# ---- block 1 ----
Fig. 1: block 1, metal layers overlaid
Bar = 20 µm.
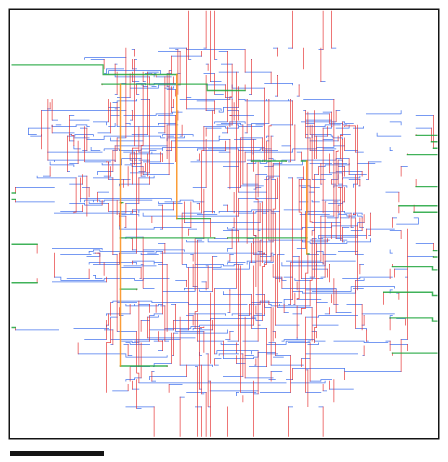

<file path="config.mk">
export PLATFORM = sky130hd
export DESIGN_NAME = bcd4digit_scan_flat
export DESIGN_NICKNAME = d
export VERILOG_FILES = /design/src/rtl/bcd4digit_scan_if.sv /design/src/rtl/bcd4digit_scan.sv /design/src/flat_wrapper.sv
export SDC_FILE = /design/constraint.sdc
export NUM_CORES = 1
export LEC_CHECK = 0
export CORE_MARGIN = 4
export CORE_UTILIZATION = 41
export DETAILED_ROUTE_END_ITERATION = 6
export PLACE_DENSITY = 0.65
export SYNTH_ARGS = -nofsm -noshare
export SYNTH_HDL_FRONTEND = slang
export SYNTH_SLANG_ARGS = --single-unit
</file>
<file path="constraint.sdc">
create_clock -name clk -period 2.3 [get_ports clk]
set_clock_uncertainty 0.15 [all_clocks]
set_input_delay 0.345 -clock clk [delete_from_list [all_inputs] [get_ports clk]]
set_output_delay 0.345 -clock clk [all_outputs]
set_load 0.005 [all_outputs]
</file>
<file path="src/rtl/bcd4digit_scan_if.sv">
// Load-side bus of the 4-digit BCD display scanner.
// The master presents a packed BCD word and decimal points with a load strobe.
// The slave reports whether a loaded value is still waiting for a frame boundary.
interface bcd4digit_scan_if;
  logic        load;
  logic [15:0] bcd;
  logic [3:0]  dp;
  logic        pending;

  modport master (output load, output bcd, output dp, input pending);
  modport slave  (input load, input bcd, input dp, output pending);
endinterface

</file>
<file path="src/rtl/bcd4digit_scan.sv">
// Time-multiplexed driver for a 4-digit common-anode seven-segment display.
// It double-buffers the value, so a new word only takes effect at a frame boundary.
module bcd4digit_scan #(
  parameter int REFRESH_DIV   = 2000,
  parameter int DIV_WIDTH     = 11,
  parameter int BLANK_LEADING = 1
) (
  input  logic                   clk,
  input  logic                   rst,
  bcd4digit_scan_if.slave        bus,
  output logic [3:0]             an,
  output logic [6:0]             seg,
  output logic                   seg_dp
);

  logic [DIV_WIDTH-1:0] prescaler;
  logic [1:0]           idx;
  logic                 tc;
  logic                 commit;
  logic [19:0]          shadow;
  logic [15:0]          disp_bcd;
  logic [3:0]           disp_dp;
  logic                 pending;
  logic [3:0]           nib;
  logic                 blank3;
  logic                 blank2;
  logic                 blank1;
  logic                 blank;
  logic [6:0]           seg_next;

  assign tc          = (prescaler == DIV_WIDTH'(REFRESH_DIV - 1));
  assign commit      = tc && (idx == 2'd3);
  assign bus.pending = pending;

  always_ff @(posedge clk) begin
    if (rst) begin
      prescaler <= '0;
      idx       <= '0;
    end else if (tc) begin
      prescaler <= '0;
      idx       <= idx + 2'd1;
    end else begin
      prescaler <= prescaler + DIV_WIDTH'(1);
    end
  end

  // A load landing on the commit edge bypasses the shadow and goes straight to the display.
  always_ff @(posedge clk) begin
    if (rst) begin
      shadow   <= '0;
      disp_bcd <= '0;
      disp_dp  <= '0;
      pending  <= 1'b0;
    end else begin
      if (bus.load) begin
        shadow <= {bus.dp, bus.bcd};
      end
      if (commit) begin
        if (bus.load) begin
          disp_bcd <= bus.bcd;
          disp_dp  <= bus.dp;
        end else if (pending) begin
          disp_bcd <= shadow[15:0];
          disp_dp  <= shadow[19:16];
        end
        pending <= 1'b0;
      end else if (bus.load) begin
        pending <= 1'b1;
      end
    end
  end

  // Blanking cascades from the leftmost digit; a non-BCD nibble stops the cascade.
  always_comb begin
    nib    = disp_bcd[{idx, 2'b00} +: 4];
    blank3 = (disp_bcd[15:12] == 4'd0);
    blank2 = blank3 && (disp_bcd[11:8] == 4'd0);
    blank1 = blank2 && (disp_bcd[7:4] == 4'd0);
    case (idx)
      2'd1:    blank = blank1;
      2'd2:    blank = blank2;
      2'd3:    blank = blank3;
      default: blank = 1'b0;
    endcase
    blank = blank && (BLANK_LEADING != 0);
    case (nib)
      4'd0:    seg_next = 7'h40;
      4'd1:    seg_next = 7'h79;
      4'd2:    seg_next = 7'h24;
      4'd3:    seg_next = 7'h30;
      4'd4:    seg_next = 7'h19;
      4'd5:    seg_next = 7'h12;
      4'd6:    seg_next = 7'h02;
      4'd7:    seg_next = 7'h78;
      4'd8:    seg_next = 7'h00;
      4'd9:    seg_next = 7'h10;
      default: seg_next = 7'h3F;
    endcase
    if (blank) begin
      seg_next = 7'h7F;
    end
  end

  always_ff @(posedge clk) begin
    if (rst) begin
      an     <= 4'b1111;
      seg    <= 7'h7F;
      seg_dp <= 1'b1;
    end else begin
      an     <= ~(4'b0001 << idx);
      seg    <= seg_next;
      seg_dp <= ~disp_dp[idx];
    end
  end

endmodule

</file>
<file path="src/flat_wrapper.sv">
// flat-port wrapper written by rule: the top's interface ports become plain ports
module bcd4digit_scan_flat 
#(
  parameter int REFRESH_DIV   = 2000,
  parameter int DIV_WIDTH     = 11,
  parameter int BLANK_LEADING = 1
)
  (clk, rst, an, seg, seg_dp, bus_load, bus_bcd, bus_dp, bus_pending);
  bcd4digit_scan_if bus_i ();
  input  logic clk;
  input  logic rst;
  output logic [3:0] an;
  output logic [6:0] seg;
  output logic seg_dp;
  input wire logic [$bits(bus_i.load)-1:0] bus_load;
  input wire logic [$bits(bus_i.bcd)-1:0] bus_bcd;
  input wire logic [$bits(bus_i.dp)-1:0] bus_dp;
  output wire logic [$bits(bus_i.pending)-1:0] bus_pending;
  assign bus_i.load = bus_load;
  assign bus_i.bcd = bus_bcd;
  assign bus_i.dp = bus_dp;
  assign bus_pending = bus_i.pending;
  bcd4digit_scan #(.REFRESH_DIV(REFRESH_DIV), .DIV_WIDTH(DIV_WIDTH), .BLANK_LEADING(BLANK_LEADING)) u_core (.clk(clk), .rst(rst), .bus(bus_i), .an(an), .seg(seg), .seg_dp(seg_dp));
endmodule
</file>
# ---- block 2 ----
<file path="config.mk">
export PLATFORM = sky130hd
export DESIGN_NAME = dmem_arbiter
export DESIGN_NICKNAME = d
export VERILOG_FILES = /design/src/rtl/funrv32_pkg.sv /design/src/rtl/dm_lane_fmt.sv /design/src/rtl/dmem_arbiter.sv
export SDC_FILE = /design/constraint.sdc
export NUM_CORES = 1
export LEC_CHECK = 0
export CAP_MARGIN = 10
export CORE_AREA = 2 2 101 103
export DETAILED_ROUTE_END_ITERATION = 10
export DIE_AREA = 0 0 103 105
export GPL_TIMING_DRIVEN = 0
export PLACE_DENSITY_LB_ADDON = 0.05
export REMOVE_ABC_BUFFERS = 1
export SYNTH_ARGS = -nofsm -noshare
export SYNTH_HDL_FRONTEND = slang
export SYNTH_SLANG_ARGS = --single-unit
</file>
<file path="constraint.sdc">
create_clock -name i_clk -period 4.1 [get_ports i_clk]
set_input_delay 0.41 -clock i_clk [delete_from_list [all_inputs] [get_ports i_clk]]
set_output_delay 0.41 -clock i_clk [all_outputs]
set_load 0.05 [all_outputs]
</file>
<file path="src/rtl/funrv32_pkg.sv">
// Shared encodings for the data-memory path: access sizes, arbiter states and
// read-return owner tags.
package funrv32_pkg;

  localparam logic [1:0] SZ_B = 2'b00;
  localparam logic [1:0] SZ_H = 2'b01;
  localparam logic [1:0] SZ_W = 2'b10;

  localparam logic OWN_CPU = 1'b0;
  localparam logic OWN_LDR = 1'b1;

  typedef enum logic [1:0] {
    StAccess    = 2'd0,
    StFence     = 2'd1,
    StFenceWait = 2'd2
  } arb_state_e;

  // Size 11 has no legal encoding, so it is rejected like a misaligned access.
  function automatic logic is_misaligned(input logic [1:0] size, input logic [1:0] off);
    logic mis;
    case (size)
      SZ_B:    mis = 1'b0;
      SZ_H:    mis = off[0];
      SZ_W:    mis = |off;
      default: mis = 1'b1;
    endcase
    return mis;
  endfunction

endpackage

</file>
<file path="src/rtl/dm_lane_fmt.sv">
// Combinational lane steering: replicates store data onto byte lanes with enables,
// and aligns/extends returned load words.
module dm_lane_fmt
  import funrv32_pkg::*;
(
  input  logic [1:0]  st_size,
  input  logic [1:0]  st_off,
  input  logic [31:0] st_data,
  output logic [31:0] st_lanes,
  output logic [3:0]  st_ben,
  input  logic [1:0]  ld_size,
  input  logic        ld_unsigned,
  input  logic [1:0]  ld_off,
  input  logic [31:0] ld_word,
  output logic [31:0] ld_data
);

  logic [31:0] ld_shift;

  always_comb begin
    st_lanes = st_data;
    st_ben   = 4'b1111;
    case (st_size)
      SZ_B: begin
        st_lanes = {4{st_data[7:0]}};
        st_ben   = 4'b0001 << st_off;
      end
      SZ_H: begin
        st_lanes = {2{st_data[15:0]}};
        st_ben   = st_off[1] ? 4'b1100 : 4'b0011;
      end
      default: ;
    endcase
  end

  always_comb begin
    ld_shift = ld_word >> {ld_off, 3'b000};
    ld_data  = ld_shift;
    case (ld_size)
      SZ_B:    ld_data = {{24{~ld_unsigned & ld_shift[7]}}, ld_shift[7:0]};
      SZ_H:    ld_data = {{16{~ld_unsigned & ld_shift[15]}}, ld_shift[15:0]};
      default: ;
    endcase
  end

endmodule

</file>
<file path="src/rtl/dmem_arbiter.sv">
// Shares main_mem's data port between the CPU LSU and the loader, formats stores,
// returns aligned loads and sequences fence_i requests into IM syncs.
module dmem_arbiter
  import funrv32_pkg::*;
#(
  parameter int unsigned STARVE_LIMIT = 4
) (
  input  logic        i_clk,
  input  logic        i_rst_n,
  input  logic        i_cpu_req,
  input  logic        i_cpu_we,
  input  logic [1:0]  i_cpu_size,
  input  logic        i_cpu_unsigned,
  input  logic [15:0] i_cpu_addr,
  input  logic [31:0] i_cpu_wdata,
  input  logic        i_cpu_fence_i,
  output logic        o_cpu_gnt,
  output logic        o_cpu_misaligned,
  output logic        o_cpu_rvalid,
  output logic [31:0] o_cpu_rdata,
  output logic        o_fence_done,
  input  logic        i_ldr_req,
  input  logic        i_ldr_we,
  input  logic [13:0] i_ldr_addr,
  input  logic [31:0] i_ldr_wdata,
  input  logic        i_ldr_done,
  output logic        o_ldr_gnt,
  output logic        o_ldr_rvalid,
  output logic [31:0] o_ldr_rdata,
  output logic        o_dm_ren,
  output logic        o_dm_wen,
  output logic [3:0]  o_dm_ben,
  output logic [13:0] o_dm_addr,
  output logic [31:0] o_dm_wdata,
  input  logic [31:0] i_dm_rdata,
  output logic        o_fence_i,
  input  logic        i_ready
);

  localparam int unsigned CntW = (STARVE_LIMIT < 1) ? 1 : $clog2(STARVE_LIMIT + 1);
  localparam logic [CntW-1:0] StarveMax = CntW'(STARVE_LIMIT);

  arb_state_e    state_q, state_d;
  logic          fence_pend_q, fence_pend_d;
  logic          wait_q, wait_d;
  logic [CntW-1:0] starve_q, starve_d;
  logic          rd_pend_q, rd_pend_d;
  logic          rd_own_q;
  logic [1:0]    rd_size_q;
  logic          rd_uns_q;
  logic [1:0]    rd_off_q;

  logic        live;
  logic        fence_req;
  logic        grant_ok;
  logic        fence_pulse;
  logic        done_pulse;
  logic        starve_hit;
  logic        cpu_gnt;
  logic        ldr_gnt;
  logic        cpu_mis;
  logic        cpu_acc;
  logic [31:0] st_lanes;
  logic [3:0]  st_ben;
  logic [31:0] ld_data;

  // Outputs are held quiet for the whole reset cycle, including a stale read return.
  assign live      = i_rst_n;
  assign fence_req = i_cpu_fence_i | i_ldr_done;

  always_comb begin
    state_d      = state_q;
    fence_pend_d = fence_pend_q | fence_req;
    wait_d       = wait_q;
    grant_ok     = 1'b0;
    fence_pulse  = 1'b0;
    done_pulse   = 1'b0;
    unique case (state_q)
      StAccess: begin
        if (fence_pend_q) begin
          // A request landing in this cycle is covered by the sync about to start.
          fence_pend_d = 1'b0;
          state_d      = StFence;
        end else begin
          grant_ok = i_ready;
        end
      end
      StFence: begin
        fence_pulse = 1'b1;
        wait_d      = 1'b0;
        state_d     = StFenceWait;
      end
      StFenceWait: begin
        wait_d = 1'b1;
        if (wait_q && i_ready) begin
          done_pulse = 1'b1;
          state_d    = StAccess;
        end
      end
      default: state_d = StAccess;
    endcase
  end

  assign starve_hit = (starve_q == StarveMax);
  assign cpu_gnt    = live & grant_ok & i_cpu_req & ~(i_ldr_req & starve_hit);
  assign ldr_gnt    = live & grant_ok & i_ldr_req & (~i_cpu_req | starve_hit);
  assign cpu_mis    = is_misaligned(i_cpu_size, i_cpu_addr[1:0]);
  assign cpu_acc    = cpu_gnt & ~cpu_mis;

  always_comb begin
    starve_d = starve_q;
    if (!i_ldr_req || ldr_gnt) begin
      starve_d = '0;
    end else if (cpu_gnt && !starve_hit) begin
      starve_d = starve_q + CntW'(1);
    end
  end

  assign rd_pend_d = (cpu_acc & ~i_cpu_we) | (ldr_gnt & ~i_ldr_we);

  dm_lane_fmt u_lane_fmt (
    .st_size     (i_cpu_size),
    .st_off      (i_cpu_addr[1:0]),
    .st_data     (i_cpu_wdata),
    .st_lanes    (st_lanes),
    .st_ben      (st_ben),
    .ld_size     (rd_size_q),
    .ld_unsigned (rd_uns_q),
    .ld_off      (rd_off_q),
    .ld_word     (i_dm_rdata),
    .ld_data     (ld_data)
  );

  always_comb begin
    o_dm_ren   = 1'b0;
    o_dm_wen   = 1'b0;
    o_dm_ben   = 4'b0000;
    o_dm_addr  = '0;
    o_dm_wdata = '0;
    if (cpu_acc) begin
      o_dm_ren   = ~i_cpu_we;
      o_dm_wen   = i_cpu_we;
      o_dm_ben   = st_ben;
      o_dm_addr  = i_cpu_addr[15:2];
      o_dm_wdata = i_cpu_we ? st_lanes : '0;
    end else if (ldr_gnt) begin
      o_dm_ren   = ~i_ldr_we;
      o_dm_wen   = i_ldr_we;
      o_dm_ben   = 4'b1111;
      o_dm_addr  = i_ldr_addr;
      o_dm_wdata = i_ldr_we ? i_ldr_wdata : '0;
    end
  end

  assign o_cpu_gnt        = cpu_gnt;
  assign o_ldr_gnt        = ldr_gnt;
  assign o_cpu_misaligned = cpu_gnt & cpu_mis;
  assign o_fence_i        = live & fence_pulse;
  assign o_fence_done     = live & done_pulse;
  assign o_cpu_rvalid     = live & rd_pend_q & (rd_own_q == OWN_CPU);
  assign o_ldr_rvalid     = live & rd_pend_q & (rd_own_q == OWN_LDR);
  assign o_cpu_rdata      = o_cpu_rvalid ? ld_data : '0;
  assign o_ldr_rdata      = o_ldr_rvalid ? i_dm_rdata : '0;

  always_ff @(posedge i_clk) begin
    if (!i_rst_n) begin
      state_q      <= StAccess;
      fence_pend_q <= 1'b0;
      wait_q       <= 1'b0;
      starve_q     <= '0;
      rd_pend_q    <= 1'b0;
      rd_own_q     <= OWN_CPU;
      rd_size_q    <= SZ_B;
      rd_uns_q     <= 1'b0;
      rd_off_q     <= 2'b00;
    end else begin
      state_q      <= state_d;
      fence_pend_q <= fence_pend_d;
      wait_q       <= wait_d;
      starve_q     <= starve_d;
      rd_pend_q    <= rd_pend_d;
      if (cpu_acc || ldr_gnt) begin
        rd_own_q  <= cpu_acc ? OWN_CPU : OWN_LDR;
        rd_size_q <= i_cpu_size;
        rd_uns_q  <= i_cpu_unsigned;
        rd_off_q  <= i_cpu_addr[1:0];
      end
    end
  end

endmodule

</file>
Fig. 2: block 1, nets reached from selected ports
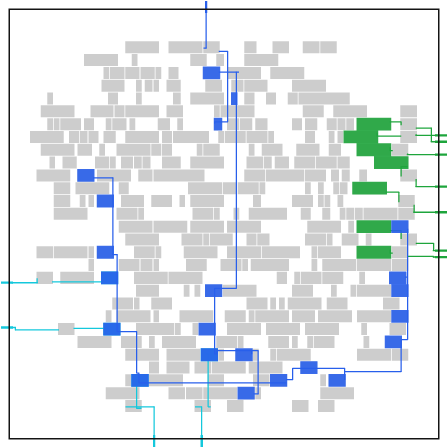
- blue: bus_load (bits 1; direction input; end cells 22; buffers 2; wire 263 µm)
- cyan: bus_dp (bits 4; direction input; end cells 4; buffers 4; wire 75.5 µm)
- green: seg (bits 7; direction output; end cells 7; buffers 7; wire 65.9 µm)
Port Buffers: 35
Ports: 36

Notes on Fig. 1 above:
- red: M2 (wire length 2,430 µm)
- orange: M4 (wire length 110 µm)
- blue: M1 (wire length 2,420 µm)
- green: M3 (wire length 221 µm)
final wirelength: 5185 µm
GRT Overall Usage: 13.95%
routed length per instance: 13.29 µm
via count: 1,941

==> summary.txt, block 1 <==
flow finished, numbers: final setup TNS 0 ps, first-pass GRT wire length 9045 µm, Core Util, Final 53.40%, worst slack at placement 243.2 ps, crit start category flop, Flops after synth 66, Max rail drop VDD 0.3038 mV, critical path depth 7, n_diodes 0, outcome finished clean, WHS 222.4 ps, Detailed Routing Iterations Pass 1 4, fin area 3468 µm², Syn Std Cell Area 2816 µm², logic area 1366 µm², number of cells on the worst reg-to-reg path 7, Max Cap Viol 0, Fin. Hold Viols 0, Synth Flop Type dfxtp_1, ys async rst share 0%, crit share post-route 90.02%, fmax 483.0 MHz, aoi share 13.82%
block 1: metal layers:
layer,part of all wire (%),vias to the layer above,routed length [µm]
met2,47,30,2432
li1,-,1006,-
met1,47,895,2421
met5,0,-,0
met4,2.1,0,110
met3,4.2,10,220
block 1: worst paths after layout:
path | slack, ps | from | to
setup / recovery | 230 | u_core.idx[0] | u_core.seg[4]
hold / removal | 220 | rst | u_core.shadow[13]
setup reg to reg | 230 | u_core.idx[0] | u_core.seg[4]
hold reg to reg | 320 | u_core.prescaler[0] | u_core.prescaler[0]
Fig. 3: block 2, metal layers overlaid
Bar = 20 µm.
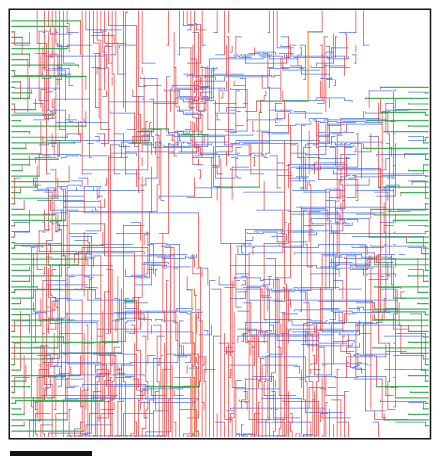
- red: M2 (wire length 6,320 µm)
- blue: M1 (wire length 4,290 µm)
- orange: M4 (wire length 104 µm)
- green: M3 (wire length 1,090 µm)
GRT Overall Usage: 19.78%
via count: 3,520

==> summary.txt, block 2 <==
flow finished, numbers: critical-path maximum fanout 28, Max Cap Viol 0, nonclk buf count 262, min Tclk post-route 3901 ps, R2R Path Start state_q[0], clk_skew 5.340 ps, clock power share 12.8%, adder share 3.354%, crit-path cells mux2i_1 > mux2_2 > or3_1 > a21oi_1 > clkdlybuf4s50_1, FP Util 27.09%, Root Driver clkbuf_8, most instantiated library cell after synthesis mux2i_1, logic area 2151 µm², DR vias/cell 4.916, die height 105 µm, Sw Pwr 377.0 µW, Port Buffers 260, final setup TNS 0 ps, Fin. Hold Viols 0, Area Growth Syn to Fin 104.6%, outcome finished clean, nets 730, CTS tree built, Crit. End Element primary output, Clock group 112 µW, CTS sink count 14, crit start category flop, Yosys top cell by area mux2i_1, cell class ranked first by area non-clock buffers, largest net degree at the start of global routing 34
-- block 2: metal layers --
metal	part of all wire, %	track usage (%)	vias to the layer above
met5	0	0	-
met2	54	38.45	161
met4	0.88	2.914	0
met3	9.3	5.953	8
met1	36	20.68	1595
li1	-	-	1756
-- block 2: cell families (layout without fill, tap and decap cells) --
| logic type | after synthesis | after routing |
|---|---|---|
| buffers and inverters | 43 | 278 |
| xor gates and xnor gates | 3 | 3 |
| DFF | 14 | 14 |
| adders and majority gates | 7 | 7 |
| and+or+nand+nor | 109 | 110 |
| AOI/OAI and AO/OA | 120 | 120 |
| muxes | 51 | 51 |

==> gallery <==
Clock distribution.
Plate I
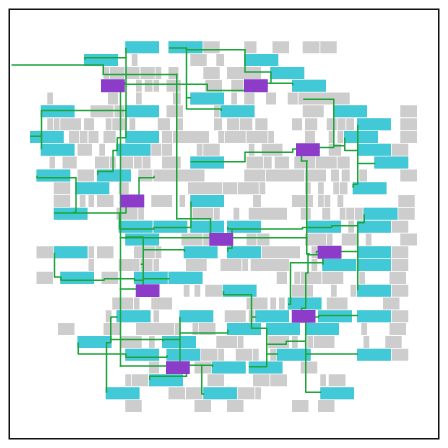
Plate II
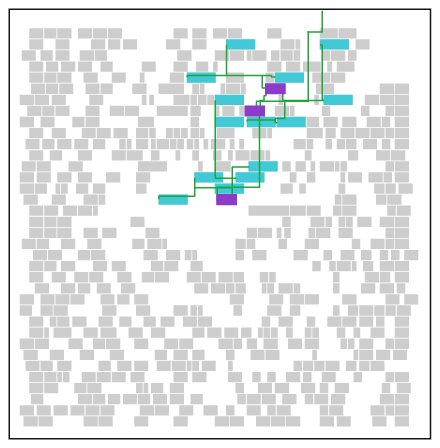
block 1: Plate I
block 2: Plate II
Of these, most sequential cells: Plate I


# ---- block 3 ----
Fig. 4: block 3, clock distribution
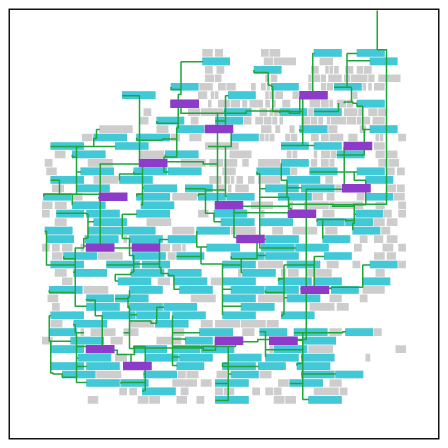

**config.mk**
```make
export PLATFORM = sky130hd
export DESIGN_NAME = master_bus_bridge
export DESIGN_NICKNAME = d
export VERILOG_FILES = /design/src/rtl/master_bus_bridge.sv
export SDC_FILE = /design/constraint.sdc
export NUM_CORES = 1
export LEC_CHECK = 0
export CAP_MARGIN = 20
export CORE_MARGIN = 10
export CORE_UTILIZATION = 45
export DETAILED_ROUTE_END_ITERATION = 7
export PLACE_DENSITY = 0.67
export SYNTH_ARGS = -nofsm -noshare
export SYNTH_HDL_FRONTEND = slang
export SYNTH_SLANG_ARGS = --single-unit
```
**constraint.sdc**
```tcl
create_clock -name clk -period 2.55 [get_ports clk]
set_input_delay 0.3825 -clock clk [delete_from_list [all_inputs] [get_ports clk]]
set_output_delay 0.3825 -clock clk [all_outputs]
set_load 0.1 [all_outputs]
```
**src/rtl/master_bus_bridge.sv**
```systemverilog
// Bridges frames from a UART receiver to a bus master port through a small command FIFO.
// Read transactions return one byte to the UART transmitter.
module master_bus_bridge #(
    parameter int ADDR_WIDTH = 16,
    parameter int DATA_WIDTH = 8,
    parameter int FIFO_DEPTH = 4,
    parameter int TIMEOUT    = 4096
) (
    input  logic                             clk,
    input  logic                             rstn,
    input  logic [ADDR_WIDTH+DATA_WIDTH:0]   uart_register_in,
    input  logic                             valid_in,
    output logic [DATA_WIDTH-1:0]            uart_register_out,
    output logic                             valid_out,
    input  logic                             ready_out,
    output logic [ADDR_WIDTH-1:0]            m_addr,
    output logic [DATA_WIDTH-1:0]            m_wr_data,
    output logic                             m_mode,
    output logic                             m_start,
    input  logic                             m_done,
    input  logic [DATA_WIDTH-1:0]            m_rd_data,
    output logic                             overflow,
    output logic                             timeout_err
);
    // state     | meaning
    // IDLE      | waiting for a queued command
    // ISSUE     | m_start pulse, timeout counter loaded
    // WAIT      | waiting for m_done or timeout
    // RESP      | waiting for ready_out to send read byte
    // RESP_WAIT | waiting for transmitter busy->ready
    localparam logic [2:0] IDLE      = 3'd0;
    localparam logic [2:0] ISSUE     = 3'd1;
    localparam logic [2:0] WAIT      = 3'd2;
    localparam logic [2:0] RESP      = 3'd3;
    localparam logic [2:0] RESP_WAIT = 3'd4;

    localparam int FW   = 1 + ADDR_WIDTH + DATA_WIDTH;
    localparam int PW   = $clog2(FIFO_DEPTH);
    localparam int CNTW = PW + 1;
    localparam int TW   = $clog2(TIMEOUT);

    logic [FW-1:0]         mem [FIFO_DEPTH];
    logic [PW-1:0]         wr_ptr, rd_ptr;
    logic [CNTW-1:0]       count;
    logic                  empty, full, push, pop;

    logic [2:0]            state;
    logic [FW-1:0]         cmd;
    logic [DATA_WIDTH-1:0] resp;
    logic [TW-1:0]         timer;
    logic                  seen_busy;

    assign empty = (count == '0);
    assign full  = (count == CNTW'(FIFO_DEPTH));
    assign pop   = (state == IDLE) && !empty;
    // A full FIFO still accepts a frame in the same cycle its head is popped.
    assign push  = valid_in && (!full || pop);

    always_ff @(posedge clk) begin
        if (push) mem[wr_ptr] <= uart_register_in;
    end

    always_ff @(posedge clk or negedge rstn) begin
        if (!rstn) begin
            wr_ptr   <= '0;
            rd_ptr   <= '0;
            count    <= '0;
            overflow <= 1'b0;
        end else begin
            if (push) wr_ptr <= wr_ptr + PW'(1);
            if (pop)  rd_ptr <= rd_ptr + PW'(1);
            if (push && !pop)      count <= count + CNTW'(1);
            else if (pop && !push) count <= count - CNTW'(1);
            if (valid_in && !push) overflow <= 1'b1;
        end
    end

    always_ff @(posedge clk or negedge rstn) begin
        if (!rstn) begin
            state       <= IDLE;
            cmd         <= '0;
            resp        <= '0;
            timer       <= '0;
            seen_busy   <= 1'b0;
            timeout_err <= 1'b0;
        end else begin
            case (state)
                IDLE: begin
                    if (pop) begin
                        cmd   <= mem[rd_ptr];
                        state <= ISSUE;
                    end
                end
                ISSUE: begin
                    timer <= TW'(TIMEOUT - 1);
                    state <= WAIT;
                end
                WAIT: begin
                    if (m_done) begin
                        if (cmd[FW-1]) begin
                            state <= IDLE;
                        end else begin
                            resp  <= m_rd_data;
                            state <= RESP;
                        end
                    end else if (timer == '0) begin
                        timeout_err <= 1'b1;
                        if (cmd[FW-1]) begin
                            state <= IDLE;
                        end else begin
                            resp  <= '1;
                            state <= RESP;
                        end
                    end else begin
                        timer <= timer - TW'(1);
                    end
                end
                RESP: begin
                    if (ready_out) begin
                        seen_busy <= 1'b0;
                        state     <= RESP_WAIT;
                    end
                end
                RESP_WAIT: begin
                    if (!ready_out)     seen_busy <= 1'b1;
                    else if (seen_busy) state     <= IDLE;
                end
                default: state <= IDLE;
            endcase
        end
    end

    assign m_start           = (state == ISSUE);
    assign valid_out         = (state == RESP) && ready_out;
    assign m_mode            = cmd[FW-1];
    assign m_addr            = cmd[FW-2:DATA_WIDTH];
    assign m_wr_data         = cmd[DATA_WIDTH-1:0];
    assign uart_register_out = resp;
endmodule

```
# ---- block 4 ----
--- src/rtl/l1_scaler_pkg.sv ---
// Address map, register bit positions and FSM state types shared by the
// L1 trigger scaler top level and its per-beam slices.
package l1_scaler_pkg;

  localparam logic [11:0] CTRL_OFS    = 12'h000;
  localparam logic [11:0] STATUS_OFS  = 12'h004;
  localparam logic [11:0] PERIOD_OFS  = 12'h008;
  localparam logic [11:0] HOLDOFF_OFS = 12'h00C;
  localparam logic [11:0] COUNT_BASE  = 12'h400;
  localparam logic [11:0] MASK_BASE   = 12'h800;

  // adr[11:10] picks the space, adr[9:2] the word (or beam index) inside it
  localparam logic [1:0] SPACE_REGS  = CTRL_OFS[11:10];
  localparam logic [1:0] SPACE_COUNT = COUNT_BASE[11:10];
  localparam logic [1:0] SPACE_MASK  = MASK_BASE[11:10];

  localparam logic [7:0] WORD_CTRL    = CTRL_OFS[9:2];
  localparam logic [7:0] WORD_STATUS  = STATUS_OFS[9:2];
  localparam logic [7:0] WORD_PERIOD  = PERIOD_OFS[9:2];
  localparam logic [7:0] WORD_HOLDOFF = HOLDOFF_OFS[9:2];

  localparam int CTRL_START = 0;
  localparam int CTRL_MODE  = 1;
  localparam int CTRL_STOP  = 2;

  localparam int ST_BUSY = 0;
  localparam int ST_DONE = 1;
  localparam int ST_SAT  = 2;
  localparam int ST_MODE = 3;

  typedef enum logic {IDLE, RUN} gate_state_t;
  typedef enum logic {R_IDLE, R_ACK} reg_state_t;

endpackage

--- src/rtl/l1_scaler_beam.sv ---
// One beam slice: holdoff down-counter, mask bit, registered trigger output,
// saturating live counter and the snapshot register software reads.
module l1_scaler_beam #(
  parameter int COUNT_WIDTH   = 32,
  parameter int HOLDOFF_WIDTH = 8
) (
  input  logic                     aclk,
  input  logic                     aresetn,
  input  logic                     trig_i,
  input  logic                     run,
  input  logic                     clear,
  input  logic                     snap,
  input  logic [HOLDOFF_WIDTH-1:0] holdoff_val,
  input  logic                     mask_we,
  input  logic                     mask_d,
  output logic                     trig_o,
  output logic                     mask_o,
  output logic                     sat_o,
  output logic [COUNT_WIDTH-1:0]   count_o
);

  logic [HOLDOFF_WIDTH-1:0] r_holdoff;
  logic [COUNT_WIDTH-1:0]   r_live;
  logic [COUNT_WIDTH-1:0]   r_snap;
  logic [COUNT_WIDTH-1:0]   w_live_next;
  logic                     r_mask;
  logic                     r_trig;
  logic                     w_accept;
  logic                     w_inc;
  logic                     w_at_max;

  assign w_accept = trig_i & ~r_mask & (r_holdoff == '0);
  assign w_inc    = run & w_accept;
  assign w_at_max = &r_live;

  // The snapshot takes the post-increment value, so a trigger accepted in the
  // terminal cycle lands in the period that is closing.
  assign w_live_next = (w_inc && !w_at_max) ? r_live + 1'b1 : r_live;
  assign sat_o       = w_inc & w_at_max;

  // NOTE: state is updated with <= so every flop samples pre-edge values, independent of statement order.
  always_ff @(posedge aclk or negedge aresetn) begin
    if (!aresetn) begin
      r_holdoff <= '0;
      r_live    <= '0;
      // NOTE: the result bank is ordinary per-beam flops, so it is reset with everything else and reads 0 after reset.
      r_snap    <= '0;
      r_mask    <= 1'b0;
      r_trig    <= 1'b0;
    end else begin
      r_trig <= w_accept;
      if (mask_we) r_mask <= mask_d;

      if (w_accept)              r_holdoff <= holdoff_val;
      else if (r_holdoff != '0)  r_holdoff <= r_holdoff - 1'b1;

      if (clear) r_live <= '0;
      else       r_live <= w_live_next;

      if (snap) r_snap <= w_live_next;
    end
  end

  assign trig_o  = r_trig;
  assign mask_o  = r_mask;
  assign count_o = r_snap;

endmodule

--- src/rtl/l1_trigger_scaler.sv ---
// Per-beam L1 trigger rate scaler: gate FSM and period counter, register
// slave with read mux, and one l1_scaler_beam slice per beam.
module l1_trigger_scaler
  import l1_scaler_pkg::*;
#(
  parameter int NBEAMS          = 2,
  parameter int COUNT_WIDTH     = 32,
  parameter int PERIOD_WIDTH    = 32,
  parameter int HOLDOFF_WIDTH   = 8,
  parameter int DEFAULT_PERIOD  = 375000000,
  parameter int DEFAULT_HOLDOFF = 16
) (
  input  logic              aclk,
  input  logic              aresetn,
  input  logic [NBEAMS-1:0] trig_i,
  output logic [NBEAMS-1:0] trig_o,
  output logic              period_done_o,
  input  logic              reg_stb_i,
  input  logic              reg_we_i,
  input  logic [11:0]       reg_adr_i,
  input  logic [31:0]       reg_dat_i,
  output logic              reg_ack_o,
  output logic [31:0]       reg_dat_o
);

  localparam logic [PERIOD_WIDTH-1:0]  PERIOD_RST  = PERIOD_WIDTH'(DEFAULT_PERIOD);
  localparam logic [HOLDOFF_WIDTH-1:0] HOLDOFF_RST = HOLDOFF_WIDTH'(DEFAULT_HOLDOFF);

  gate_state_t r_gate_state, w_gate_next;
  reg_state_t  r_reg_state, w_reg_next;

  logic [PERIOD_WIDTH-1:0]  r_period, r_gate_cnt, r_gate_last;
  logic [HOLDOFF_WIDTH-1:0] r_holdoff, r_holdoff_act, w_holdoff_val;
  logic                     r_mode, r_mode_act, r_done, r_sat_any, r_period_done;
  logic [31:0]              r_rd_data, w_rd_data;

  logic [1:0] w_space;
  logic [7:0] w_word;
  logic       w_req, w_wr, w_busy, w_term;
  logic       w_ctrl_wr, w_period_wr, w_holdoff_wr, w_mask_wr;
  logic       w_start, w_stop, w_load, w_snap, w_clear;
  logic       w_unused_adr;

  logic [NBEAMS-1:0]      w_mask;
  logic [NBEAMS-1:0]      w_sat;
  logic [COUNT_WIDTH-1:0] w_count [NBEAMS];

  // ---------------------------------------------------------------- decode
  assign w_space      = reg_adr_i[11:10];
  assign w_word       = reg_adr_i[9:2];
  assign w_unused_adr = ^reg_adr_i[1:0];

  assign w_req        = (r_reg_state == R_IDLE) & reg_stb_i;
  assign w_wr         = w_req & reg_we_i;
  assign w_ctrl_wr    = w_wr & (w_space == SPACE_REGS) & (w_word == WORD_CTRL);
  assign w_period_wr  = w_wr & (w_space == SPACE_REGS) & (w_word == WORD_PERIOD);
  assign w_holdoff_wr = w_wr & (w_space == SPACE_REGS) & (w_word == WORD_HOLDOFF);
  assign w_mask_wr    = w_wr & (w_space == SPACE_MASK);
  assign w_start      = w_ctrl_wr & reg_dat_i[CTRL_START];
  assign w_stop       = w_ctrl_wr & reg_dat_i[CTRL_STOP];

  assign w_busy = (r_gate_state == RUN);
  assign w_term = w_busy & (r_gate_cnt == r_gate_last);

  // Idle slices see HOLDOFF writes at once; running ones keep the value loaded at (re)start.
  assign w_holdoff_val = w_busy ? r_holdoff_act : r_holdoff;

  // ---------------------------------------------------------------- gate FSM
  always_comb begin
    // NOTE: every output of this block gets a default first, so no path can leave one unassigned and infer a latch.
    w_gate_next = r_gate_state;
    w_load      = 1'b0;
    w_snap      = 1'b0;
    w_clear     = 1'b0;
    if (w_start) begin
      w_gate_next = RUN;
      w_load      = 1'b1;
      w_clear     = 1'b1;
    end else if (w_term) begin
      w_snap = 1'b1;
      if (w_stop || !r_mode_act) begin
        w_gate_next = IDLE;
      end else begin
        w_load  = 1'b1;
        w_clear = 1'b1;
      end
    end else if (w_stop) begin
      w_gate_next = IDLE;
    end
  end

  always_ff @(posedge aclk or negedge aresetn) begin
    if (!aresetn) begin
      r_gate_state  <= IDLE;
      r_gate_cnt    <= '0;
      r_gate_last   <= '0;
      r_period      <= PERIOD_RST;
      r_holdoff     <= HOLDOFF_RST;
      r_holdoff_act <= HOLDOFF_RST;
      r_mode        <= 1'b0;
      r_mode_act    <= 1'b0;
      r_done        <= 1'b0;
      r_sat_any     <= 1'b0;
      r_period_done <= 1'b0;
    end else begin
      r_gate_state  <= w_gate_next;
      r_period_done <= w_snap;

      // PERIOD = 0 behaves as 1: the terminal count is then 0
      if (w_load) begin
        r_gate_cnt    <= '0;
        r_gate_last   <= (r_period == '0) ? '0 : r_period - 1'b1;
        r_mode_act    <= w_start ? reg_dat_i[CTRL_MODE] : r_mode;
        r_holdoff_act <= r_holdoff;
      end else if (w_busy) begin
        r_gate_cnt <= r_gate_cnt + 1'b1;
      end

      if (w_ctrl_wr)    r_mode    <= reg_dat_i[CTRL_MODE];
      if (w_period_wr)  r_period  <= reg_dat_i[PERIOD_WIDTH-1:0];
      if (w_holdoff_wr) r_holdoff <= reg_dat_i[HOLDOFF_WIDTH-1:0];

      if (w_start)     r_done <= 1'b0;
      else if (w_snap) r_done <= 1'b1;

      if (w_start)     r_sat_any <= 1'b0;
      else if (|w_sat) r_sat_any <= 1'b1;
    end
  end

  // ---------------------------------------------------------------- beams
  for (genvar i = 0; i < NBEAMS; i++) begin : g_beam
    l1_scaler_beam #(
      .COUNT_WIDTH   (COUNT_WIDTH),
      .HOLDOFF_WIDTH (HOLDOFF_WIDTH)
    ) u_beam (
      .aclk        (aclk),
      .aresetn     (aresetn),
      .trig_i      (trig_i[i]),
      .run         (w_busy),
      .clear       (w_clear),
      .snap        (w_snap),
      .holdoff_val (w_holdoff_val),
      .mask_we     (w_mask_wr && (int'(w_word) == i)),
      .mask_d      (reg_dat_i[0]),
      .trig_o      (trig_o[i]),
      .mask_o      (w_mask[i]),
      .sat_o       (w_sat[i]),
      .count_o     (w_count[i])
    );
  end

  // ---------------------------------------------------------------- register slave
  always_comb begin
    w_reg_next = r_reg_state;
    case (r_reg_state)
      R_IDLE:  if (reg_stb_i) w_reg_next = R_ACK;
      R_ACK:   w_reg_next = R_IDLE;
      default: w_reg_next = R_IDLE;
    endcase
  end

  always_comb begin
    w_rd_data = '0;
    case (w_space)
      SPACE_REGS: begin
        case (w_word)
          WORD_STATUS: begin
            w_rd_data[ST_BUSY] = w_busy;
            w_rd_data[ST_DONE] = r_done;
            w_rd_data[ST_SAT]  = r_sat_any;
            w_rd_data[ST_MODE] = r_mode;
          end
          WORD_PERIOD:  w_rd_data = 32'(r_period);
          WORD_HOLDOFF: w_rd_data = 32'(r_holdoff);
          default:      w_rd_data = '0;
        endcase
      end
      SPACE_COUNT: begin
        for (int i = 0; i < NBEAMS; i++)
          if (int'(w_word) == i) w_rd_data = 32'(w_count[i]);
      end
      SPACE_MASK: begin
        for (int i = 0; i < NBEAMS; i++)
          if (int'(w_word) == i) w_rd_data[0] = w_mask[i];
      end
      default: w_rd_data = '0;
    endcase
  end

  always_ff @(posedge aclk or negedge aresetn) begin
    if (!aresetn) begin
      r_reg_state <= R_IDLE;
      r_rd_data   <= '0;
    end else begin
      r_reg_state <= w_reg_next;
      if (w_req && !reg_we_i) r_rd_data <= w_rd_data;
    end
  end

  assign reg_ack_o     = (r_reg_state == R_ACK);
  assign reg_dat_o     = r_rd_data;
  assign period_done_o = r_period_done;

endmodule

--- config.mk ---
export PLATFORM = sky130hd
export DESIGN_NAME = l1_trigger_scaler
export DESIGN_NICKNAME = d
export VERILOG_FILES = /design/src/rtl/l1_scaler_pkg.sv /design/src/rtl/l1_scaler_beam.sv /design/src/rtl/l1_trigger_scaler.sv
export SDC_FILE = /design/constraint.sdc
export NUM_CORES = 1
export LEC_CHECK = 0
export CAP_MARGIN = 20
export CORE_AREA = 2 2 238 146
export DETAILED_ROUTE_END_ITERATION = 6
export DIE_AREA = 0 0 240 148
export GPL_ROUTABILITY_DRIVEN = 0
export PLACE_DENSITY = 0.72
export RECOVER_POWER = 25
export SLEW_MARGIN = 20
export SYNTH_ARGS = -nofsm -noshare
export SYNTH_HDL_FRONTEND = slang
export SYNTH_HIERARCHICAL = 1
export SYNTH_SLANG_ARGS = --single-unit
--- constraint.sdc ---
create_clock -name aclk -period 3.8 [get_ports aclk]
set_input_delay 0.76 -clock aclk [delete_from_list [all_inputs] [get_ports aclk]]
set_output_delay 0.76 -clock aclk [all_outputs]
set_load 0.02 [all_outputs]
# ---- block 5 ----
<file path="src/rtl/gumnut_ctrl_unit.sv">
// Gumnut control stage: fetch/decode sequencing, PC, return stack, bus handshakes.
// Define GUMNUT_INT_EN to add the interrupt request/acknowledge path.
module gumnut_ctrl_unit #(
  parameter int unsigned STACK_DEPTH = 8,
  parameter logic [11:0] RESET_PC    = 12'h000
) (
  input  logic        clk_i,
  input  logic        rst_i,
  input  logic        inst_ack_i,
  output logic        inst_cyc_o,
  output logic        inst_stb_o,
  output logic [11:0] inst_adr_o,
  input  logic [2:0]  op_e,
  input  logic [2:0]  func_e,
  input  logic [11:0] addr_e,
  input  logic [7:0]  disp_e,
  input  logic [7:0]  offset_e,
  input  logic [7:0]  rs_i,
  input  logic        carry_e,
  input  logic        zero_e,
  input  logic        data_ack_i,
  output logic        data_cyc_o,
  output logic        data_stb_o,
  output logic        data_we_o,
  output logic [7:0]  data_adr_o,
  input  logic        port_ack_i,
  output logic        port_cyc_o,
  output logic        port_stb_o,
  output logic        port_we_o,
  output logic [7:0]  port_adr_o,
  output logic        RegWrt_c,
  output logic        ClkEn_e,
  output logic [1:0]  RegMux_c,
  output logic        op2_c,
  output logic [3:0]  ALUOp_c,
  output logic        halt_o
`ifdef GUMNUT_INT_EN
  ,
  input  logic        int_req_i,
  output logic        int_ack_o
`endif
);

  localparam int SW = $clog2(STACK_DEPTH);

  typedef enum logic [2:0] {
    S_FETCH,
    S_DECODE,
    S_EXEC,
    S_MEM,
    S_HALT
  } state_t;

  state_t        state_q, state_d;
  logic [11:0]   pc_q, pc_d, pc_n;
  logic [11:0]   pc_inc, br_tgt;
  logic [SW-1:0] sp_q, sp_d, sp_m1;
  logic [11:0]   stack_q [STACK_DEPTH];
  logic          push;
  logic          z_q, z_d, c_q, c_d;
  logic          taken;
  logic          mem_port, mem_ack;
  logic [7:0]    mem_adr;
  logic          is_alu, is_mem;
  logic          is_br, is_jmp, is_misc;
  logic          int_take;

`ifdef GUMNUT_INT_EN
  logic          ie_q, ie_d;
  logic [11:0]   spc_q;
  logic          sz_q, sc_q;
  logic          int_ack_q;
`endif

  assign pc_inc   = pc_q + 12'd1;
  assign br_tgt   = pc_inc + {{4{disp_e[7]}}, disp_e};
  assign sp_m1    = sp_q - SW'(1);
  assign mem_adr  = rs_i + offset_e;
  assign mem_port = func_e[1];
  assign mem_ack  = mem_port ? port_ack_i : data_ack_i;

  assign is_alu  = (op_e == 3'b000) |
                   (op_e == 3'b001) |
                   (op_e == 3'b010);
  assign is_mem  = (op_e == 3'b011);
  assign is_br   = (op_e == 3'b100);
  assign is_jmp  = (op_e == 3'b101);
  assign is_misc = (op_e == 3'b110);

  assign inst_adr_o = pc_q;

  // Branches test the flags latched by the last ALU op.
  always_comb begin
    taken = 1'b0;
    unique case (func_e[1:0])
      2'b00: taken = z_q;
      2'b01: taken = ~z_q;
      2'b10: taken = c_q;
      2'b11: taken = ~c_q;
    endcase
  end

  always_comb begin
    state_d    = state_q;
    pc_d       = pc_q;
    sp_d       = sp_q;
    push       = 1'b0;
    z_d        = z_q;
    c_d        = c_q;
    inst_cyc_o = 1'b0;
    inst_stb_o = 1'b0;
    data_cyc_o = 1'b0;
    data_stb_o = 1'b0;
    data_we_o  = 1'b0;
    data_adr_o = 8'h00;
    port_cyc_o = 1'b0;
    port_stb_o = 1'b0;
    port_we_o  = 1'b0;
    port_adr_o = 8'h00;
    RegWrt_c   = 1'b0;
    ClkEn_e    = 1'b0;
    RegMux_c   = 2'b00;
    op2_c      = 1'b0;
    ALUOp_c    = 4'h0;
    halt_o     = 1'b0;
`ifdef GUMNUT_INT_EN
    ie_d       = ie_q;
`endif
    unique case (state_q)
      S_FETCH: begin
        // Gated so the strobes read 0 while reset is held.
        inst_cyc_o = rst_i;
        inst_stb_o = rst_i;
        if (inst_ack_i) state_d = S_DECODE;
      end
      S_DECODE: begin
        state_d = S_FETCH;
        pc_d    = pc_inc;
        unique case (1'b1)
          is_alu: begin
            state_d = S_EXEC;
            pc_d    = pc_q;
          end
          is_mem: begin
            state_d = S_MEM;
            pc_d    = pc_q;
          end
          is_br: begin
            if (taken) pc_d = br_tgt;
          end
          is_jmp: begin
            pc_d = addr_e;
            push = func_e[0];
            if (func_e[0]) sp_d = sp_q + SW'(1);
          end
          is_misc: begin
            case (func_e)
              3'b000: begin
                pc_d = stack_q[sp_m1];
                sp_d = sp_m1;
              end
              3'b001: state_d = S_HALT;
`ifdef GUMNUT_INT_EN
              3'b010: ie_d = 1'b1;
              3'b011: ie_d = 1'b0;
              3'b100: begin
                pc_d = spc_q;
                z_d  = sz_q;
                c_d  = sc_q;
                ie_d = 1'b1;
              end
`endif
              default: ;
            endcase
          end
          default: ;
        endcase
      end
      S_EXEC: begin
        ClkEn_e  = 1'b1;
        RegWrt_c = 1'b1;
        op2_c    = (op_e == 3'b000);
        ALUOp_c  = {op_e == 3'b010, func_e};
        z_d      = zero_e;
        c_d      = carry_e;
        pc_d     = pc_inc;
        state_d  = S_FETCH;
      end
      S_MEM: begin
        if (mem_port) begin
          port_cyc_o = 1'b1;
          port_stb_o = 1'b1;
          port_we_o  = func_e[0];
          port_adr_o = mem_adr;
        end else begin
          data_cyc_o = 1'b1;
          data_stb_o = 1'b1;
          data_we_o  = func_e[0];
          data_adr_o = mem_adr;
        end
        if (mem_ack) begin
          if (!func_e[0]) begin
            ClkEn_e  = 1'b1;
            RegWrt_c = 1'b1;
            RegMux_c = mem_port ? 2'b10 : 2'b01;
          end
          pc_d    = pc_inc;
          state_d = S_FETCH;
        end
      end
      S_HALT: begin
        halt_o = 1'b1;
`ifdef GUMNUT_INT_EN
        if (int_req_i && ie_q) state_d = S_FETCH;
`endif
      end
      default: state_d = S_FETCH;
    endcase
  end

`ifdef GUMNUT_INT_EN
  assign int_take = int_req_i & ie_d &
                    (state_d == S_FETCH) &
                    (state_q != S_FETCH);
  assign int_ack_o = int_ack_q;
`else
  assign int_take = 1'b0;
`endif

  assign pc_n = int_take ? 12'h001 : pc_d;

  always_ff @(posedge clk_i or negedge rst_i) begin
    if (!rst_i) begin
      state_q <= S_FETCH;
      pc_q    <= RESET_PC;
      sp_q    <= '0;
      z_q     <= 1'b0;
      c_q     <= 1'b0;
    end else begin
      state_q <= state_d;
      pc_q    <= pc_n;
      sp_q    <= sp_d;
      z_q     <= z_d;
      c_q     <= c_d;
    end
  end

  always_ff @(posedge clk_i or negedge rst_i) begin
    if (!rst_i) begin
      for (int i = 0; i < STACK_DEPTH; i++)
        stack_q[i] <= '0;
    end else if (push) begin
      stack_q[sp_q] <= pc_inc;
    end
  end

`ifdef GUMNUT_INT_EN
  always_ff @(posedge clk_i or negedge rst_i) begin
    if (!rst_i) begin
      ie_q      <= 1'b0;
      spc_q     <= 12'h000;
      sz_q      <= 1'b0;
      sc_q      <= 1'b0;
      int_ack_q <= 1'b0;
    end else begin
      ie_q      <= int_take ? 1'b0 : ie_d;
      int_ack_q <= int_take;
      if (int_take) begin
        spc_q <= pc_d;
        sz_q  <= z_d;
        sc_q  <= c_d;
      end
    end
  end
`endif

endmodule

</file>
<file path="config.mk">
export PLATFORM = sky130hd
export DESIGN_NAME = gumnut_ctrl_unit
export DESIGN_NICKNAME = d
export VERILOG_FILES = /design/src/rtl/gumnut_ctrl_unit.sv
export SDC_FILE = /design/constraint.sdc
export NUM_CORES = 1
export LEC_CHECK = 0
export ABC_AREA = 1
export CELL_PAD_IN_SITES_DETAIL_PLACEMENT = 0
export CELL_PAD_IN_SITES_GLOBAL_PLACEMENT = 1
export CORE_UTILIZATION = 38
export DETAILED_ROUTE_END_ITERATION = 10
export PLACE_DENSITY = 0.83
export RECOVER_POWER = 100
export SLEW_MARGIN = 20
export SYNTH_ARGS = -nofsm -noshare
export SYNTH_HDL_FRONTEND = slang
export SYNTH_SLANG_ARGS = --single-unit
</file>
<file path="constraint.sdc">
create_clock -name clk_i -period 3.7 [get_ports clk_i]
set_input_delay 0.74 -clock clk_i [delete_from_list [all_inputs] [get_ports clk_i]]
set_output_delay 0.74 -clock clk_i [all_outputs]
set_load 0.1 [all_outputs]
</file>
# ---- block 6 ----
$ cat src/rtl/regfile_mp_sb.sv
// Multi-port register file with two write ports, same-cycle write-to-read
// bypass on every read port, and a per-register pending-write scoreboard.
module regfile_mp_sb #(
  parameter int unsigned DATA_W   = 32,
  parameter int unsigned ADDR_W   = 5,
  parameter int unsigned NUM_RD   = 2,
  parameter int unsigned ZERO_REG = 1
) (
  input  logic                     clk,
  input  logic                     reset,
  input  logic [NUM_RD*ADDR_W-1:0] rd_addr,
  output logic [NUM_RD*DATA_W-1:0] rd_data,
  output logic [NUM_RD-1:0]        rd_busy,
  input  logic                     wr0_en,
  input  logic [ADDR_W-1:0]        wr0_addr,
  input  logic [DATA_W-1:0]        wr0_data,
  input  logic                     wr1_en,
  input  logic [ADDR_W-1:0]        wr1_addr,
  input  logic [DATA_W-1:0]        wr1_data,
  input  logic                     iss_en,
  input  logic [ADDR_W-1:0]        iss_addr,
  output logic [ADDR_W:0]          busy_cnt
);

  localparam int unsigned Depth = 2 ** ADDR_W;
  localparam int unsigned CntW  = ADDR_W + 1;

  // Address 0 is only special when the zero register is enabled.
  function automatic logic is_zero(input logic [ADDR_W-1:0] addr);
    return (ZERO_REG != 0) && (addr == '0);
  endfunction

  logic [DATA_W-1:0] regs_q [Depth];
  logic [DATA_W-1:0] regs_d [Depth];
  logic [Depth-1:0]  pending_q, pending_d;
  logic [CntW-1:0]   cnt_q, cnt_d;

  logic wr0_ok, wr1_ok, iss_ok;

  assign wr0_ok = wr0_en && !is_zero(wr0_addr);
  assign wr1_ok = wr1_en && !is_zero(wr1_addr);
  assign iss_ok = iss_en && !is_zero(iss_addr);

  // Next register contents; wr1 is applied last so it wins an address collision.
  always_comb begin
    regs_d = regs_q;
    if (wr0_ok) regs_d[wr0_addr] = wr0_data;
    if (wr1_ok) regs_d[wr1_addr] = wr1_data;
  end

  // Register storage.
  always_ff @(posedge clk or posedge reset) begin
    if (reset) begin
      regs_q <= '{default: '0};
    end else begin
      regs_q <= regs_d;
    end
  end

  // Scoreboard next state: writes clear, then an issue sets (new producer wins).
  always_comb begin
    pending_d = pending_q;
    if (wr0_en) pending_d[wr0_addr] = 1'b0;
    if (wr1_en) pending_d[wr1_addr] = 1'b0;
    if (iss_ok) pending_d[iss_addr] = 1'b1;
  end

  // Count is taken from the next pending vector so it lands on the same edge.
  always_comb begin
    cnt_d = '0;
    for (int i = 0; i < Depth; i++) begin
      cnt_d = cnt_d + CntW'(pending_d[i]);
    end
  end

  // Scoreboard and pending count state.
  always_ff @(posedge clk or posedge reset) begin
    if (reset) begin
      pending_q <= '0;
      cnt_q     <= '0;
    end else begin
      pending_q <= pending_d;
      cnt_q     <= cnt_d;
    end
  end

  assign busy_cnt = cnt_q;

  for (genvar k = 0; k < NUM_RD; k++) begin : g_rd
    logic [ADDR_W-1:0] addr;
    logic              hit0, hit1;
    logic [DATA_W-1:0] data;

    assign addr = rd_addr[k*ADDR_W +: ADDR_W];
    assign hit0 = wr0_en && (wr0_addr == addr);
    assign hit1 = wr1_en && (wr1_addr == addr);

    // Read mux: zero register, then wr1 bypass, then wr0 bypass, then storage.
    // Outputs are held at zero while reset is asserted, bypass included.
    always_comb begin
      data = regs_q[addr];
      if (reset || is_zero(addr)) begin
        data = '0;
      end else if (hit1) begin
        data = wr1_data;
      end else if (hit0) begin
        data = wr0_data;
      end
    end

    assign rd_data[k*DATA_W +: DATA_W] = data;
    assign rd_busy[k] = !reset && !is_zero(addr) && pending_q[addr] && !(hit0 || hit1);
  end

endmodule

$ cat config.mk
export PLATFORM = sky130hd
export DESIGN_NAME = regfile_mp_sb
export DESIGN_NICKNAME = d
export VERILOG_FILES = /design/src/rtl/regfile_mp_sb.sv
export SDC_FILE = /design/constraint.sdc
export NUM_CORES = 2
export LEC_CHECK = 0
export ABC_AREA = 0
export ABC_CLOCK_PERIOD_IN_PS = 89800
export CORE_UTILIZATION = 40
export CTS_CLUSTER_SIZE = 16
export DETAILED_ROUTE_END_ITERATION = 7
export DONT_BUFFER_PORTS = 1
export PLACE_DENSITY = 0.57
export RECOVER_POWER = 25
export SYNTH_ARGS = -nofsm -noshare
export SYNTH_HDL_FRONTEND = slang
export SYNTH_SLANG_ARGS = --single-unit
$ cat constraint.sdc
create_clock -name clk -period 89.8 [get_ports clk]
set_input_delay 8.98 -clock clk [delete_from_list [all_inputs] [get_ports clk]]
set_output_delay 8.98 -clock clk [all_outputs]
set_load 0.01 [all_outputs]
Fig. 5: block 6, I/O pins on the die edge
Pins as bars across the die edge, other pins in grey.
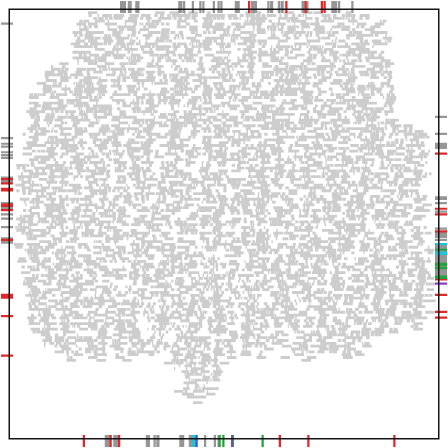
- purple: rd_busy (pins 2; direction output; edge 1 east, 1 south)
- blue: wr1_en (pins 1; direction input; edge south)
- red: wr0_data (pins 32; direction input; edge 13 west, 8 east, 6 south, 5 north)
- green: rd_addr (pins 10; direction input; edge 6 east, 4 south)
- cyan: wr1_addr (pins 5; direction input; edge 3 east, 2 south)
- all pins by edge: 50 east, 44 north, 40 south, 32 west
die height: 412.0 µm
Port Buffers: 0
die width: 412.0 µm

==> summary.txt, block 6 <==
flow finished, numbers: Post-Syn Instances 6,755, fin area 71,940 µm², post-cts repair resize count 0, simple share 10.09%, most flop-heavy register regs_q, top post-synthesis cells by area dfrtp_1 40%, mux4_2 13%, mux2i_1 12%, nor2_1 4.3%, a21oi_1 4.0%, CP max stage cell clkinvlp_2, Main logic family multiplexers, outcome finished with violations, Max Cap Viol 35, Signal inverters 54, violated checks max-capacitance violations, max-slew violations, Synth Flop Type dfrtp_1, Flops after synth 1,062, Tightest Pin Transition 8340 ps, Slew Viols, Final 1,337
[block 6: critical path, delay by kind of cell]
family,cells,cell delay [ps]
and+or+nand+nor,3,2150
AOI/OAI and AO/OA,1,440
buffers and inverters,2,3740
[block 6: per-layer routing]
layer | vias up | track usage, % | wire length [µm] | share of wire, %
met1 | 29171 | 45.84 | 113800 | 36
li1 | 23644 | - | - | -
met2 | 4773 | 51.32 | 131500 | 42
met4 | 8 | 21.33 | 21820 | 7.0
met5 | - | 0.1979 | 230 | 0.074
met3 | 1114 | 13.98 | 44570 | 14
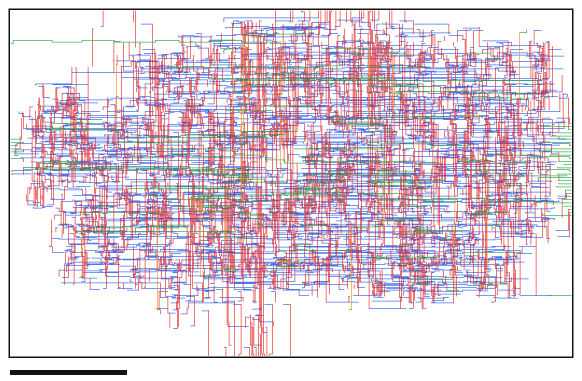
Fig. 6. Metal layers overlaid (block 4).
Bar = 50 µm.
- red: M2 (wire length 18,100 µm)
- green: M3 (wire length 3,240 µm)
- blue: M1 (wire length 19,700 µm)
- orange: M4 (wire length 639 µm)
GRT Overall Usage: 23.80%
final wirelength: 41,670 µm
routed length per instance: 19.75 µm

Fig. 7: block 4, placed standard cells
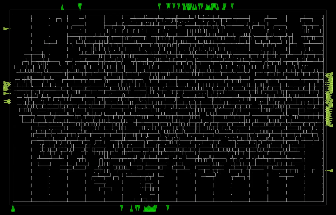
core area: 33,310 µm²
seq_cells: 299
num rows: 52

==> summary.txt, block 4 <==
flow finished, numbers: yosys warning tally 6, postcts setup bufs 0, via count 12.52k, Max Cap Viol 1, Min-Delay Endpoint r_holdoff_act[4], violated checks max-capacitance violations, max-slew violations, Slew Viols, Final 93, worst r2r dst g_beam[0].u_beam/count_o[2], xor/xnor share 5.230%, Post-Syn Instances 1,558, crit start category flop, GR peak layer met1, Non-clock buffer share 7.047%, setup violators final 0, outcome finished with violations, grt met1 use 37.26%, first-pass GRT wire length 66,860 µm, tally of filler cells in the layout 2,985, Critical Path Source g_beam[0].u_beam/r_holdoff[0]
[block 4: worst max-delay path, delay by kind of cell, from the launching register on]
kind            cells  cell delay (ps)
simple gates        3             1560
compound gates      2              760
buf+inv             2              400
fa+ha+maj           1              210
flops               1              380
[block 4: cells in the mapped netlist, types with 31 or more instances]
master	n
o31ai_1	33
nand3_1	86
xor2_1	45
dfrtp_1	285
o21ai_0	32
nor2_1	188
a31oi_1	56
xnor2_1	44
mux2_2	54
or3_1	35
a22oi_1	31
a21oi_1	133
clkbuf_1	63
nand2_1	144
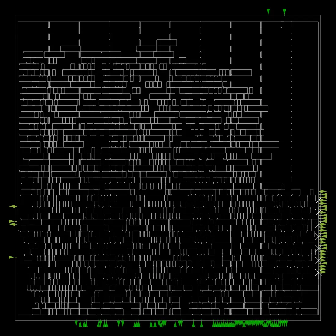
Fig. 8. Placed standard cells (block 5).
n_taps: 229
tally of filler cells in the layout: 1,839
Seq/total area: 33.29%
non-filler cells in the finished layout: 1,256

==> summary.txt, block 5 <==
flow finished, numbers: H-tree depth 4, outcome finished with violations, final worst setup slack 161.8 ps, critical path depth 11, Syn Std Cell Area 7142 µm², most flop-heavy register stack_q, violated checks design-rule violations, max-capacitance violations, max-slew violations, DRC Markers 7, Max Cap Viol 1, Slew Viols, Final 73, Area Growth Syn to Fin 22.11%, FP Util 39.22%, CP max stage cell clkdlybuf4s50_1, Detailed Routing Iterations Pass 1 8, wire length on met1 9994 µm, crit share post-route 95.63%, Post-synth EDFFs 0
-- block 5: final cells by class --
type,instances,area [µm²],share of cell area [%]
multi-input combinational,696,3621,41.52
sequential,116,2903,33.29
timing repair buffer,114,1092,12.53
clock buffer,17,425.4,4.878
tap,229,286.5,3.286
inverter,69,259.0,2.970
clock inverter,15,133.9,1.535
Fig. 9: block 3, placed standard cells
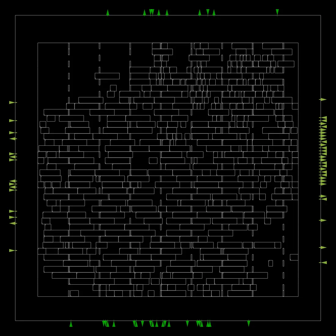
seq_cells: 158
non-filler cells in the finished layout: 624
n_taps: 176
core area: 13,400 µm²

Fig. 10: block 3, metal layers overlaid
Bar = 50 µm.
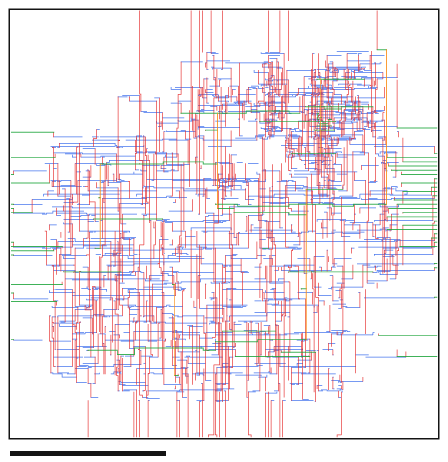
- green: M3 (wire length 848 µm)
- orange: M4 (wire length 209 µm)
- red: M2 (wire length 6,350 µm)
- blue: M1 (wire length 4,920 µm)
final wirelength: 12,320 µm
routed length per instance: 19.75 µm

About Fig. 4:
- cyan: flip-flops (count 158)
- purple: clock-net drivers (count 17)
- green: clock wires (length 1,770 µm)
- routed clock nets: 18
Clk Latency, worst-skew pair: 420 ps

==> summary.txt, block 3 <==
flow finished, numbers: vias in the first global route 3,803, CP arrival 2550 ps, number of cells on the worst reg-to-reg path 7, Max Cap Viol 0, wire length on met1 4915 µm, DR WL met3 847 µm, Syn Std Cell Area 6217 µm², OpenROAD warning count 30, crit start category flop, critical path depth 7, final worst setup slack 301.6 ps, DR iter-0 viols 240, fraction of area in clock buffers and inverters 7.599%, routed length on met2 6351 µm, outcome finished clean
[block 3: sequential cells by signal, indices dropped and copies added, names as in the netlist]
signal             flops
timer                 12
cmd                   25
overflow               1
mem                  100
uart_register_out      8
seen_busy              1
state                  3
wr_ptr                 2
count                  3
timeout_err            1
rd_ptr                 2
[block 3: cells by family after synthesis]
logic type               count (synthesis)  synth area share [%]
flip-flops                             158                 71.64
AND/OR/NAND/NOR                         58                 5.615
multiplexers                            52                 13.93
AND-OR/OR-AND                           38                 4.528
buffers and inverters                   24                 1.711
adder cells (fa/ha/maj)                  8                 1.731
XOR/XNOR                                 6                0.8454

==> layout pictures side by side <==
Nets reached from selected ports.
image #1
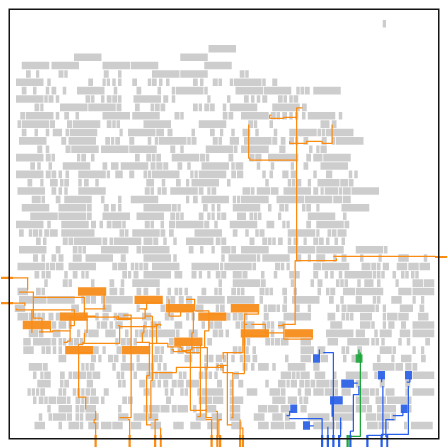
image #2
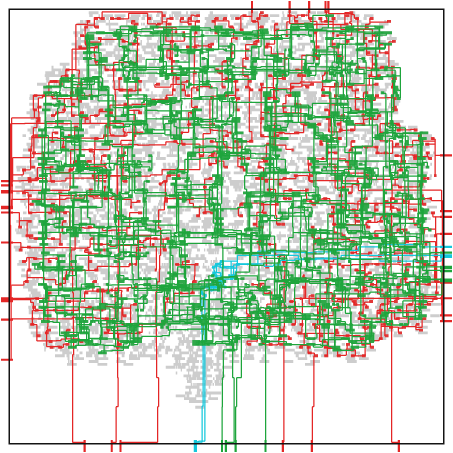
image #3
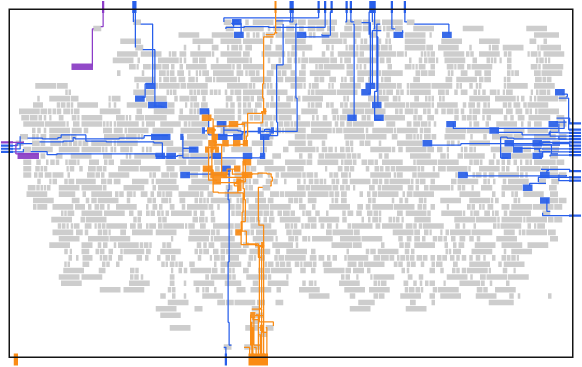
image #4
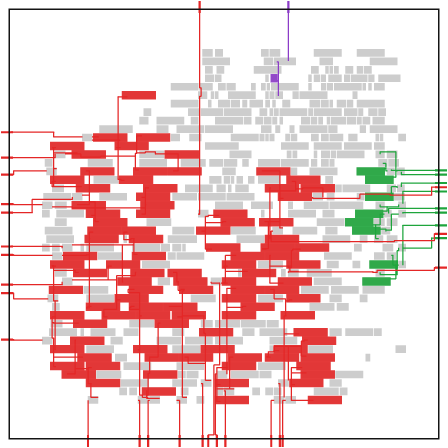
Block 4 is image #3.
Block 6 is image #2.
Block 5 is image #1.
Block 3 is image #4.

Key to image #2:
- green: rd_addr (bits 10; direction input; end cells 1,009; buffers 0; wire 29.8 mm)
- red: wr0_data (bits 32; direction input; end cells 660; buffers 0; wire 13,000 µm)
- cyan: wr1_addr (bits 5; direction input; end cells 33; buffers 0; wire 1,330 µm)


# ---- block 7 ----
Fig. 11: block 7, placed standard cells
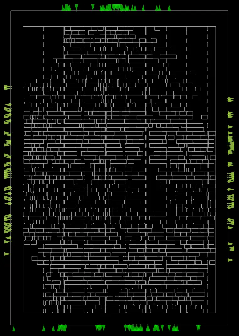

<file path="config.mk">
export PLATFORM = sky130hd
export DESIGN_NAME = core_fetch
export DESIGN_NICKNAME = d
export VERILOG_FILES = /design/src/rtl/core_fetch.sv
export SDC_FILE = /design/constraint.sdc
export NUM_CORES = 1
export LEC_CHECK = 0
export CAP_MARGIN = 20
export CORE_ASPECT_RATIO = 1.5
export CORE_MARGIN = 8
export CORE_UTILIZATION = 50
export DETAILED_ROUTE_END_ITERATION = 7
export HOLD_SLACK_MARGIN = 0.02
export PLACE_DENSITY = 0.81
export SLEW_MARGIN = 10
export SYNTH_ARGS = -nofsm -noshare
export SYNTH_HDL_FRONTEND = slang
export SYNTH_SLANG_ARGS = --single-unit
export TNS_END_PERCENT = 30
</file>
<file path="constraint.sdc">
create_clock -name clk -period 3.2 [get_ports clk]
set_clock_uncertainty 0.2 [all_clocks]
set_input_delay 0.64 -clock clk [delete_from_list [all_inputs] [get_ports clk]]
set_output_delay 0.64 -clock clk [all_outputs]
set_load 0.03 [all_outputs]
</file>
<file path="src/rtl/core_fetch.sv">
// core_fetch: instruction fetch stage, word reads split into halfword insns.
// Optional CORE_FETCH_BYPASS_EN: response halfword may skip the prefetch FIFO.
module core_fetch #(
  parameter int          PREFETCH_DEPTH = 4,
  parameter logic [31:0] RESET_PC       = 32'h0000_0000
) (
  input  logic        clk,
  input  logic        rst,
  input  logic        stall,
  input  logic        flush,
  input  logic [31:0] target,
  output logic [15:0] insn,
  output logic [31:0] insn_pc,
  output logic        insn_valid,
  output logic [29:0] mem_addr,
  output logic        mem_start,
  input  logic        mem_ready,
  input  logic [31:0] mem_data
);

  localparam int AW = $clog2(PREFETCH_DEPTH);
  localparam logic [AW:0] SPACE_LIM = (AW+1)'(PREFETCH_DEPTH - 2);

  logic [31:0]   fetch_pc_q, fetch_pc_d;
  logic          pending_q, pending_d;
  logic          discard_q, discard_d;
  logic [AW-1:0] rd_q, rd_d;
  logic [AW:0]   cnt_q, cnt_d;
  logic [15:0]   insn_q, insn_d;
  logic [31:0]   ipc_q, ipc_d;
  logic          ival_q, ival_d;

  logic [15:0]   fhw_q [PREFETCH_DEPTH];
  logic [31:0]   fpc_q [PREFETCH_DEPTH];

  logic          resp, take, lo, load, empty, pop, byp;
  logic          we0, we1;
  logic [AW-1:0] wa0, wa1;
  logic [15:0]   e0_hw, e1_hw, w0_hw;
  logic [31:0]   e0_pc, e1_pc, w0_pc;
  logic          unused_tgt;

  assign unused_tgt = target[0];

  assign resp  = mem_ready && pending_q;
  assign take  = resp && !discard_q && !flush;
  assign lo    = !fetch_pc_q[1];
  assign e0_hw = lo ? mem_data[15:0] : mem_data[31:16];
  assign e0_pc = {fetch_pc_q[31:2], lo ? 2'b00 : 2'b10};
  assign e1_hw = mem_data[31:16];
  assign e1_pc = {fetch_pc_q[31:2], 2'b10};
  assign load  = !ival_q || !stall;
  assign empty = (cnt_q == '0);
  assign pop   = load && !empty && !flush;
`ifdef CORE_FETCH_BYPASS_EN
  assign byp   = load && empty && take;
`else
  assign byp   = 1'b0;
`endif

  assign mem_addr   = fetch_pc_q[31:2];
  assign mem_start  = !rst && !pending_q && !flush
                      && (cnt_q <= SPACE_LIM);
  assign insn       = insn_q;
  assign insn_pc    = ipc_q;
  assign insn_valid = ival_q;

  // next-state: request, response push, output load, flush override
  always_comb begin
    fetch_pc_d = fetch_pc_q;
    pending_d  = pending_q;
    discard_d  = discard_q;
    rd_d       = rd_q;
    cnt_d      = cnt_q;
    insn_d     = insn_q;
    ipc_d      = ipc_q;
    ival_d     = ival_q;
    we0        = 1'b0;
    we1        = 1'b0;
    wa0        = rd_q + cnt_q[AW-1:0];
    wa1        = wa0 + 1'b1;
    w0_hw      = e0_hw;
    w0_pc      = e0_pc;

    if (mem_start) pending_d = 1'b1;

    if (resp) begin
      pending_d = 1'b0;
      discard_d = 1'b0;
      if (!discard_q)
        fetch_pc_d = {fetch_pc_q[31:2] + 30'd1, 2'b00};
    end

    if (take) begin
      if (byp) begin
        we0   = lo;
        w0_hw = e1_hw;
        w0_pc = e1_pc;
      end else begin
        we0 = 1'b1;
        we1 = lo;
      end
    end

    if (load) begin
      if (pop) begin
        insn_d = fhw_q[rd_q];
        ipc_d  = fpc_q[rd_q];
        ival_d = 1'b1;
      end else if (byp) begin
        insn_d = e0_hw;
        ipc_d  = e0_pc;
        ival_d = 1'b1;
      end else begin
        ival_d = 1'b0;
      end
    end

    rd_d  = rd_q + AW'(pop);
    cnt_d = cnt_q - (AW+1)'(pop)
            + (AW+1)'(we0) + (AW+1)'(we1);

    if (flush) begin
      cnt_d      = '0;
      ival_d     = 1'b0;
      fetch_pc_d = {target[31:1], 1'b0};
      if (pending_q && !mem_ready) discard_d = 1'b1;
    end
  end

  // control and output registers
  always_ff @(posedge clk or posedge rst) begin
    if (rst) begin
      fetch_pc_q <= RESET_PC;
      pending_q  <= 1'b0;
      discard_q  <= 1'b0;
      rd_q       <= '0;
      cnt_q      <= '0;
      insn_q     <= '0;
      ipc_q      <= RESET_PC;
      ival_q     <= 1'b0;
    end else begin
      fetch_pc_q <= fetch_pc_d;
      pending_q  <= pending_d;
      discard_q  <= discard_d;
      rd_q       <= rd_d;
      cnt_q      <= cnt_d;
      insn_q     <= insn_d;
      ipc_q      <= ipc_d;
      ival_q     <= ival_d;
    end
  end

  // FIFO storage; contents only meaningful below cnt_q
  always_ff @(posedge clk) begin
    if (we0) begin
      fhw_q[wa0] <= w0_hw;
      fpc_q[wa0] <= w0_pc;
    end
    if (we1) begin
      fhw_q[wa1] <= e1_hw;
      fpc_q[wa1] <= e1_pc;
    end
  end

endmodule

</file>
# ---- block 8 ----
File: config.mk
export PLATFORM = sky130hd
export DESIGN_NAME = rx_pkt_arbiter
export DESIGN_NICKNAME = d
export VERILOG_FILES = /design/src/rtl/packet_pkg.sv /design/src/rtl/rr_arbiter.sv /design/src/rtl/rx_pkt_arbiter.sv
export SDC_FILE = /design/constraint.sdc
export NUM_CORES = 1
export LEC_CHECK = 0
export ABC_AREA = 1
export CAP_MARGIN = 40
export CORE_AREA = 4 4 730 732
export DETAILED_ROUTE_END_ITERATION = 7
export DIE_AREA = 0 0 734 736
export SETUP_SLACK_MARGIN = 0.2
export SKIP_CTS_REPAIR_TIMING = 1
export SLEW_MARGIN = 20
export SYNTH_ARGS = -nofsm -noshare
export SYNTH_HDL_FRONTEND = slang
export SYNTH_SLANG_ARGS = --single-unit
File: constraint.sdc
create_clock -name aclk -period 121 [get_ports aclk]
set_input_delay 36.3 -clock aclk [delete_from_list [all_inputs] [get_ports aclk]]
set_output_delay 36.3 -clock aclk [all_outputs]
set_load 0.05 [all_outputs]
File: src/rtl/packet_pkg.sv
// packet_pkg: shared constants and types for the RX packet arbiter.
//   DATA_W / KEEP_W : AXI-Stream data width and byte-enable width per beat
//   CNT_W           : width of each per-port packet counter
//   rx_arb_state_e  : arbiter state (IDLE = arbitrate, BUSY = packet granted)
package packet_pkg;

  localparam int unsigned DATA_W = 512;
  localparam int unsigned KEEP_W = DATA_W / 8;
  localparam int unsigned CNT_W  = 32;

  typedef enum logic [0:0] {
    IDLE = 1'b0,
    BUSY = 1'b1
  } rx_arb_state_e;

endpackage

File: src/rtl/rr_arbiter.sv
// rr_arbiter: combinational round-robin pick.
//   req_i        : per-port request vector
//   last_grant_i : index of the previously granted port
//   gnt_idx_o    : first requesting port strictly after last_grant_i (ascending, wrapping)
//   gnt_valid_o  : high when any request is set
module rr_arbiter #(
  parameter int unsigned NUM_PORTS = 2,
  parameter int unsigned IDX_W     = $clog2(NUM_PORTS)
) (
  input  logic [NUM_PORTS-1:0] req_i,
  input  logic [IDX_W-1:0]     last_grant_i,
  output logic [IDX_W-1:0]     gnt_idx_o,
  output logic                 gnt_valid_o
);

  // One spare bit so last_grant + offset cannot overflow before the wrap.
  logic [IDX_W:0] cand;

  always_comb begin
    gnt_idx_o   = '0;
    gnt_valid_o = 1'b0;
    cand        = '0;
    for (int i = 1; i <= int'(NUM_PORTS); i++) begin
      cand = {1'b0, last_grant_i} + (IDX_W + 1)'(i);
      if (cand >= (IDX_W + 1)'(NUM_PORTS)) begin
        cand = cand - (IDX_W + 1)'(NUM_PORTS);
      end
      if (!gnt_valid_o && req_i[cand[IDX_W-1:0]]) begin
        gnt_valid_o = 1'b1;
        gnt_idx_o   = cand[IDX_W-1:0];
      end
    end
  end

endmodule

File: src/rtl/rx_pkt_arbiter.sv
// rx_pkt_arbiter: packet-granular round-robin merge of NUM_PORTS AXI-Stream sources.
//   aclk, areset           : clock, synchronous active-high reset
//   s_axis_*               : per-port input streams, port p at slice p
//   m_axis_*               : registered merged output stream
//   port_en                : static per-port arbitration enable (sampled only when idle)
//   grant_port             : port currently or most recently granted
//   busy                   : a packet is currently granted
//   pkt_count              : per-port 32-bit packet counters, present only when the
//                            RX_PKT_ARBITER_CNT_EN macro is defined
module rx_pkt_arbiter
  import packet_pkg::*;
#(
  parameter int unsigned NUM_PORTS = 2,
  parameter int unsigned TUSER_W   = 48
) (
  input  logic                           aclk,
  input  logic                           areset,
  input  logic [NUM_PORTS-1:0]           s_axis_tvalid,
  input  logic [NUM_PORTS*DATA_W-1:0]    s_axis_tdata,
  input  logic [NUM_PORTS*KEEP_W-1:0]    s_axis_tkeep,
  input  logic [NUM_PORTS-1:0]           s_axis_tlast,
  input  logic [NUM_PORTS*TUSER_W-1:0]   s_axis_tuser,
  output logic [NUM_PORTS-1:0]           s_axis_tready,
  output logic                           m_axis_tvalid,
  output logic [DATA_W-1:0]              m_axis_tdata,
  output logic [KEEP_W-1:0]              m_axis_tkeep,
  output logic                           m_axis_tlast,
  output logic [TUSER_W-1:0]             m_axis_tuser,
  input  logic                           m_axis_tready,
  input  logic [NUM_PORTS-1:0]           port_en,
  output logic [$clog2(NUM_PORTS)-1:0]   grant_port,
`ifdef RX_PKT_ARBITER_CNT_EN
  output logic [NUM_PORTS*CNT_W-1:0]     pkt_count,
`endif
  output logic                           busy
);

  localparam int unsigned IdxW = $clog2(NUM_PORTS);

  rx_arb_state_e          state_q, state_d;
  logic [IdxW-1:0]        grant_q, grant_d;
  logic [IdxW-1:0]        last_grant_q, last_grant_d;
  logic                   m_valid_q, m_valid_d;
  logic [DATA_W-1:0]      m_data_q, m_data_d;
  logic [KEEP_W-1:0]      m_keep_q, m_keep_d;
  logic                   m_last_q, m_last_d;
  logic [TUSER_W-1:0]     m_user_q, m_user_d;

  logic [IdxW-1:0]        rr_idx;
  logic                   rr_valid;
  logic                   out_ready;
  logic                   accept;
  logic                   sel_valid;
  logic [DATA_W-1:0]      sel_data;
  logic [KEEP_W-1:0]      sel_keep;
  logic                   sel_last;
  logic [TUSER_W-1:0]     sel_user;

  rr_arbiter #(
    .NUM_PORTS (NUM_PORTS),
    .IDX_W     (IdxW)
  ) u_rr_arbiter (
    .req_i        (s_axis_tvalid & port_en),
    .last_grant_i (last_grant_q),
    .gnt_idx_o    (rr_idx),
    .gnt_valid_o  (rr_valid)
  );

  // Granted-port mux; the loop keeps every slice index constant.
  always_comb begin
    sel_valid = 1'b0;
    sel_data  = '0;
    sel_keep  = '0;
    sel_last  = 1'b0;
    sel_user  = '0;
    for (int p = 0; p < int'(NUM_PORTS); p++) begin
      if (grant_q == IdxW'(p)) begin
        sel_valid = s_axis_tvalid[p];
        sel_data  = s_axis_tdata[p*DATA_W +: DATA_W];
        sel_keep  = s_axis_tkeep[p*KEEP_W +: KEEP_W];
        sel_last  = s_axis_tlast[p];
        sel_user  = s_axis_tuser[p*TUSER_W +: TUSER_W];
      end
    end
  end

  assign out_ready = !m_valid_q || m_axis_tready;
  assign accept    = (state_q == BUSY) && sel_valid && out_ready;

  always_comb begin
    for (int p = 0; p < int'(NUM_PORTS); p++) begin
      s_axis_tready[p] = (state_q == BUSY) && (grant_q == IdxW'(p)) && out_ready;
    end
  end

  always_comb begin
    state_d      = state_q;
    grant_d      = grant_q;
    last_grant_d = last_grant_q;
    case (state_q)
      IDLE: begin
        if (rr_valid) begin
          state_d = BUSY;
          grant_d = rr_idx;
        end
      end
      BUSY: begin
        if (accept && sel_last) begin
          state_d      = IDLE;
          last_grant_d = grant_q;
        end
      end
    endcase
  end

  // Single output register stage: load on accept, drain when the consumer takes it.
  always_comb begin
    m_valid_d = m_valid_q;
    m_data_d  = m_data_q;
    m_keep_d  = m_keep_q;
    m_last_d  = m_last_q;
    m_user_d  = m_user_q;
    if (accept) begin
      m_valid_d = 1'b1;
      m_data_d  = sel_data;
      m_keep_d  = sel_keep;
      m_last_d  = sel_last;
      m_user_d  = sel_user;
    end else if (out_ready) begin
      m_valid_d = 1'b0;
    end
  end

  always_ff @(posedge aclk) begin
    if (areset) begin
      state_q      <= IDLE;
      grant_q      <= '0;
      last_grant_q <= IdxW'(NUM_PORTS - 1);
      m_valid_q    <= 1'b0;
    end else begin
      state_q      <= state_d;
      grant_q      <= grant_d;
      last_grant_q <= last_grant_d;
      m_valid_q    <= m_valid_d;
    end
  end

  // Payload is don't-care while invalid, so it carries no reset.
  always_ff @(posedge aclk) begin
    m_data_q <= m_data_d;
    m_keep_q <= m_keep_d;
    m_last_q <= m_last_d;
    m_user_q <= m_user_d;
  end

  assign m_axis_tvalid = m_valid_q;
  assign m_axis_tdata  = m_data_q;
  assign m_axis_tkeep  = m_keep_q;
  assign m_axis_tlast  = m_last_q;
  assign m_axis_tuser  = m_user_q;
  assign grant_port    = grant_q;
  assign busy          = (state_q == BUSY);

`ifdef RX_PKT_ARBITER_CNT_EN
  logic [CNT_W-1:0] cnt_q [NUM_PORTS];

  always_ff @(posedge aclk) begin
    for (int p = 0; p < int'(NUM_PORTS); p++) begin
      if (areset) begin
        cnt_q[p] <= '0;
      end else if (accept && sel_last && (grant_q == IdxW'(p))) begin
        cnt_q[p] <= cnt_q[p] + 1'b1;
      end
    end
  end

  always_comb begin
    for (int p = 0; p < int'(NUM_PORTS); p++) begin
      pkt_count[p*CNT_W +: CNT_W] = cnt_q[p];
    end
  end
`endif

endmodule

# ---- block 9 ----
## src/rtl/mem_arbiter.sv

```systemverilog
// Serialises icache refills and dcache refills/writebacks onto one memory port.
// Define MEM_ARBITER_ROUND_ROBIN_EN for round-robin tie-breaking; otherwise dcache wins ties.
module mem_arbiter #(
  parameter int ADDR_WIDTH = 32,
  parameter int LINE_WIDTH = 128
) (
  input  logic                  clk_i,
  input  logic                  rst_i,
  input  logic                  ic_req_valid_i,
  output logic                  ic_req_ready_o,
  input  logic [ADDR_WIDTH-1:0] ic_addr_i,
  output logic                  ic_rsp_valid_o,
  input  logic                  ic_rsp_ready_i,
  output logic [LINE_WIDTH-1:0] ic_rsp_data_o,
  output logic [ADDR_WIDTH-1:0] ic_rsp_addr_o,
  input  logic                  dc_req_valid_i,
  output logic                  dc_req_ready_o,
  input  logic [ADDR_WIDTH-1:0] dc_addr_i,
  input  logic                  dc_we_i,
  input  logic [LINE_WIDTH-1:0] dc_wdata_i,
  output logic                  dc_rsp_valid_o,
  input  logic                  dc_rsp_ready_i,
  output logic [LINE_WIDTH-1:0] dc_rsp_data_o,
  output logic [ADDR_WIDTH-1:0] dc_rsp_addr_o,
  output logic                  mem_req_valid_o,
  input  logic                  mem_req_ready_i,
  output logic [ADDR_WIDTH-1:0] mem_addr_o,
  output logic                  mem_we_o,
  output logic [LINE_WIDTH-1:0] mem_wdata_o,
  input  logic                  mem_rsp_valid_i,
  output logic                  mem_rsp_ready_o,
  input  logic [LINE_WIDTH-1:0] mem_rsp_data_i
);

  typedef enum logic [1:0] {IDLE, REQ, WAIT, RESP} state_t;

  localparam logic OWN_IC = 1'b0;
  localparam logic OWN_DC = 1'b1;

  state_t                state;
  logic                  owner;
  logic [ADDR_WIDTH-1:0] addr_q;
  logic [LINE_WIDTH-1:0] wdata_q;
  logic [LINE_WIDTH-1:0] line_q;
  logic                  prefer_dc;
  logic                  grant_ic;
  logic                  grant_dc;
  logic                  accept;
  logic                  rsp_taken;

`ifdef MEM_ARBITER_ROUND_ROBIN_EN
  logic last_grant;
  assign prefer_dc = (last_grant == OWN_IC);
`else
  assign prefer_dc = 1'b1;
`endif

  // Ready is gated by reset so no handshake can be seen while reset is asserted.
  always_comb begin
    grant_dc = 1'b0;
    grant_ic = 1'b0;
    if (state == IDLE && !rst_i) begin
      grant_dc = dc_req_valid_i && (!ic_req_valid_i || prefer_dc);
      grant_ic = ic_req_valid_i && !grant_dc;
    end
  end

  assign accept    = grant_ic | grant_dc;
  assign rsp_taken = (owner == OWN_IC) ? ic_rsp_ready_i : dc_rsp_ready_i;

  assign ic_req_ready_o = grant_ic;
  assign dc_req_ready_o = grant_dc;
  assign mem_addr_o     = addr_q;
  assign mem_wdata_o    = wdata_q;
  assign ic_rsp_addr_o  = addr_q;
  assign dc_rsp_addr_o  = addr_q;
  assign ic_rsp_data_o  = line_q;
  assign dc_rsp_data_o  = line_q;

  always_ff @(posedge clk_i or posedge rst_i) begin
    if (rst_i) begin
      state           <= IDLE;
      owner           <= OWN_IC;
      addr_q          <= '0;
      wdata_q         <= '0;
      line_q          <= '0;
      mem_req_valid_o <= 1'b0;
      mem_we_o        <= 1'b0;
      mem_rsp_ready_o <= 1'b0;
      ic_rsp_valid_o  <= 1'b0;
      dc_rsp_valid_o  <= 1'b0;
`ifdef MEM_ARBITER_ROUND_ROBIN_EN
      last_grant      <= OWN_IC;
`endif
    end else begin
      case (state)
        IDLE: begin
          if (accept) begin
            owner           <= grant_dc;
            addr_q          <= grant_dc ? dc_addr_i : ic_addr_i;
            wdata_q         <= grant_dc ? dc_wdata_i : '0;
            mem_we_o        <= grant_dc && dc_we_i;
            mem_req_valid_o <= 1'b1;
            state           <= REQ;
`ifdef MEM_ARBITER_ROUND_ROBIN_EN
            last_grant      <= grant_dc;
`endif
          end
        end
        REQ: begin
          if (mem_req_ready_i) begin
            mem_req_valid_o <= 1'b0;
            mem_we_o        <= 1'b0;
            mem_rsp_ready_o <= 1'b1;
            state           <= WAIT;
          end
        end
        WAIT: begin
          if (mem_rsp_valid_i) begin
            line_q          <= mem_rsp_data_i;
            mem_rsp_ready_o <= 1'b0;
            ic_rsp_valid_o  <= (owner == OWN_IC);
            dc_rsp_valid_o  <= (owner == OWN_DC);
            state           <= RESP;
          end
        end
        RESP: begin
          if (rsp_taken) begin
            ic_rsp_valid_o <= 1'b0;
            dc_rsp_valid_o <= 1'b0;
            state          <= IDLE;
          end
        end
        default: state <= IDLE;
      endcase
    end
  end

endmodule
```

## config.mk

```make
export PLATFORM = sky130hd
export DESIGN_NAME = mem_arbiter
export DESIGN_NICKNAME = d
export VERILOG_FILES = /design/src/rtl/mem_arbiter.sv
export SDC_FILE = /design/constraint.sdc
export NUM_CORES = 1
export LEC_CHECK = 0
export CAP_MARGIN = 15
export CELL_PAD_IN_SITES_DETAIL_PLACEMENT = 2
export CELL_PAD_IN_SITES_GLOBAL_PLACEMENT = 2
export CORE_AREA = 5 5 313 315
export DETAILED_ROUTE_END_ITERATION = 10
export DIE_AREA = 0 0 318 320
export PLACE_DENSITY = 0.53
export SYNTH_ARGS = -nofsm -noshare
export SYNTH_HDL_FRONTEND = slang
export SYNTH_SLANG_ARGS = --single-unit
```

## constraint.sdc

```tcl
create_clock -name clk_i -period 22.8 [get_ports clk_i]
set_input_delay 3.42 -clock clk_i [delete_from_list [all_inputs] [get_ports clk_i]]
set_output_delay 3.42 -clock clk_i [all_outputs]
set_load 0.1 [all_outputs]
```

Fig. 12: block 9, nets reached from selected ports
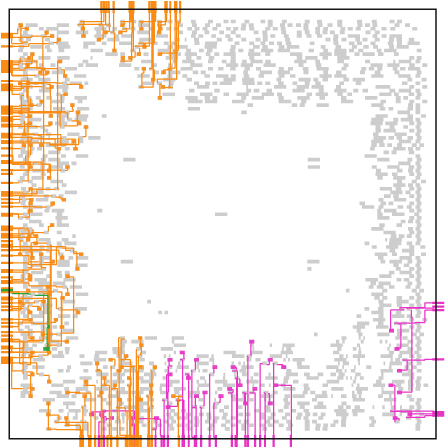
- orange: dc_wdata_i (bits 128; direction input; end cells 128; buffers 128; wire 5,480 µm)
- green: ic_req_valid_i (bits 1; direction input; end cells 2; buffers 1; wire 70.1 µm)
- magenta: ic_addr_i (bits 32; direction input; end cells 32; buffers 32; wire 1,550 µm)
Ports: 816
Port Buffers: 815

==> summary.txt, block 9 <==
flow finished, numbers: outcome finished clean, logic area 3445 µm², Mux cell area share 14.05%, DR WL met3 5856 µm, CTS clock-pin slew for the worst setup and hold paths 60 ps, dominant logic cell type in the layout clkdlybuf4s50_1, Post-DP HPWL 45,980 µm, most instantiated library cell after synthesis dfrtp_1, top post-synthesis cells by count 296 x dfrtp_1, 193 x buf_4, 130 x a22o_1, FP Util 13.41%, Mapped Nets 1,272, Reg area 7407 µm², Highest Signal Layer met5, adder share 0.4931%, via count 9,924, CTS tree built, YS chip area 12,690 µm², routed length on met2 30,370 µm, CP arrival 6240 ps, Synth Flop Type dfrtp_1, Signal inverters 7
## block 9: sequential cells by signal (all words and copies together), names as in the netlist
| register | count |
|---|---|
| dc_rsp_valid_o | 1 |
| mem_rsp_ready_o | 1 |
| state | 2 |
| mem_we_o | 1 |
| dc_rsp_data_o | 128 |
| mem_wdata_o | 128 |
| ic_rsp_valid_o | 1 |
| mem_req_valid_o | 1 |
| dc_rsp_addr_o | 32 |
| owner | 1 |
## block 9: worst reg2reg max path: stages, from the launching register on
cell     delay [ps]
dfrtp_1         400
inv_1           140
ha_1            420
and3_4          580
buf_4           780
buf_4           830
a22o_1          440
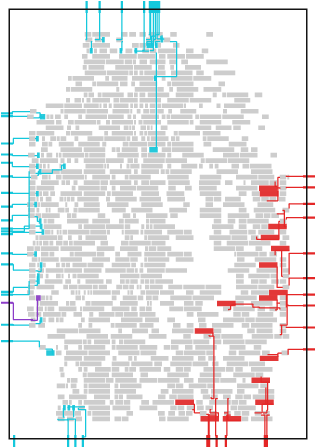
Fig. 13. Nets reached from selected ports (block 7).
- purple: mem_start (bits 1; direction output; end cells 1; buffers 1; wire 33.0 µm)
- cyan: target (bits 32; direction input; end cells 31; buffers 31; wire 640 µm)
- red: insn (bits 16; direction output; end cells 16; buffers 16; wire 489 µm)
Port Buffers: 146
Ports: 149

Fig. 14: block 7, metal layers overlaid
Bar = 50 µm.
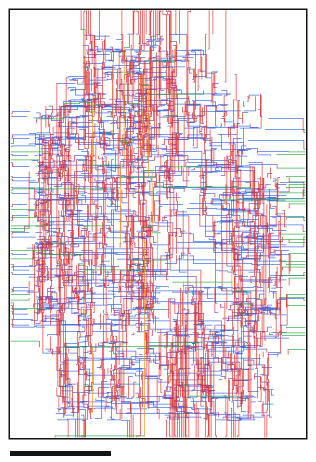
- green: M3 (wire length 1,120 µm)
- blue: M1 (wire length 10,500 µm)
- red: M2 (wire length 14,200 µm)
- orange: M4 (wire length 550 µm)
routed length per instance: 19.90 µm
final wirelength: 26,330 µm
via count: 7,142
GRT Overall Usage: 17.10%

Notes on Fig. 11 above:
n_taps: 328
num rows: 71
non-filler cells in the finished layout: 1,323

==> summary.txt, block 7 <==
flow finished, numbers: postcts setup bufs 0, Flops after synth 274, CLK BUF 37, worst slack at placement -57.34 ps, top post-synthesis cells by count 184 x edfxtp_1, 114 x mux2_2, 109 x and2_1, grt met1 use 20.12%, Top Registers fpc_q (124), fhw_q (64), die width 146.7 µm, outcome finished clean, most flop-heavy register fpc_q, min Tclk post-route 2726 ps, Mapped Avg Cell Area 14.96 µm², Worst Hold Depth 2, Max Cap Viol 0, R2R Path Start rd_q[0], nonclk buf count 176, Core Util, Final 61.40%, critical path depth 9, critical-path maximum fanout 2, met2 usage 31.49%, Synth Flop Type edfxtp_1, GR peak layer met2, CTS tree built
[block 7: kinds of logic after synthesis]
kind of cell / Yosys count / share of synthesized area, %
flip-flops: 274 / 60.58
AND/OR/NAND/NOR: 242 / 11.19
multiplexers: 162 / 18.37
buffers and inverters: 95 / 4.690
AND-OR/OR-AND: 43 / 2.150
XOR/XNOR: 32 / 2.189
adder cells (fa/ha/maj): 7 / 0.8013
other: 1 / 0.02929
Fig. 15: block 8, I/O pins on the die edge
Pins as bars across the die edge, other pins in grey.
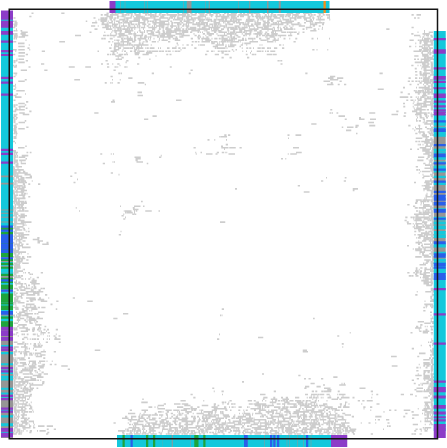
- blue: m_axis_tkeep (pins 64; direction output; edge 34 east, 23 west, 7 south)
- green: m_axis_tuser (pins 48; direction output; edge 41 west, 7 south)
- cyan: s_axis_tdata (pins 1,024; direction input; edge 318 east, 257 west, 229 south, 220 north)
- purple: s_axis_tkeep (pins 128; direction input; edge 48 west, 45 east, 27 south, 8 north)
- orange: aclk (pins 1; direction input; edge north)
- all pins by edge: 539 west, 513 east, 427 south, 408 north
die height: 736 µm
die width: 734 µm

Fig. 16: block 8, placed standard cells
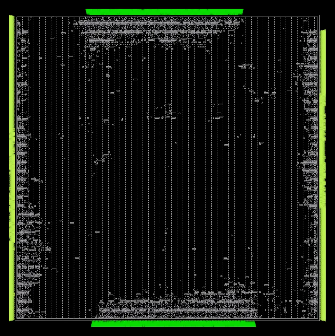
tally of filler cells in the layout: 60.59k
Core Util, Final: 11.06%

==> summary.txt, block 8 <==
flow finished, numbers: CTS sink count 629, Placer Congestion 1.019, outcome finished clean, critical path depth 6, final wirelength 365,500 µm, YS chip area 26,750 µm², Post-DP HPWL 330,500 µm, nonclk buf count 1,980, adder share 0%, fin area 58,270 µm², dpl cells 11.51k, clk_skew 112.4 ps, Worst Hold Depth 2, cell class ranked first by area non-clock buffers, Post-Syn Instances 2,675
[block 8: sequential cells by signal, summed over array words and instances (netlist names)]
| name | flops |
|---|---|
| busy | 1 |
| grant_port | 1 |
| last_grant_q | 1 |
| m_axis_tdata | 512 |
| m_axis_tkeep | 64 |
| m_axis_tlast | 1 |
| m_axis_tuser | 48 |
| m_axis_tvalid | 1 |
[block 8: routing by layer]
metal | routed length (µm) | GRT usage [%] | vias up
li1 | - | - | 12706
met1 | 124100 | 12.81 | 13342
met2 | 146000 | 18.50 | 2313
met3 | 75400 | 12.17 | 1068
met4 | 17770 | 5.199 | 334
met5 | 2239 | 0 | -

# ---- block 10 ----
Fig. 17: block 10, nets reached from selected ports
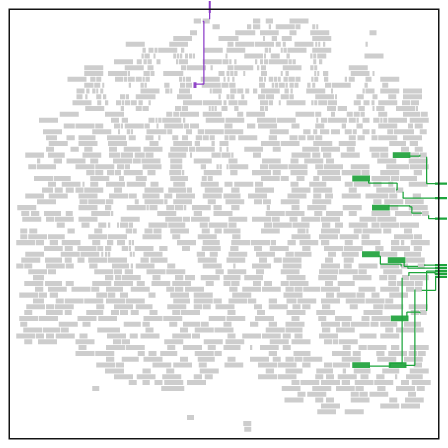

--- config.mk ---
export PLATFORM = sky130hd
export DESIGN_NAME = uart_param
export DESIGN_NICKNAME = d
export VERILOG_FILES = /design/src/rtl/uart_param.sv
export SDC_FILE = /design/constraint.sdc
export NUM_CORES = 1
export LEC_CHECK = 0
export CORE_MARGIN = 2
export CORE_UTILIZATION = 42
export DETAILED_ROUTE_END_ITERATION = 10
export GPL_TIMING_DRIVEN = 1
export SLEW_MARGIN = 20
export SYNTH_ARGS = -nofsm -noshare
export SYNTH_HDL_FRONTEND = slang
export SYNTH_SLANG_ARGS = --single-unit
--- constraint.sdc ---
create_clock -name clk -period 34.4 [get_ports clk]
set_clock_uncertainty 0.15 [all_clocks]
set_input_delay 5.16 -clock clk [delete_from_list [all_inputs] [get_ports clk]]
set_output_delay 5.16 -clock clk [all_outputs]
set_load 0.02 [all_outputs]
--- src/rtl/uart_param.sv ---
// uart_param: full-duplex RS232 UART with a generic 16x baud generator,
// configurable frame format (5..8 data bits, none/even/odd parity, 1 or 2
// stop bits), TX/RX FIFOs with a push/ack host handshake, and sticky line
// error flags.

// Synchronous FIFO with first-word fall-through head and extra-MSB pointers.
module uart_param_fifo #(
    parameter int WIDTH = 8,
    parameter int DEPTH = 16
) (
    input  logic             clk,
    input  logic             reset,
    input  logic             push,
    input  logic [WIDTH-1:0] push_data,
    input  logic             pop,
    output logic [WIDTH-1:0] head,
    output logic             full,
    output logic             empty
);
    localparam int AW = $clog2(DEPTH);
    localparam logic [AW:0] PTR_ONE = {{AW{1'b0}}, 1'b1};

    logic [AW:0]      wr_ptr_r;
    logic [AW:0]      rd_ptr_r;
    logic [WIDTH-1:0] mem_r [DEPTH];
    logic             push_ok_s;
    logic             pop_ok_s;

    // Status flags, accepted push/pop strobes and the fall-through head word.
    always_comb begin
        empty     = (wr_ptr_r == rd_ptr_r);
        full      = (wr_ptr_r[AW] != rd_ptr_r[AW]) &&
                    (wr_ptr_r[AW-1:0] == rd_ptr_r[AW-1:0]);
        pop_ok_s  = pop && !empty;
        // A pop frees the slot being written, so a full FIFO may push and pop together.
        push_ok_s = push && (!full || pop_ok_s);
        head      = mem_r[rd_ptr_r[AW-1:0]];
    end

    // Storage array; cleared on reset so the head reads zero when empty.
    always_ff @(posedge clk or posedge reset) begin
        if (reset) begin
            for (int i = 0; i < DEPTH; i++) begin
                mem_r[i] <= '0;
            end
        end else if (push_ok_s) begin
            mem_r[wr_ptr_r[AW-1:0]] <= push_data;
        end
    end

    // Read and write pointers.
    always_ff @(posedge clk or posedge reset) begin
        if (reset) begin
            wr_ptr_r <= '0;
            rd_ptr_r <= '0;
        end else begin
            if (push_ok_s) begin
                wr_ptr_r <= wr_ptr_r + PTR_ONE;
            end
            if (pop_ok_s) begin
                rd_ptr_r <= rd_ptr_r + PTR_ONE;
            end
        end
    end
endmodule

module uart_param #(
    parameter int CLK_FREQ   = 100000000,
    parameter int BAUD       = 9600,
    parameter int DATA_BITS  = 8,
    parameter int PARITY     = 0,
    parameter int STOP_BITS  = 1,
    parameter int FIFO_DEPTH = 16
) (
    input  logic                 clk,
    input  logic                 reset,
    input  logic [DATA_BITS-1:0] tx_data_in,
    input  logic                 write_tx_data,
    output logic                 tx_buffer_full,
    output logic                 tx_busy,
    output logic                 rs232_tx,
    input  logic                 rs232_rx,
    output logic [DATA_BITS-1:0] rx_data_out,
    input  logic                 read_rx_data_ack,
    output logic                 rx_data_present,
    output logic                 rx_buffer_full,
    output logic                 parity_error,
    output logic                 framing_error,
    output logic                 overrun_error,
    input  logic                 clear_errors
);
    localparam int DIV = CLK_FREQ / (16 * BAUD);
    localparam int CW  = $clog2(DIV);
    localparam logic [CW-1:0] DIV_LAST = CW'(DIV - 1);
    localparam logic [CW-1:0] CNT_ONE  = CW'(1);
    localparam logic [3:0]    DB_LAST  = 4'(DATA_BITS - 1);
    localparam logic [4:0]    TX_STOP_LAST = 5'(STOP_BITS * 16 - 1);

    typedef enum logic [2:0] {
        TX_IDLE, TX_START, TX_DATA, TX_PARITY, TX_STOP
    } tx_state_t;

    typedef enum logic [2:0] {
        RX_IDLE, RX_START, RX_DATA, RX_PARITY, RX_STOP
    } rx_state_t;

    // Parity bit that accompanies a data word: even = XOR, odd = inverted XOR.
    function automatic logic parity_bit(input logic [DATA_BITS-1:0] d);
        parity_bit = (^d) ^ (PARITY == 2);
    endfunction

    // Baud generator.
    logic [CW-1:0] baud_cnt_r;
    logic          tick_s;

    // TX path.
    tx_state_t            tx_state_r;
    logic [4:0]           tx_tick_r;
    logic [3:0]           tx_bit_r;
    logic [DATA_BITS-1:0] tx_shift_r;
    logic                 tx_par_r;
    logic                 rs232_tx_r;
    logic [DATA_BITS-1:0] tx_head_s;
    logic                 tx_full_s;
    logic                 tx_empty_s;
    logic                 tx_pop_s;

    // RX path.
    logic                 rx_meta_r;
    logic                 rx_sync_r;
    rx_state_t            rx_state_r;
    logic [3:0]           rx_tick_r;
    logic [3:0]           rx_bit_r;
    logic [DATA_BITS-1:0] rx_shift_r;
    logic                 rx_par_r;
    logic                 rx_push_r;
    logic [DATA_BITS-1:0] rx_word_r;
    logic                 par_set_r;
    logic                 frm_set_r;
    logic                 ovr_set_r;
    logic [DATA_BITS-1:0] rx_head_s;
    logic                 rx_full_s;
    logic                 rx_empty_s;

    // Sticky flags.
    logic parity_error_r;
    logic framing_error_r;
    logic overrun_error_r;

    uart_param_fifo #(
        .WIDTH (DATA_BITS),
        .DEPTH (FIFO_DEPTH)
    ) u_tx_fifo (
        .clk       (clk),
        .reset     (reset),
        .push      (write_tx_data),
        .push_data (tx_data_in),
        .pop       (tx_pop_s),
        .head      (tx_head_s),
        .full      (tx_full_s),
        .empty     (tx_empty_s)
    );

    uart_param_fifo #(
        .WIDTH (DATA_BITS),
        .DEPTH (FIFO_DEPTH)
    ) u_rx_fifo (
        .clk       (clk),
        .reset     (reset),
        .push      (rx_push_r),
        .push_data (rx_word_r),
        .pop       (read_rx_data_ack),
        .head      (rx_head_s),
        .full      (rx_full_s),
        .empty     (rx_empty_s)
    );

    assign tick_s = (baud_cnt_r == DIV_LAST);

    // 16x oversampling tick: count 0..DIV-1, pulse on the last count.
    always_ff @(posedge clk or posedge reset) begin
        if (reset) begin
            baud_cnt_r <= '0;
        end else if (tick_s) begin
            baud_cnt_r <= '0;
        end else begin
            baud_cnt_r <= baud_cnt_r + CNT_ONE;
        end
    end

    // The TX FIFO head is taken when idle, or at the end of STOP for back-to-back frames.
    always_comb begin
        tx_pop_s = 1'b0;
        if (tick_s && !tx_empty_s) begin
            if (tx_state_r == TX_IDLE) begin
                tx_pop_s = 1'b1;
            end else if ((tx_state_r == TX_STOP) && (tx_tick_r == TX_STOP_LAST)) begin
                tx_pop_s = 1'b1;
            end else begin
                tx_pop_s = 1'b0;
            end
        end else begin
            tx_pop_s = 1'b0;
        end
    end

    // Transmit FSM; every bit period is 16 ticks and the line level is registered.
    always_ff @(posedge clk or posedge reset) begin
        if (reset) begin
            tx_state_r <= TX_IDLE;
            tx_tick_r  <= 5'd0;
            tx_bit_r   <= 4'd0;
            tx_shift_r <= '0;
            tx_par_r   <= 1'b0;
            rs232_tx_r <= 1'b1;
        end else if (tick_s) begin
            case (tx_state_r)
                TX_IDLE: begin
                    if (tx_pop_s) begin
                        tx_shift_r <= tx_head_s;
                        tx_par_r   <= parity_bit(tx_head_s);
                        tx_tick_r  <= 5'd0;
                        rs232_tx_r <= 1'b0;
                        tx_state_r <= TX_START;
                    end
                end
                TX_START: begin
                    if (tx_tick_r == 5'd15) begin
                        tx_tick_r  <= 5'd0;
                        tx_bit_r   <= 4'd0;
                        rs232_tx_r <= tx_shift_r[0];
                        tx_state_r <= TX_DATA;
                    end else begin
                        tx_tick_r <= tx_tick_r + 5'd1;
                    end
                end
                TX_DATA: begin
                    if (tx_tick_r == 5'd15) begin
                        tx_tick_r <= 5'd0;
                        if (tx_bit_r == DB_LAST) begin
                            if (PARITY != 0) begin
                                rs232_tx_r <= tx_par_r;
                                tx_state_r <= TX_PARITY;
                            end else begin
                                rs232_tx_r <= 1'b1;
                                tx_state_r <= TX_STOP;
                            end
                        end else begin
                            tx_bit_r   <= tx_bit_r + 4'd1;
                            tx_shift_r <= {1'b0, tx_shift_r[DATA_BITS-1:1]};
                            rs232_tx_r <= tx_shift_r[1];
                        end
                    end else begin
                        tx_tick_r <= tx_tick_r + 5'd1;
                    end
                end
                TX_PARITY: begin
                    if (tx_tick_r == 5'd15) begin
                        tx_tick_r  <= 5'd0;
                        rs232_tx_r <= 1'b1;
                        tx_state_r <= TX_STOP;
                    end else begin
                        tx_tick_r <= tx_tick_r + 5'd1;
                    end
                end
                TX_STOP: begin
                    if (tx_tick_r == TX_STOP_LAST) begin
                        tx_tick_r <= 5'd0;
                        if (tx_pop_s) begin
                            tx_shift_r <= tx_head_s;
                            tx_par_r   <= parity_bit(tx_head_s);
                            rs232_tx_r <= 1'b0;
                            tx_state_r <= TX_START;
                        end else begin
                            rs232_tx_r <= 1'b1;
                            tx_state_r <= TX_IDLE;
                        end
                    end else begin
                        tx_tick_r <= tx_tick_r + 5'd1;
                    end
                end
                default: begin
                    tx_tick_r  <= 5'd0;
                    rs232_tx_r <= 1'b1;
                    tx_state_r <= TX_IDLE;
                end
            endcase
        end
    end

    // Two-flop synchroniser for the asynchronous serial input (idles high).
    always_ff @(posedge clk or posedge reset) begin
        if (reset) begin
            rx_meta_r <= 1'b1;
            rx_sync_r <= 1'b1;
        end else begin
            rx_meta_r <= rs232_rx;
            rx_sync_r <= rx_meta_r;
        end
    end

    // Receive FSM; samples mid-bit and raises one-cycle push/error strobes at the stop sample.
    always_ff @(posedge clk or posedge reset) begin
        if (reset) begin
            rx_state_r <= RX_IDLE;
            rx_tick_r  <= 4'd0;
            rx_bit_r   <= 4'd0;
            rx_shift_r <= '0;
            rx_par_r   <= 1'b0;
            rx_push_r  <= 1'b0;
            rx_word_r  <= '0;
            par_set_r  <= 1'b0;
            frm_set_r  <= 1'b0;
            ovr_set_r  <= 1'b0;
        end else begin
            rx_push_r <= 1'b0;
            par_set_r <= 1'b0;
            frm_set_r <= 1'b0;
            ovr_set_r <= 1'b0;
            if (tick_s) begin
                case (rx_state_r)
                    RX_IDLE: begin
                        if (!rx_sync_r) begin
                            rx_tick_r  <= 4'd0;
                            rx_state_r <= RX_START;
                        end
                    end
                    RX_START: begin
                        if (rx_tick_r == 4'd7) begin
                            rx_tick_r <= 4'd0;
                            rx_bit_r  <= 4'd0;
                            // A line that is high again at mid-start was only a glitch.
                            if (rx_sync_r) begin
                                rx_state_r <= RX_IDLE;
                            end else begin
                                rx_state_r <= RX_DATA;
                            end
                        end else begin
                            rx_tick_r <= rx_tick_r + 4'd1;
                        end
                    end
                    RX_DATA: begin
                        if (rx_tick_r == 4'd15) begin
                            rx_tick_r  <= 4'd0;
                            rx_shift_r <= {rx_sync_r, rx_shift_r[DATA_BITS-1:1]};
                            if (rx_bit_r == DB_LAST) begin
                                if (PARITY != 0) begin
                                    rx_state_r <= RX_PARITY;
                                end else begin
                                    rx_state_r <= RX_STOP;
                                end
                            end else begin
                                rx_bit_r <= rx_bit_r + 4'd1;
                            end
                        end else begin
                            rx_tick_r <= rx_tick_r + 4'd1;
                        end
                    end
                    RX_PARITY: begin
                        if (rx_tick_r == 4'd15) begin
                            rx_tick_r  <= 4'd0;
                            rx_par_r   <= rx_sync_r;
                            rx_state_r <= RX_STOP;
                        end else begin
                            rx_tick_r <= rx_tick_r + 4'd1;
                        end
                    end
                    RX_STOP: begin
                        if (rx_tick_r == 4'd15) begin
                            rx_tick_r  <= 4'd0;
                            frm_set_r  <= !rx_sync_r;
                            par_set_r  <= (PARITY != 0) && (rx_par_r != parity_bit(rx_shift_r));
                            if (rx_full_s) begin
                                ovr_set_r <= 1'b1;
                            end else begin
                                rx_push_r <= 1'b1;
                                rx_word_r <= rx_shift_r;
                            end
                            // Back to idle at mid-stop so a following start edge is not missed.
                            rx_state_r <= RX_IDLE;
                        end else begin
                            rx_tick_r <= rx_tick_r + 4'd1;
                        end
                    end
                    default: begin
                        rx_tick_r  <= 4'd0;
                        rx_state_r <= RX_IDLE;
                    end
                endcase
            end
        end
    end

    // Sticky error flags; a new error event overrides a simultaneous clear.
    always_ff @(posedge clk or posedge reset) begin
        if (reset) begin
            parity_error_r  <= 1'b0;
            framing_error_r <= 1'b0;
            overrun_error_r <= 1'b0;
        end else begin
            parity_error_r  <= (parity_error_r  && !clear_errors) || par_set_r;
            framing_error_r <= (framing_error_r && !clear_errors) || frm_set_r;
            overrun_error_r <= (overrun_error_r && !clear_errors) || ovr_set_r;
        end
    end

    assign rs232_tx        = rs232_tx_r;
    assign tx_buffer_full  = tx_full_s;
    assign tx_busy         = !tx_empty_s || (tx_state_r != TX_IDLE);
    assign rx_data_out     = rx_head_s;
    assign rx_data_present = !rx_empty_s;
    assign rx_buffer_full  = rx_full_s;
    assign parity_error    = parity_error_r;
    assign framing_error   = framing_error_r;
    assign overrun_error   = overrun_error_r;
endmodule
# ---- block 11 ----
==> config.mk <==
export PLATFORM = sky130hd
export DESIGN_NAME = clk_div_26mhz_to_1mhz
export DESIGN_NICKNAME = d
export VERILOG_FILES = /design/src/rtl/clk_div_26mhz_to_1mhz_pkg.sv /design/src/rtl/clk_div_26mhz_to_1mhz_mod_n_counter.sv /design/src/rtl/clk_div_26mhz_to_1mhz.sv
export SDC_FILE = /design/constraint.sdc
export NUM_CORES = 1
export LEC_CHECK = 0
export ABC_AREA = 1
export CAP_MARGIN = 20
export CORE_AREA = 2 2 39 41
export DETAILED_ROUTE_END_ITERATION = 12
export DIE_AREA = 0 0 41 43
export SLEW_MARGIN = 20
export SYNTH_ARGS = -nofsm -noshare
export SYNTH_HDL_FRONTEND = slang
export SYNTH_SLANG_ARGS = --single-unit
==> constraint.sdc <==
create_clock -name CLK_26MHZ_IN -period 1.1 [get_ports CLK_26MHZ_IN]
set_clock_uncertainty 0.1 [all_clocks]
set_input_delay 0.165 -clock CLK_26MHZ_IN [delete_from_list [all_inputs] [get_ports CLK_26MHZ_IN]]
set_output_delay 0.165 -clock CLK_26MHZ_IN [all_outputs]
set_load 0.05 [all_outputs]
==> src/rtl/clk_div_26mhz_to_1mhz_pkg.sv <==
// Shared constants and helpers for the 26 MHz to 1 MHz clock divider.
// Holds the default ratio, counter width function and nominal input period.
package clk_div_pkg;

   localparam int unsigned CLK_DIV_26M_1M_RATIO = 26;
   localparam real         CLK_26M_PERIOD_NS    = 38.46;

   function automatic int unsigned cnt_width(input int unsigned n);
      int unsigned w;
      w = 1;
      while ((1 << w) < n) w++;
      return w;
   endfunction

endpackage

==> src/rtl/clk_div_26mhz_to_1mhz_mod_n_counter.sv <==
// Modulo-N wrap counter with async active-low clear.
// Flags the terminal count (N-1) and the half count (N/2-1).
module mod_n_counter
   import clk_div_pkg::*;
#(
   parameter int unsigned N = CLK_DIV_26M_1M_RATIO,
   parameter int unsigned W = cnt_width(N)
) (
   input  logic clk_i,
   input  logic rst_ni,
   output logic tc_o,
   output logic half_o
);

   localparam logic [W-1:0] LAST   = W'(N - 1);
   localparam logic [W-1:0] HALFM1 = W'((N / 2) - 1);

   logic [W-1:0] cnt_q;
   logic [W-1:0] cnt_d;

   // Any value at or beyond LAST (including upset states) wraps to zero
   always_comb begin
      cnt_d = cnt_q + W'(1);
      if (cnt_q >= LAST) begin
         cnt_d = '0;
      end
   end

   always_ff @(posedge clk_i or negedge rst_ni) begin
      if (!rst_ni) begin
         cnt_q <= '0;
      end else begin
         cnt_q <= cnt_d;
      end
   end

   assign tc_o   = (cnt_q == LAST);
   assign half_o = (cnt_q == HALFM1);

endmodule

==> src/rtl/clk_div_26mhz_to_1mhz.sv <==
// Integer divide-by-N clock divider, registered output, low phase first.
// Define CLK_DIV_TICK_EN to add TICK_OUT, a one-cycle pulse on each output rise.
module clk_div_26mhz_to_1mhz
   import clk_div_pkg::*;
#(
   parameter int unsigned DIV_RATIO = CLK_DIV_26M_1M_RATIO
) (
   input  logic CLK_26MHZ_IN,
   input  logic RESET,
   output logic CLK_1MHZ_OUT
`ifdef CLK_DIV_TICK_EN
   ,
   output logic TICK_OUT
`endif
);

   localparam int unsigned CNT_W = cnt_width(DIV_RATIO);

   if (DIV_RATIO < 2) begin : g_bad_ratio
      $error("clk_div_26mhz_to_1mhz: DIV_RATIO must be >= 2");
   end

   logic tc;
   logic half;
   logic clk_q;
   logic clk_d;

   mod_n_counter #(
      .N (DIV_RATIO),
      .W (CNT_W)
   ) u_cnt (
      .clk_i  (CLK_26MHZ_IN),
      .rst_ni (RESET),
      .tc_o   (tc),
      .half_o (half)
   );

   // OR of the flags gives a single toggle if both ever coincide
   always_comb begin
      clk_d = clk_q;
      if (tc || half) begin
         clk_d = ~clk_q;
      end
   end

   always_ff @(posedge CLK_26MHZ_IN or negedge RESET) begin
      if (!RESET) begin
         clk_q <= 1'b0;
      end else begin
         clk_q <= clk_d;
      end
   end

   assign CLK_1MHZ_OUT = clk_q;

`ifdef CLK_DIV_TICK_EN
   logic tick_q;
   logic tick_d;

   always_comb begin
      tick_d = clk_d & ~clk_q;
   end

   always_ff @(posedge CLK_26MHZ_IN or negedge RESET) begin
      if (!RESET) begin
         tick_q <= 1'b0;
      end else begin
         tick_q <= tick_d;
      end
   end

   assign TICK_OUT = tick_q;
`endif

endmodule

Fig. 18: block 11, nets reached from selected ports
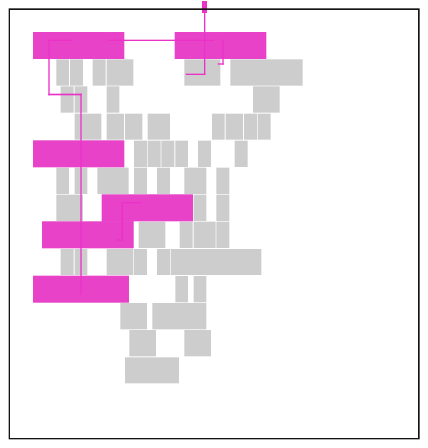
- magenta: RESET (bits 1; direction input; end cells 6; buffers 1; wire 58.5 µm)
Ports: 3
Port Buffers: 2

==> summary.txt, block 11 <==
flow finished, numbers: adder share 11.03%, DR vias/cell 3.918, Syn Std Cell Area 340.3 µm², met2 usage 13.44%, Tot Pwr 423.1 µW, Mapped Avg Cell Area 7.398 µm², final worst setup slack -87.29 ps, aoi share 1.471%, P_seq 221 µW, Reg area 151.4 µm², post-cts repair resize count 4, Mapped Nets 51, Sw Pwr 75.53 µW, setup violators final 6, violated checks negative setup slack, simple share 27.57%, min Tclk post-route 1187 ps, Seq share, synth 44.12%, core area 1384 µm², outcome finished with violations, crit share post-route 107.9%, Detailed Routing Iterations Pass 1 2
-- block 11: worst paths after layout --
check	start	end	slack, ps	cells past startpoint
worst min register to register	u_cnt.cnt_q[4]	u_cnt.cnt_q[4]	440	2
min in group CLK_26MHZ_IN	u_cnt.cnt_q[4]	u_cnt.cnt_q[4]	440	2
max in group asynchronous	RESET	u_cnt.cnt_q[0]	580	1
worst max-delay path	u_cnt.cnt_q[1]	CLK_1MHZ_OUT	-90	7
worst max register to register	u_cnt.cnt_q[1]	CLK_1MHZ_OUT	-90	7
worst min-delay path	RESET	CLK_1MHZ_OUT	70	1
Fig. 19: block 10, I/O pins on the die edge
Pins as bars across the die edge, other pins in grey.
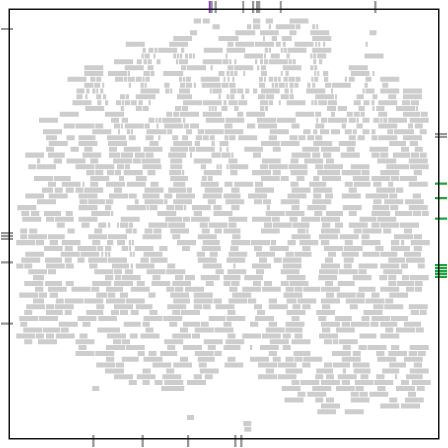
- green: rx_data_out (pins 8; direction output; edge east)
- purple: tx_buffer_full (pins 1; direction output; edge north)
- all pins by edge: 10 east, 9 north, 6 west, 5 south
die height: 199.6 µm
die width: 199.6 µm
Port Buffers: 29

Notes on Fig. 17 above:
- green: rx_data_out (bits 8; direction output; end cells 8; buffers 8; wire 286 µm)
- purple: tx_buffer_full (bits 1; direction output; end cells 1; buffers 1; wire 37.9 µm)
Ports: 30

==> summary.txt, block 10 <==
flow finished, numbers: outcome finished clean, GRT Overall Usage 17.31%, crit start category flop, Post-Syn Instances 1,083, crit path capture rx_buffer_full, Syn Std Cell Area 16,070 µm², Top Registers u_rx_fifo.mem_r (128), u_tx_fifo.mem_r (128), baud_cnt_r (10), CP arrival 3160 ps, Seq pwr share 45.6%, yosys warning tally 0, Area after DPL 16,840 µm², nets 1,134, first-pass GRT wire length 53,830 µm, final worst setup slack 25,930 ps, top post-synthesis cells by count 339 x dfrtp_1, 277 x mux2_2, 71 x mux4_2, Critical Path Source u_rx_fifo.rd_ptr_r[0]
## block 10: cell type report
class	count	area [µm²]	area share [%]
multi-input cells	662	7177	39.59
flip-flops and latches	342	8564	47.25
clock buffers	53	1067	5.888
repair buffers	41	380.4	2.098
well taps	511	639.4	3.527
diodes	1	2.502	0.01380
clock inverters	14	217.7	1.201
inverters	19	78.83	0.4348
## block 10: per-layer routing
layer  global-route usage (%)  up-vias  wire (µm)
li1                         -     4060          -
met1                    22.60     4712      14150
met2                    30.11       94      16420
met3                    2.768       38       1017
met4                    4.390        0        590
met5                        0        -          0

==> notes/layouts.md <==
Pictures saved along the way, in no particular order.

Clock distribution.
shot_01.png
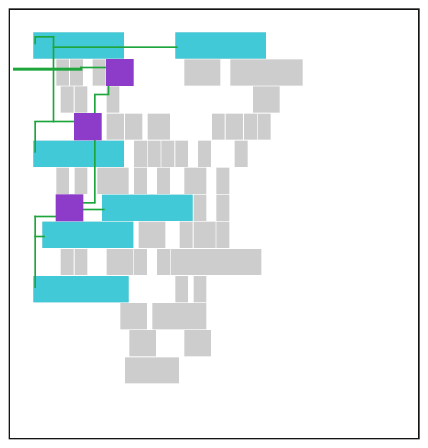
shot_02.png
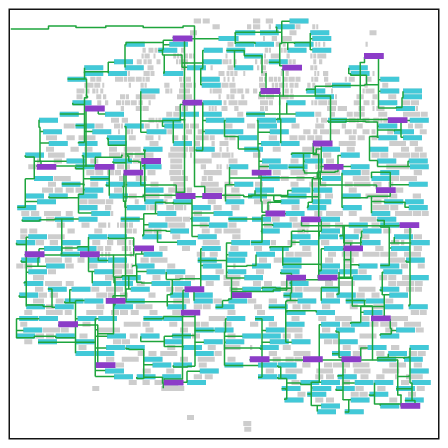
shot_02.png is block 10.
shot_01.png is block 11.
- most sequential cells: shot_02.png



==> layout pictures side by side <==
Placed standard cells.
(a)
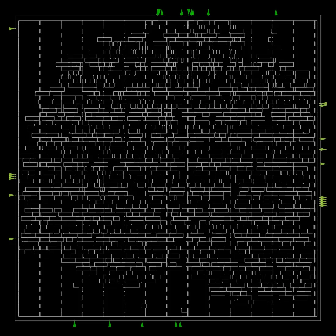
(b)
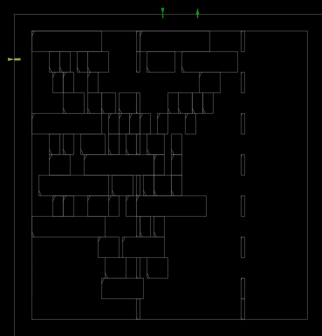
(c)
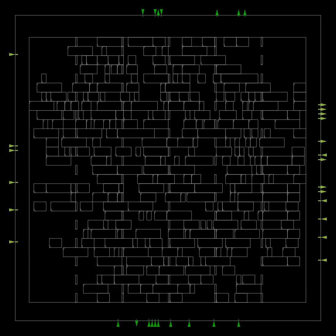
(d)
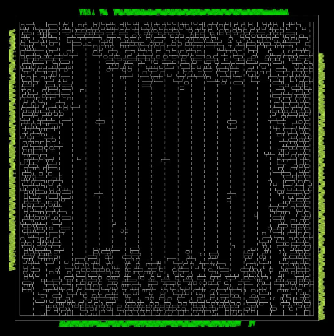
(e)
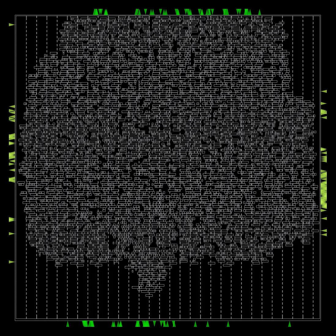
(f)
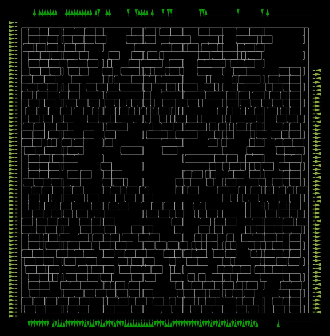
block 11: (b)
block 2: (f)
block 10: (a)
block 6: (e)
block 1: (c)
block 9: (d)


## Gallery

Clock distribution.
picture 1
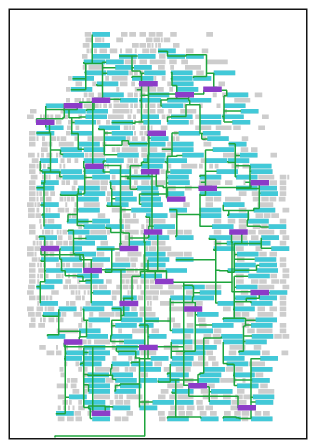
picture 2
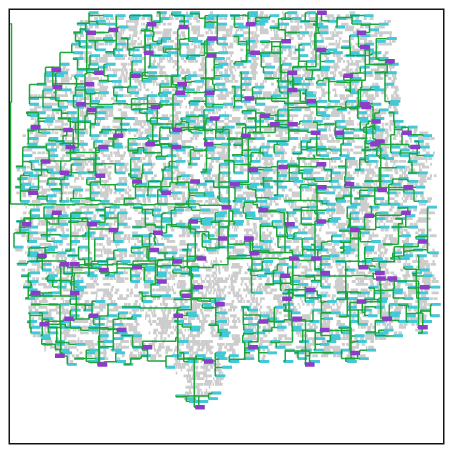
picture 3
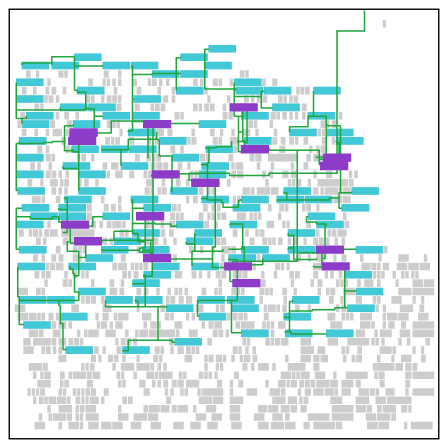
picture 4
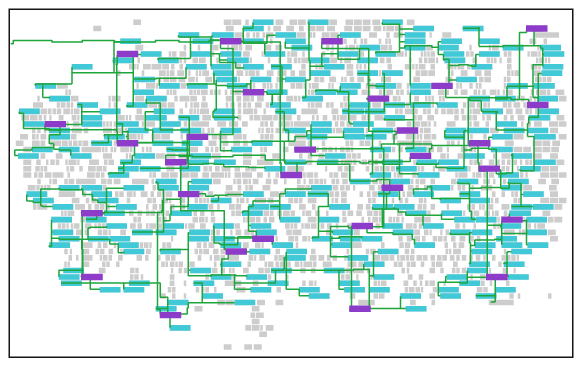
picture 5
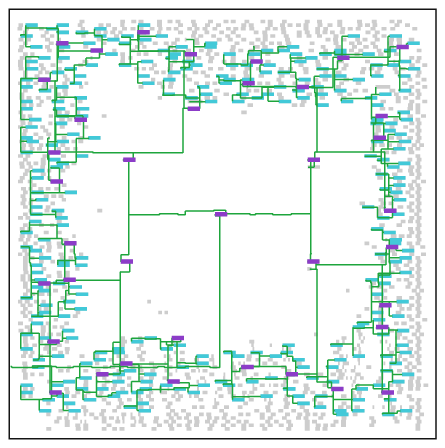
picture 6
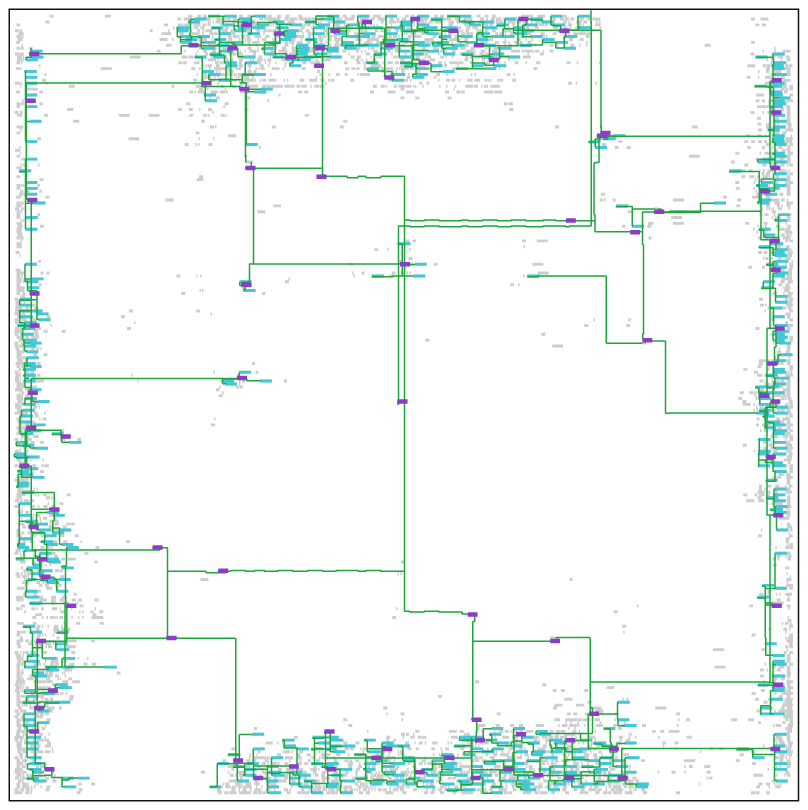
- picture 3 = block 5
- picture 2 = block 6
- picture 6 = block 8
- picture 1 = block 7
- picture 5 = block 9
- picture 4 = block 4
The one with the most sequential cells is picture 2.
The one with the fewest sequential cells is picture 3.

Key to picture 6:
- green: clock wires (length 14,200 µm)
- purple: clock-net drivers (count 91)
- cyan: flip-flops (count 629)
- flops lie: spread over the die
- routed clock nets: 92

Power is estimated from default activity; no workload was simulated.
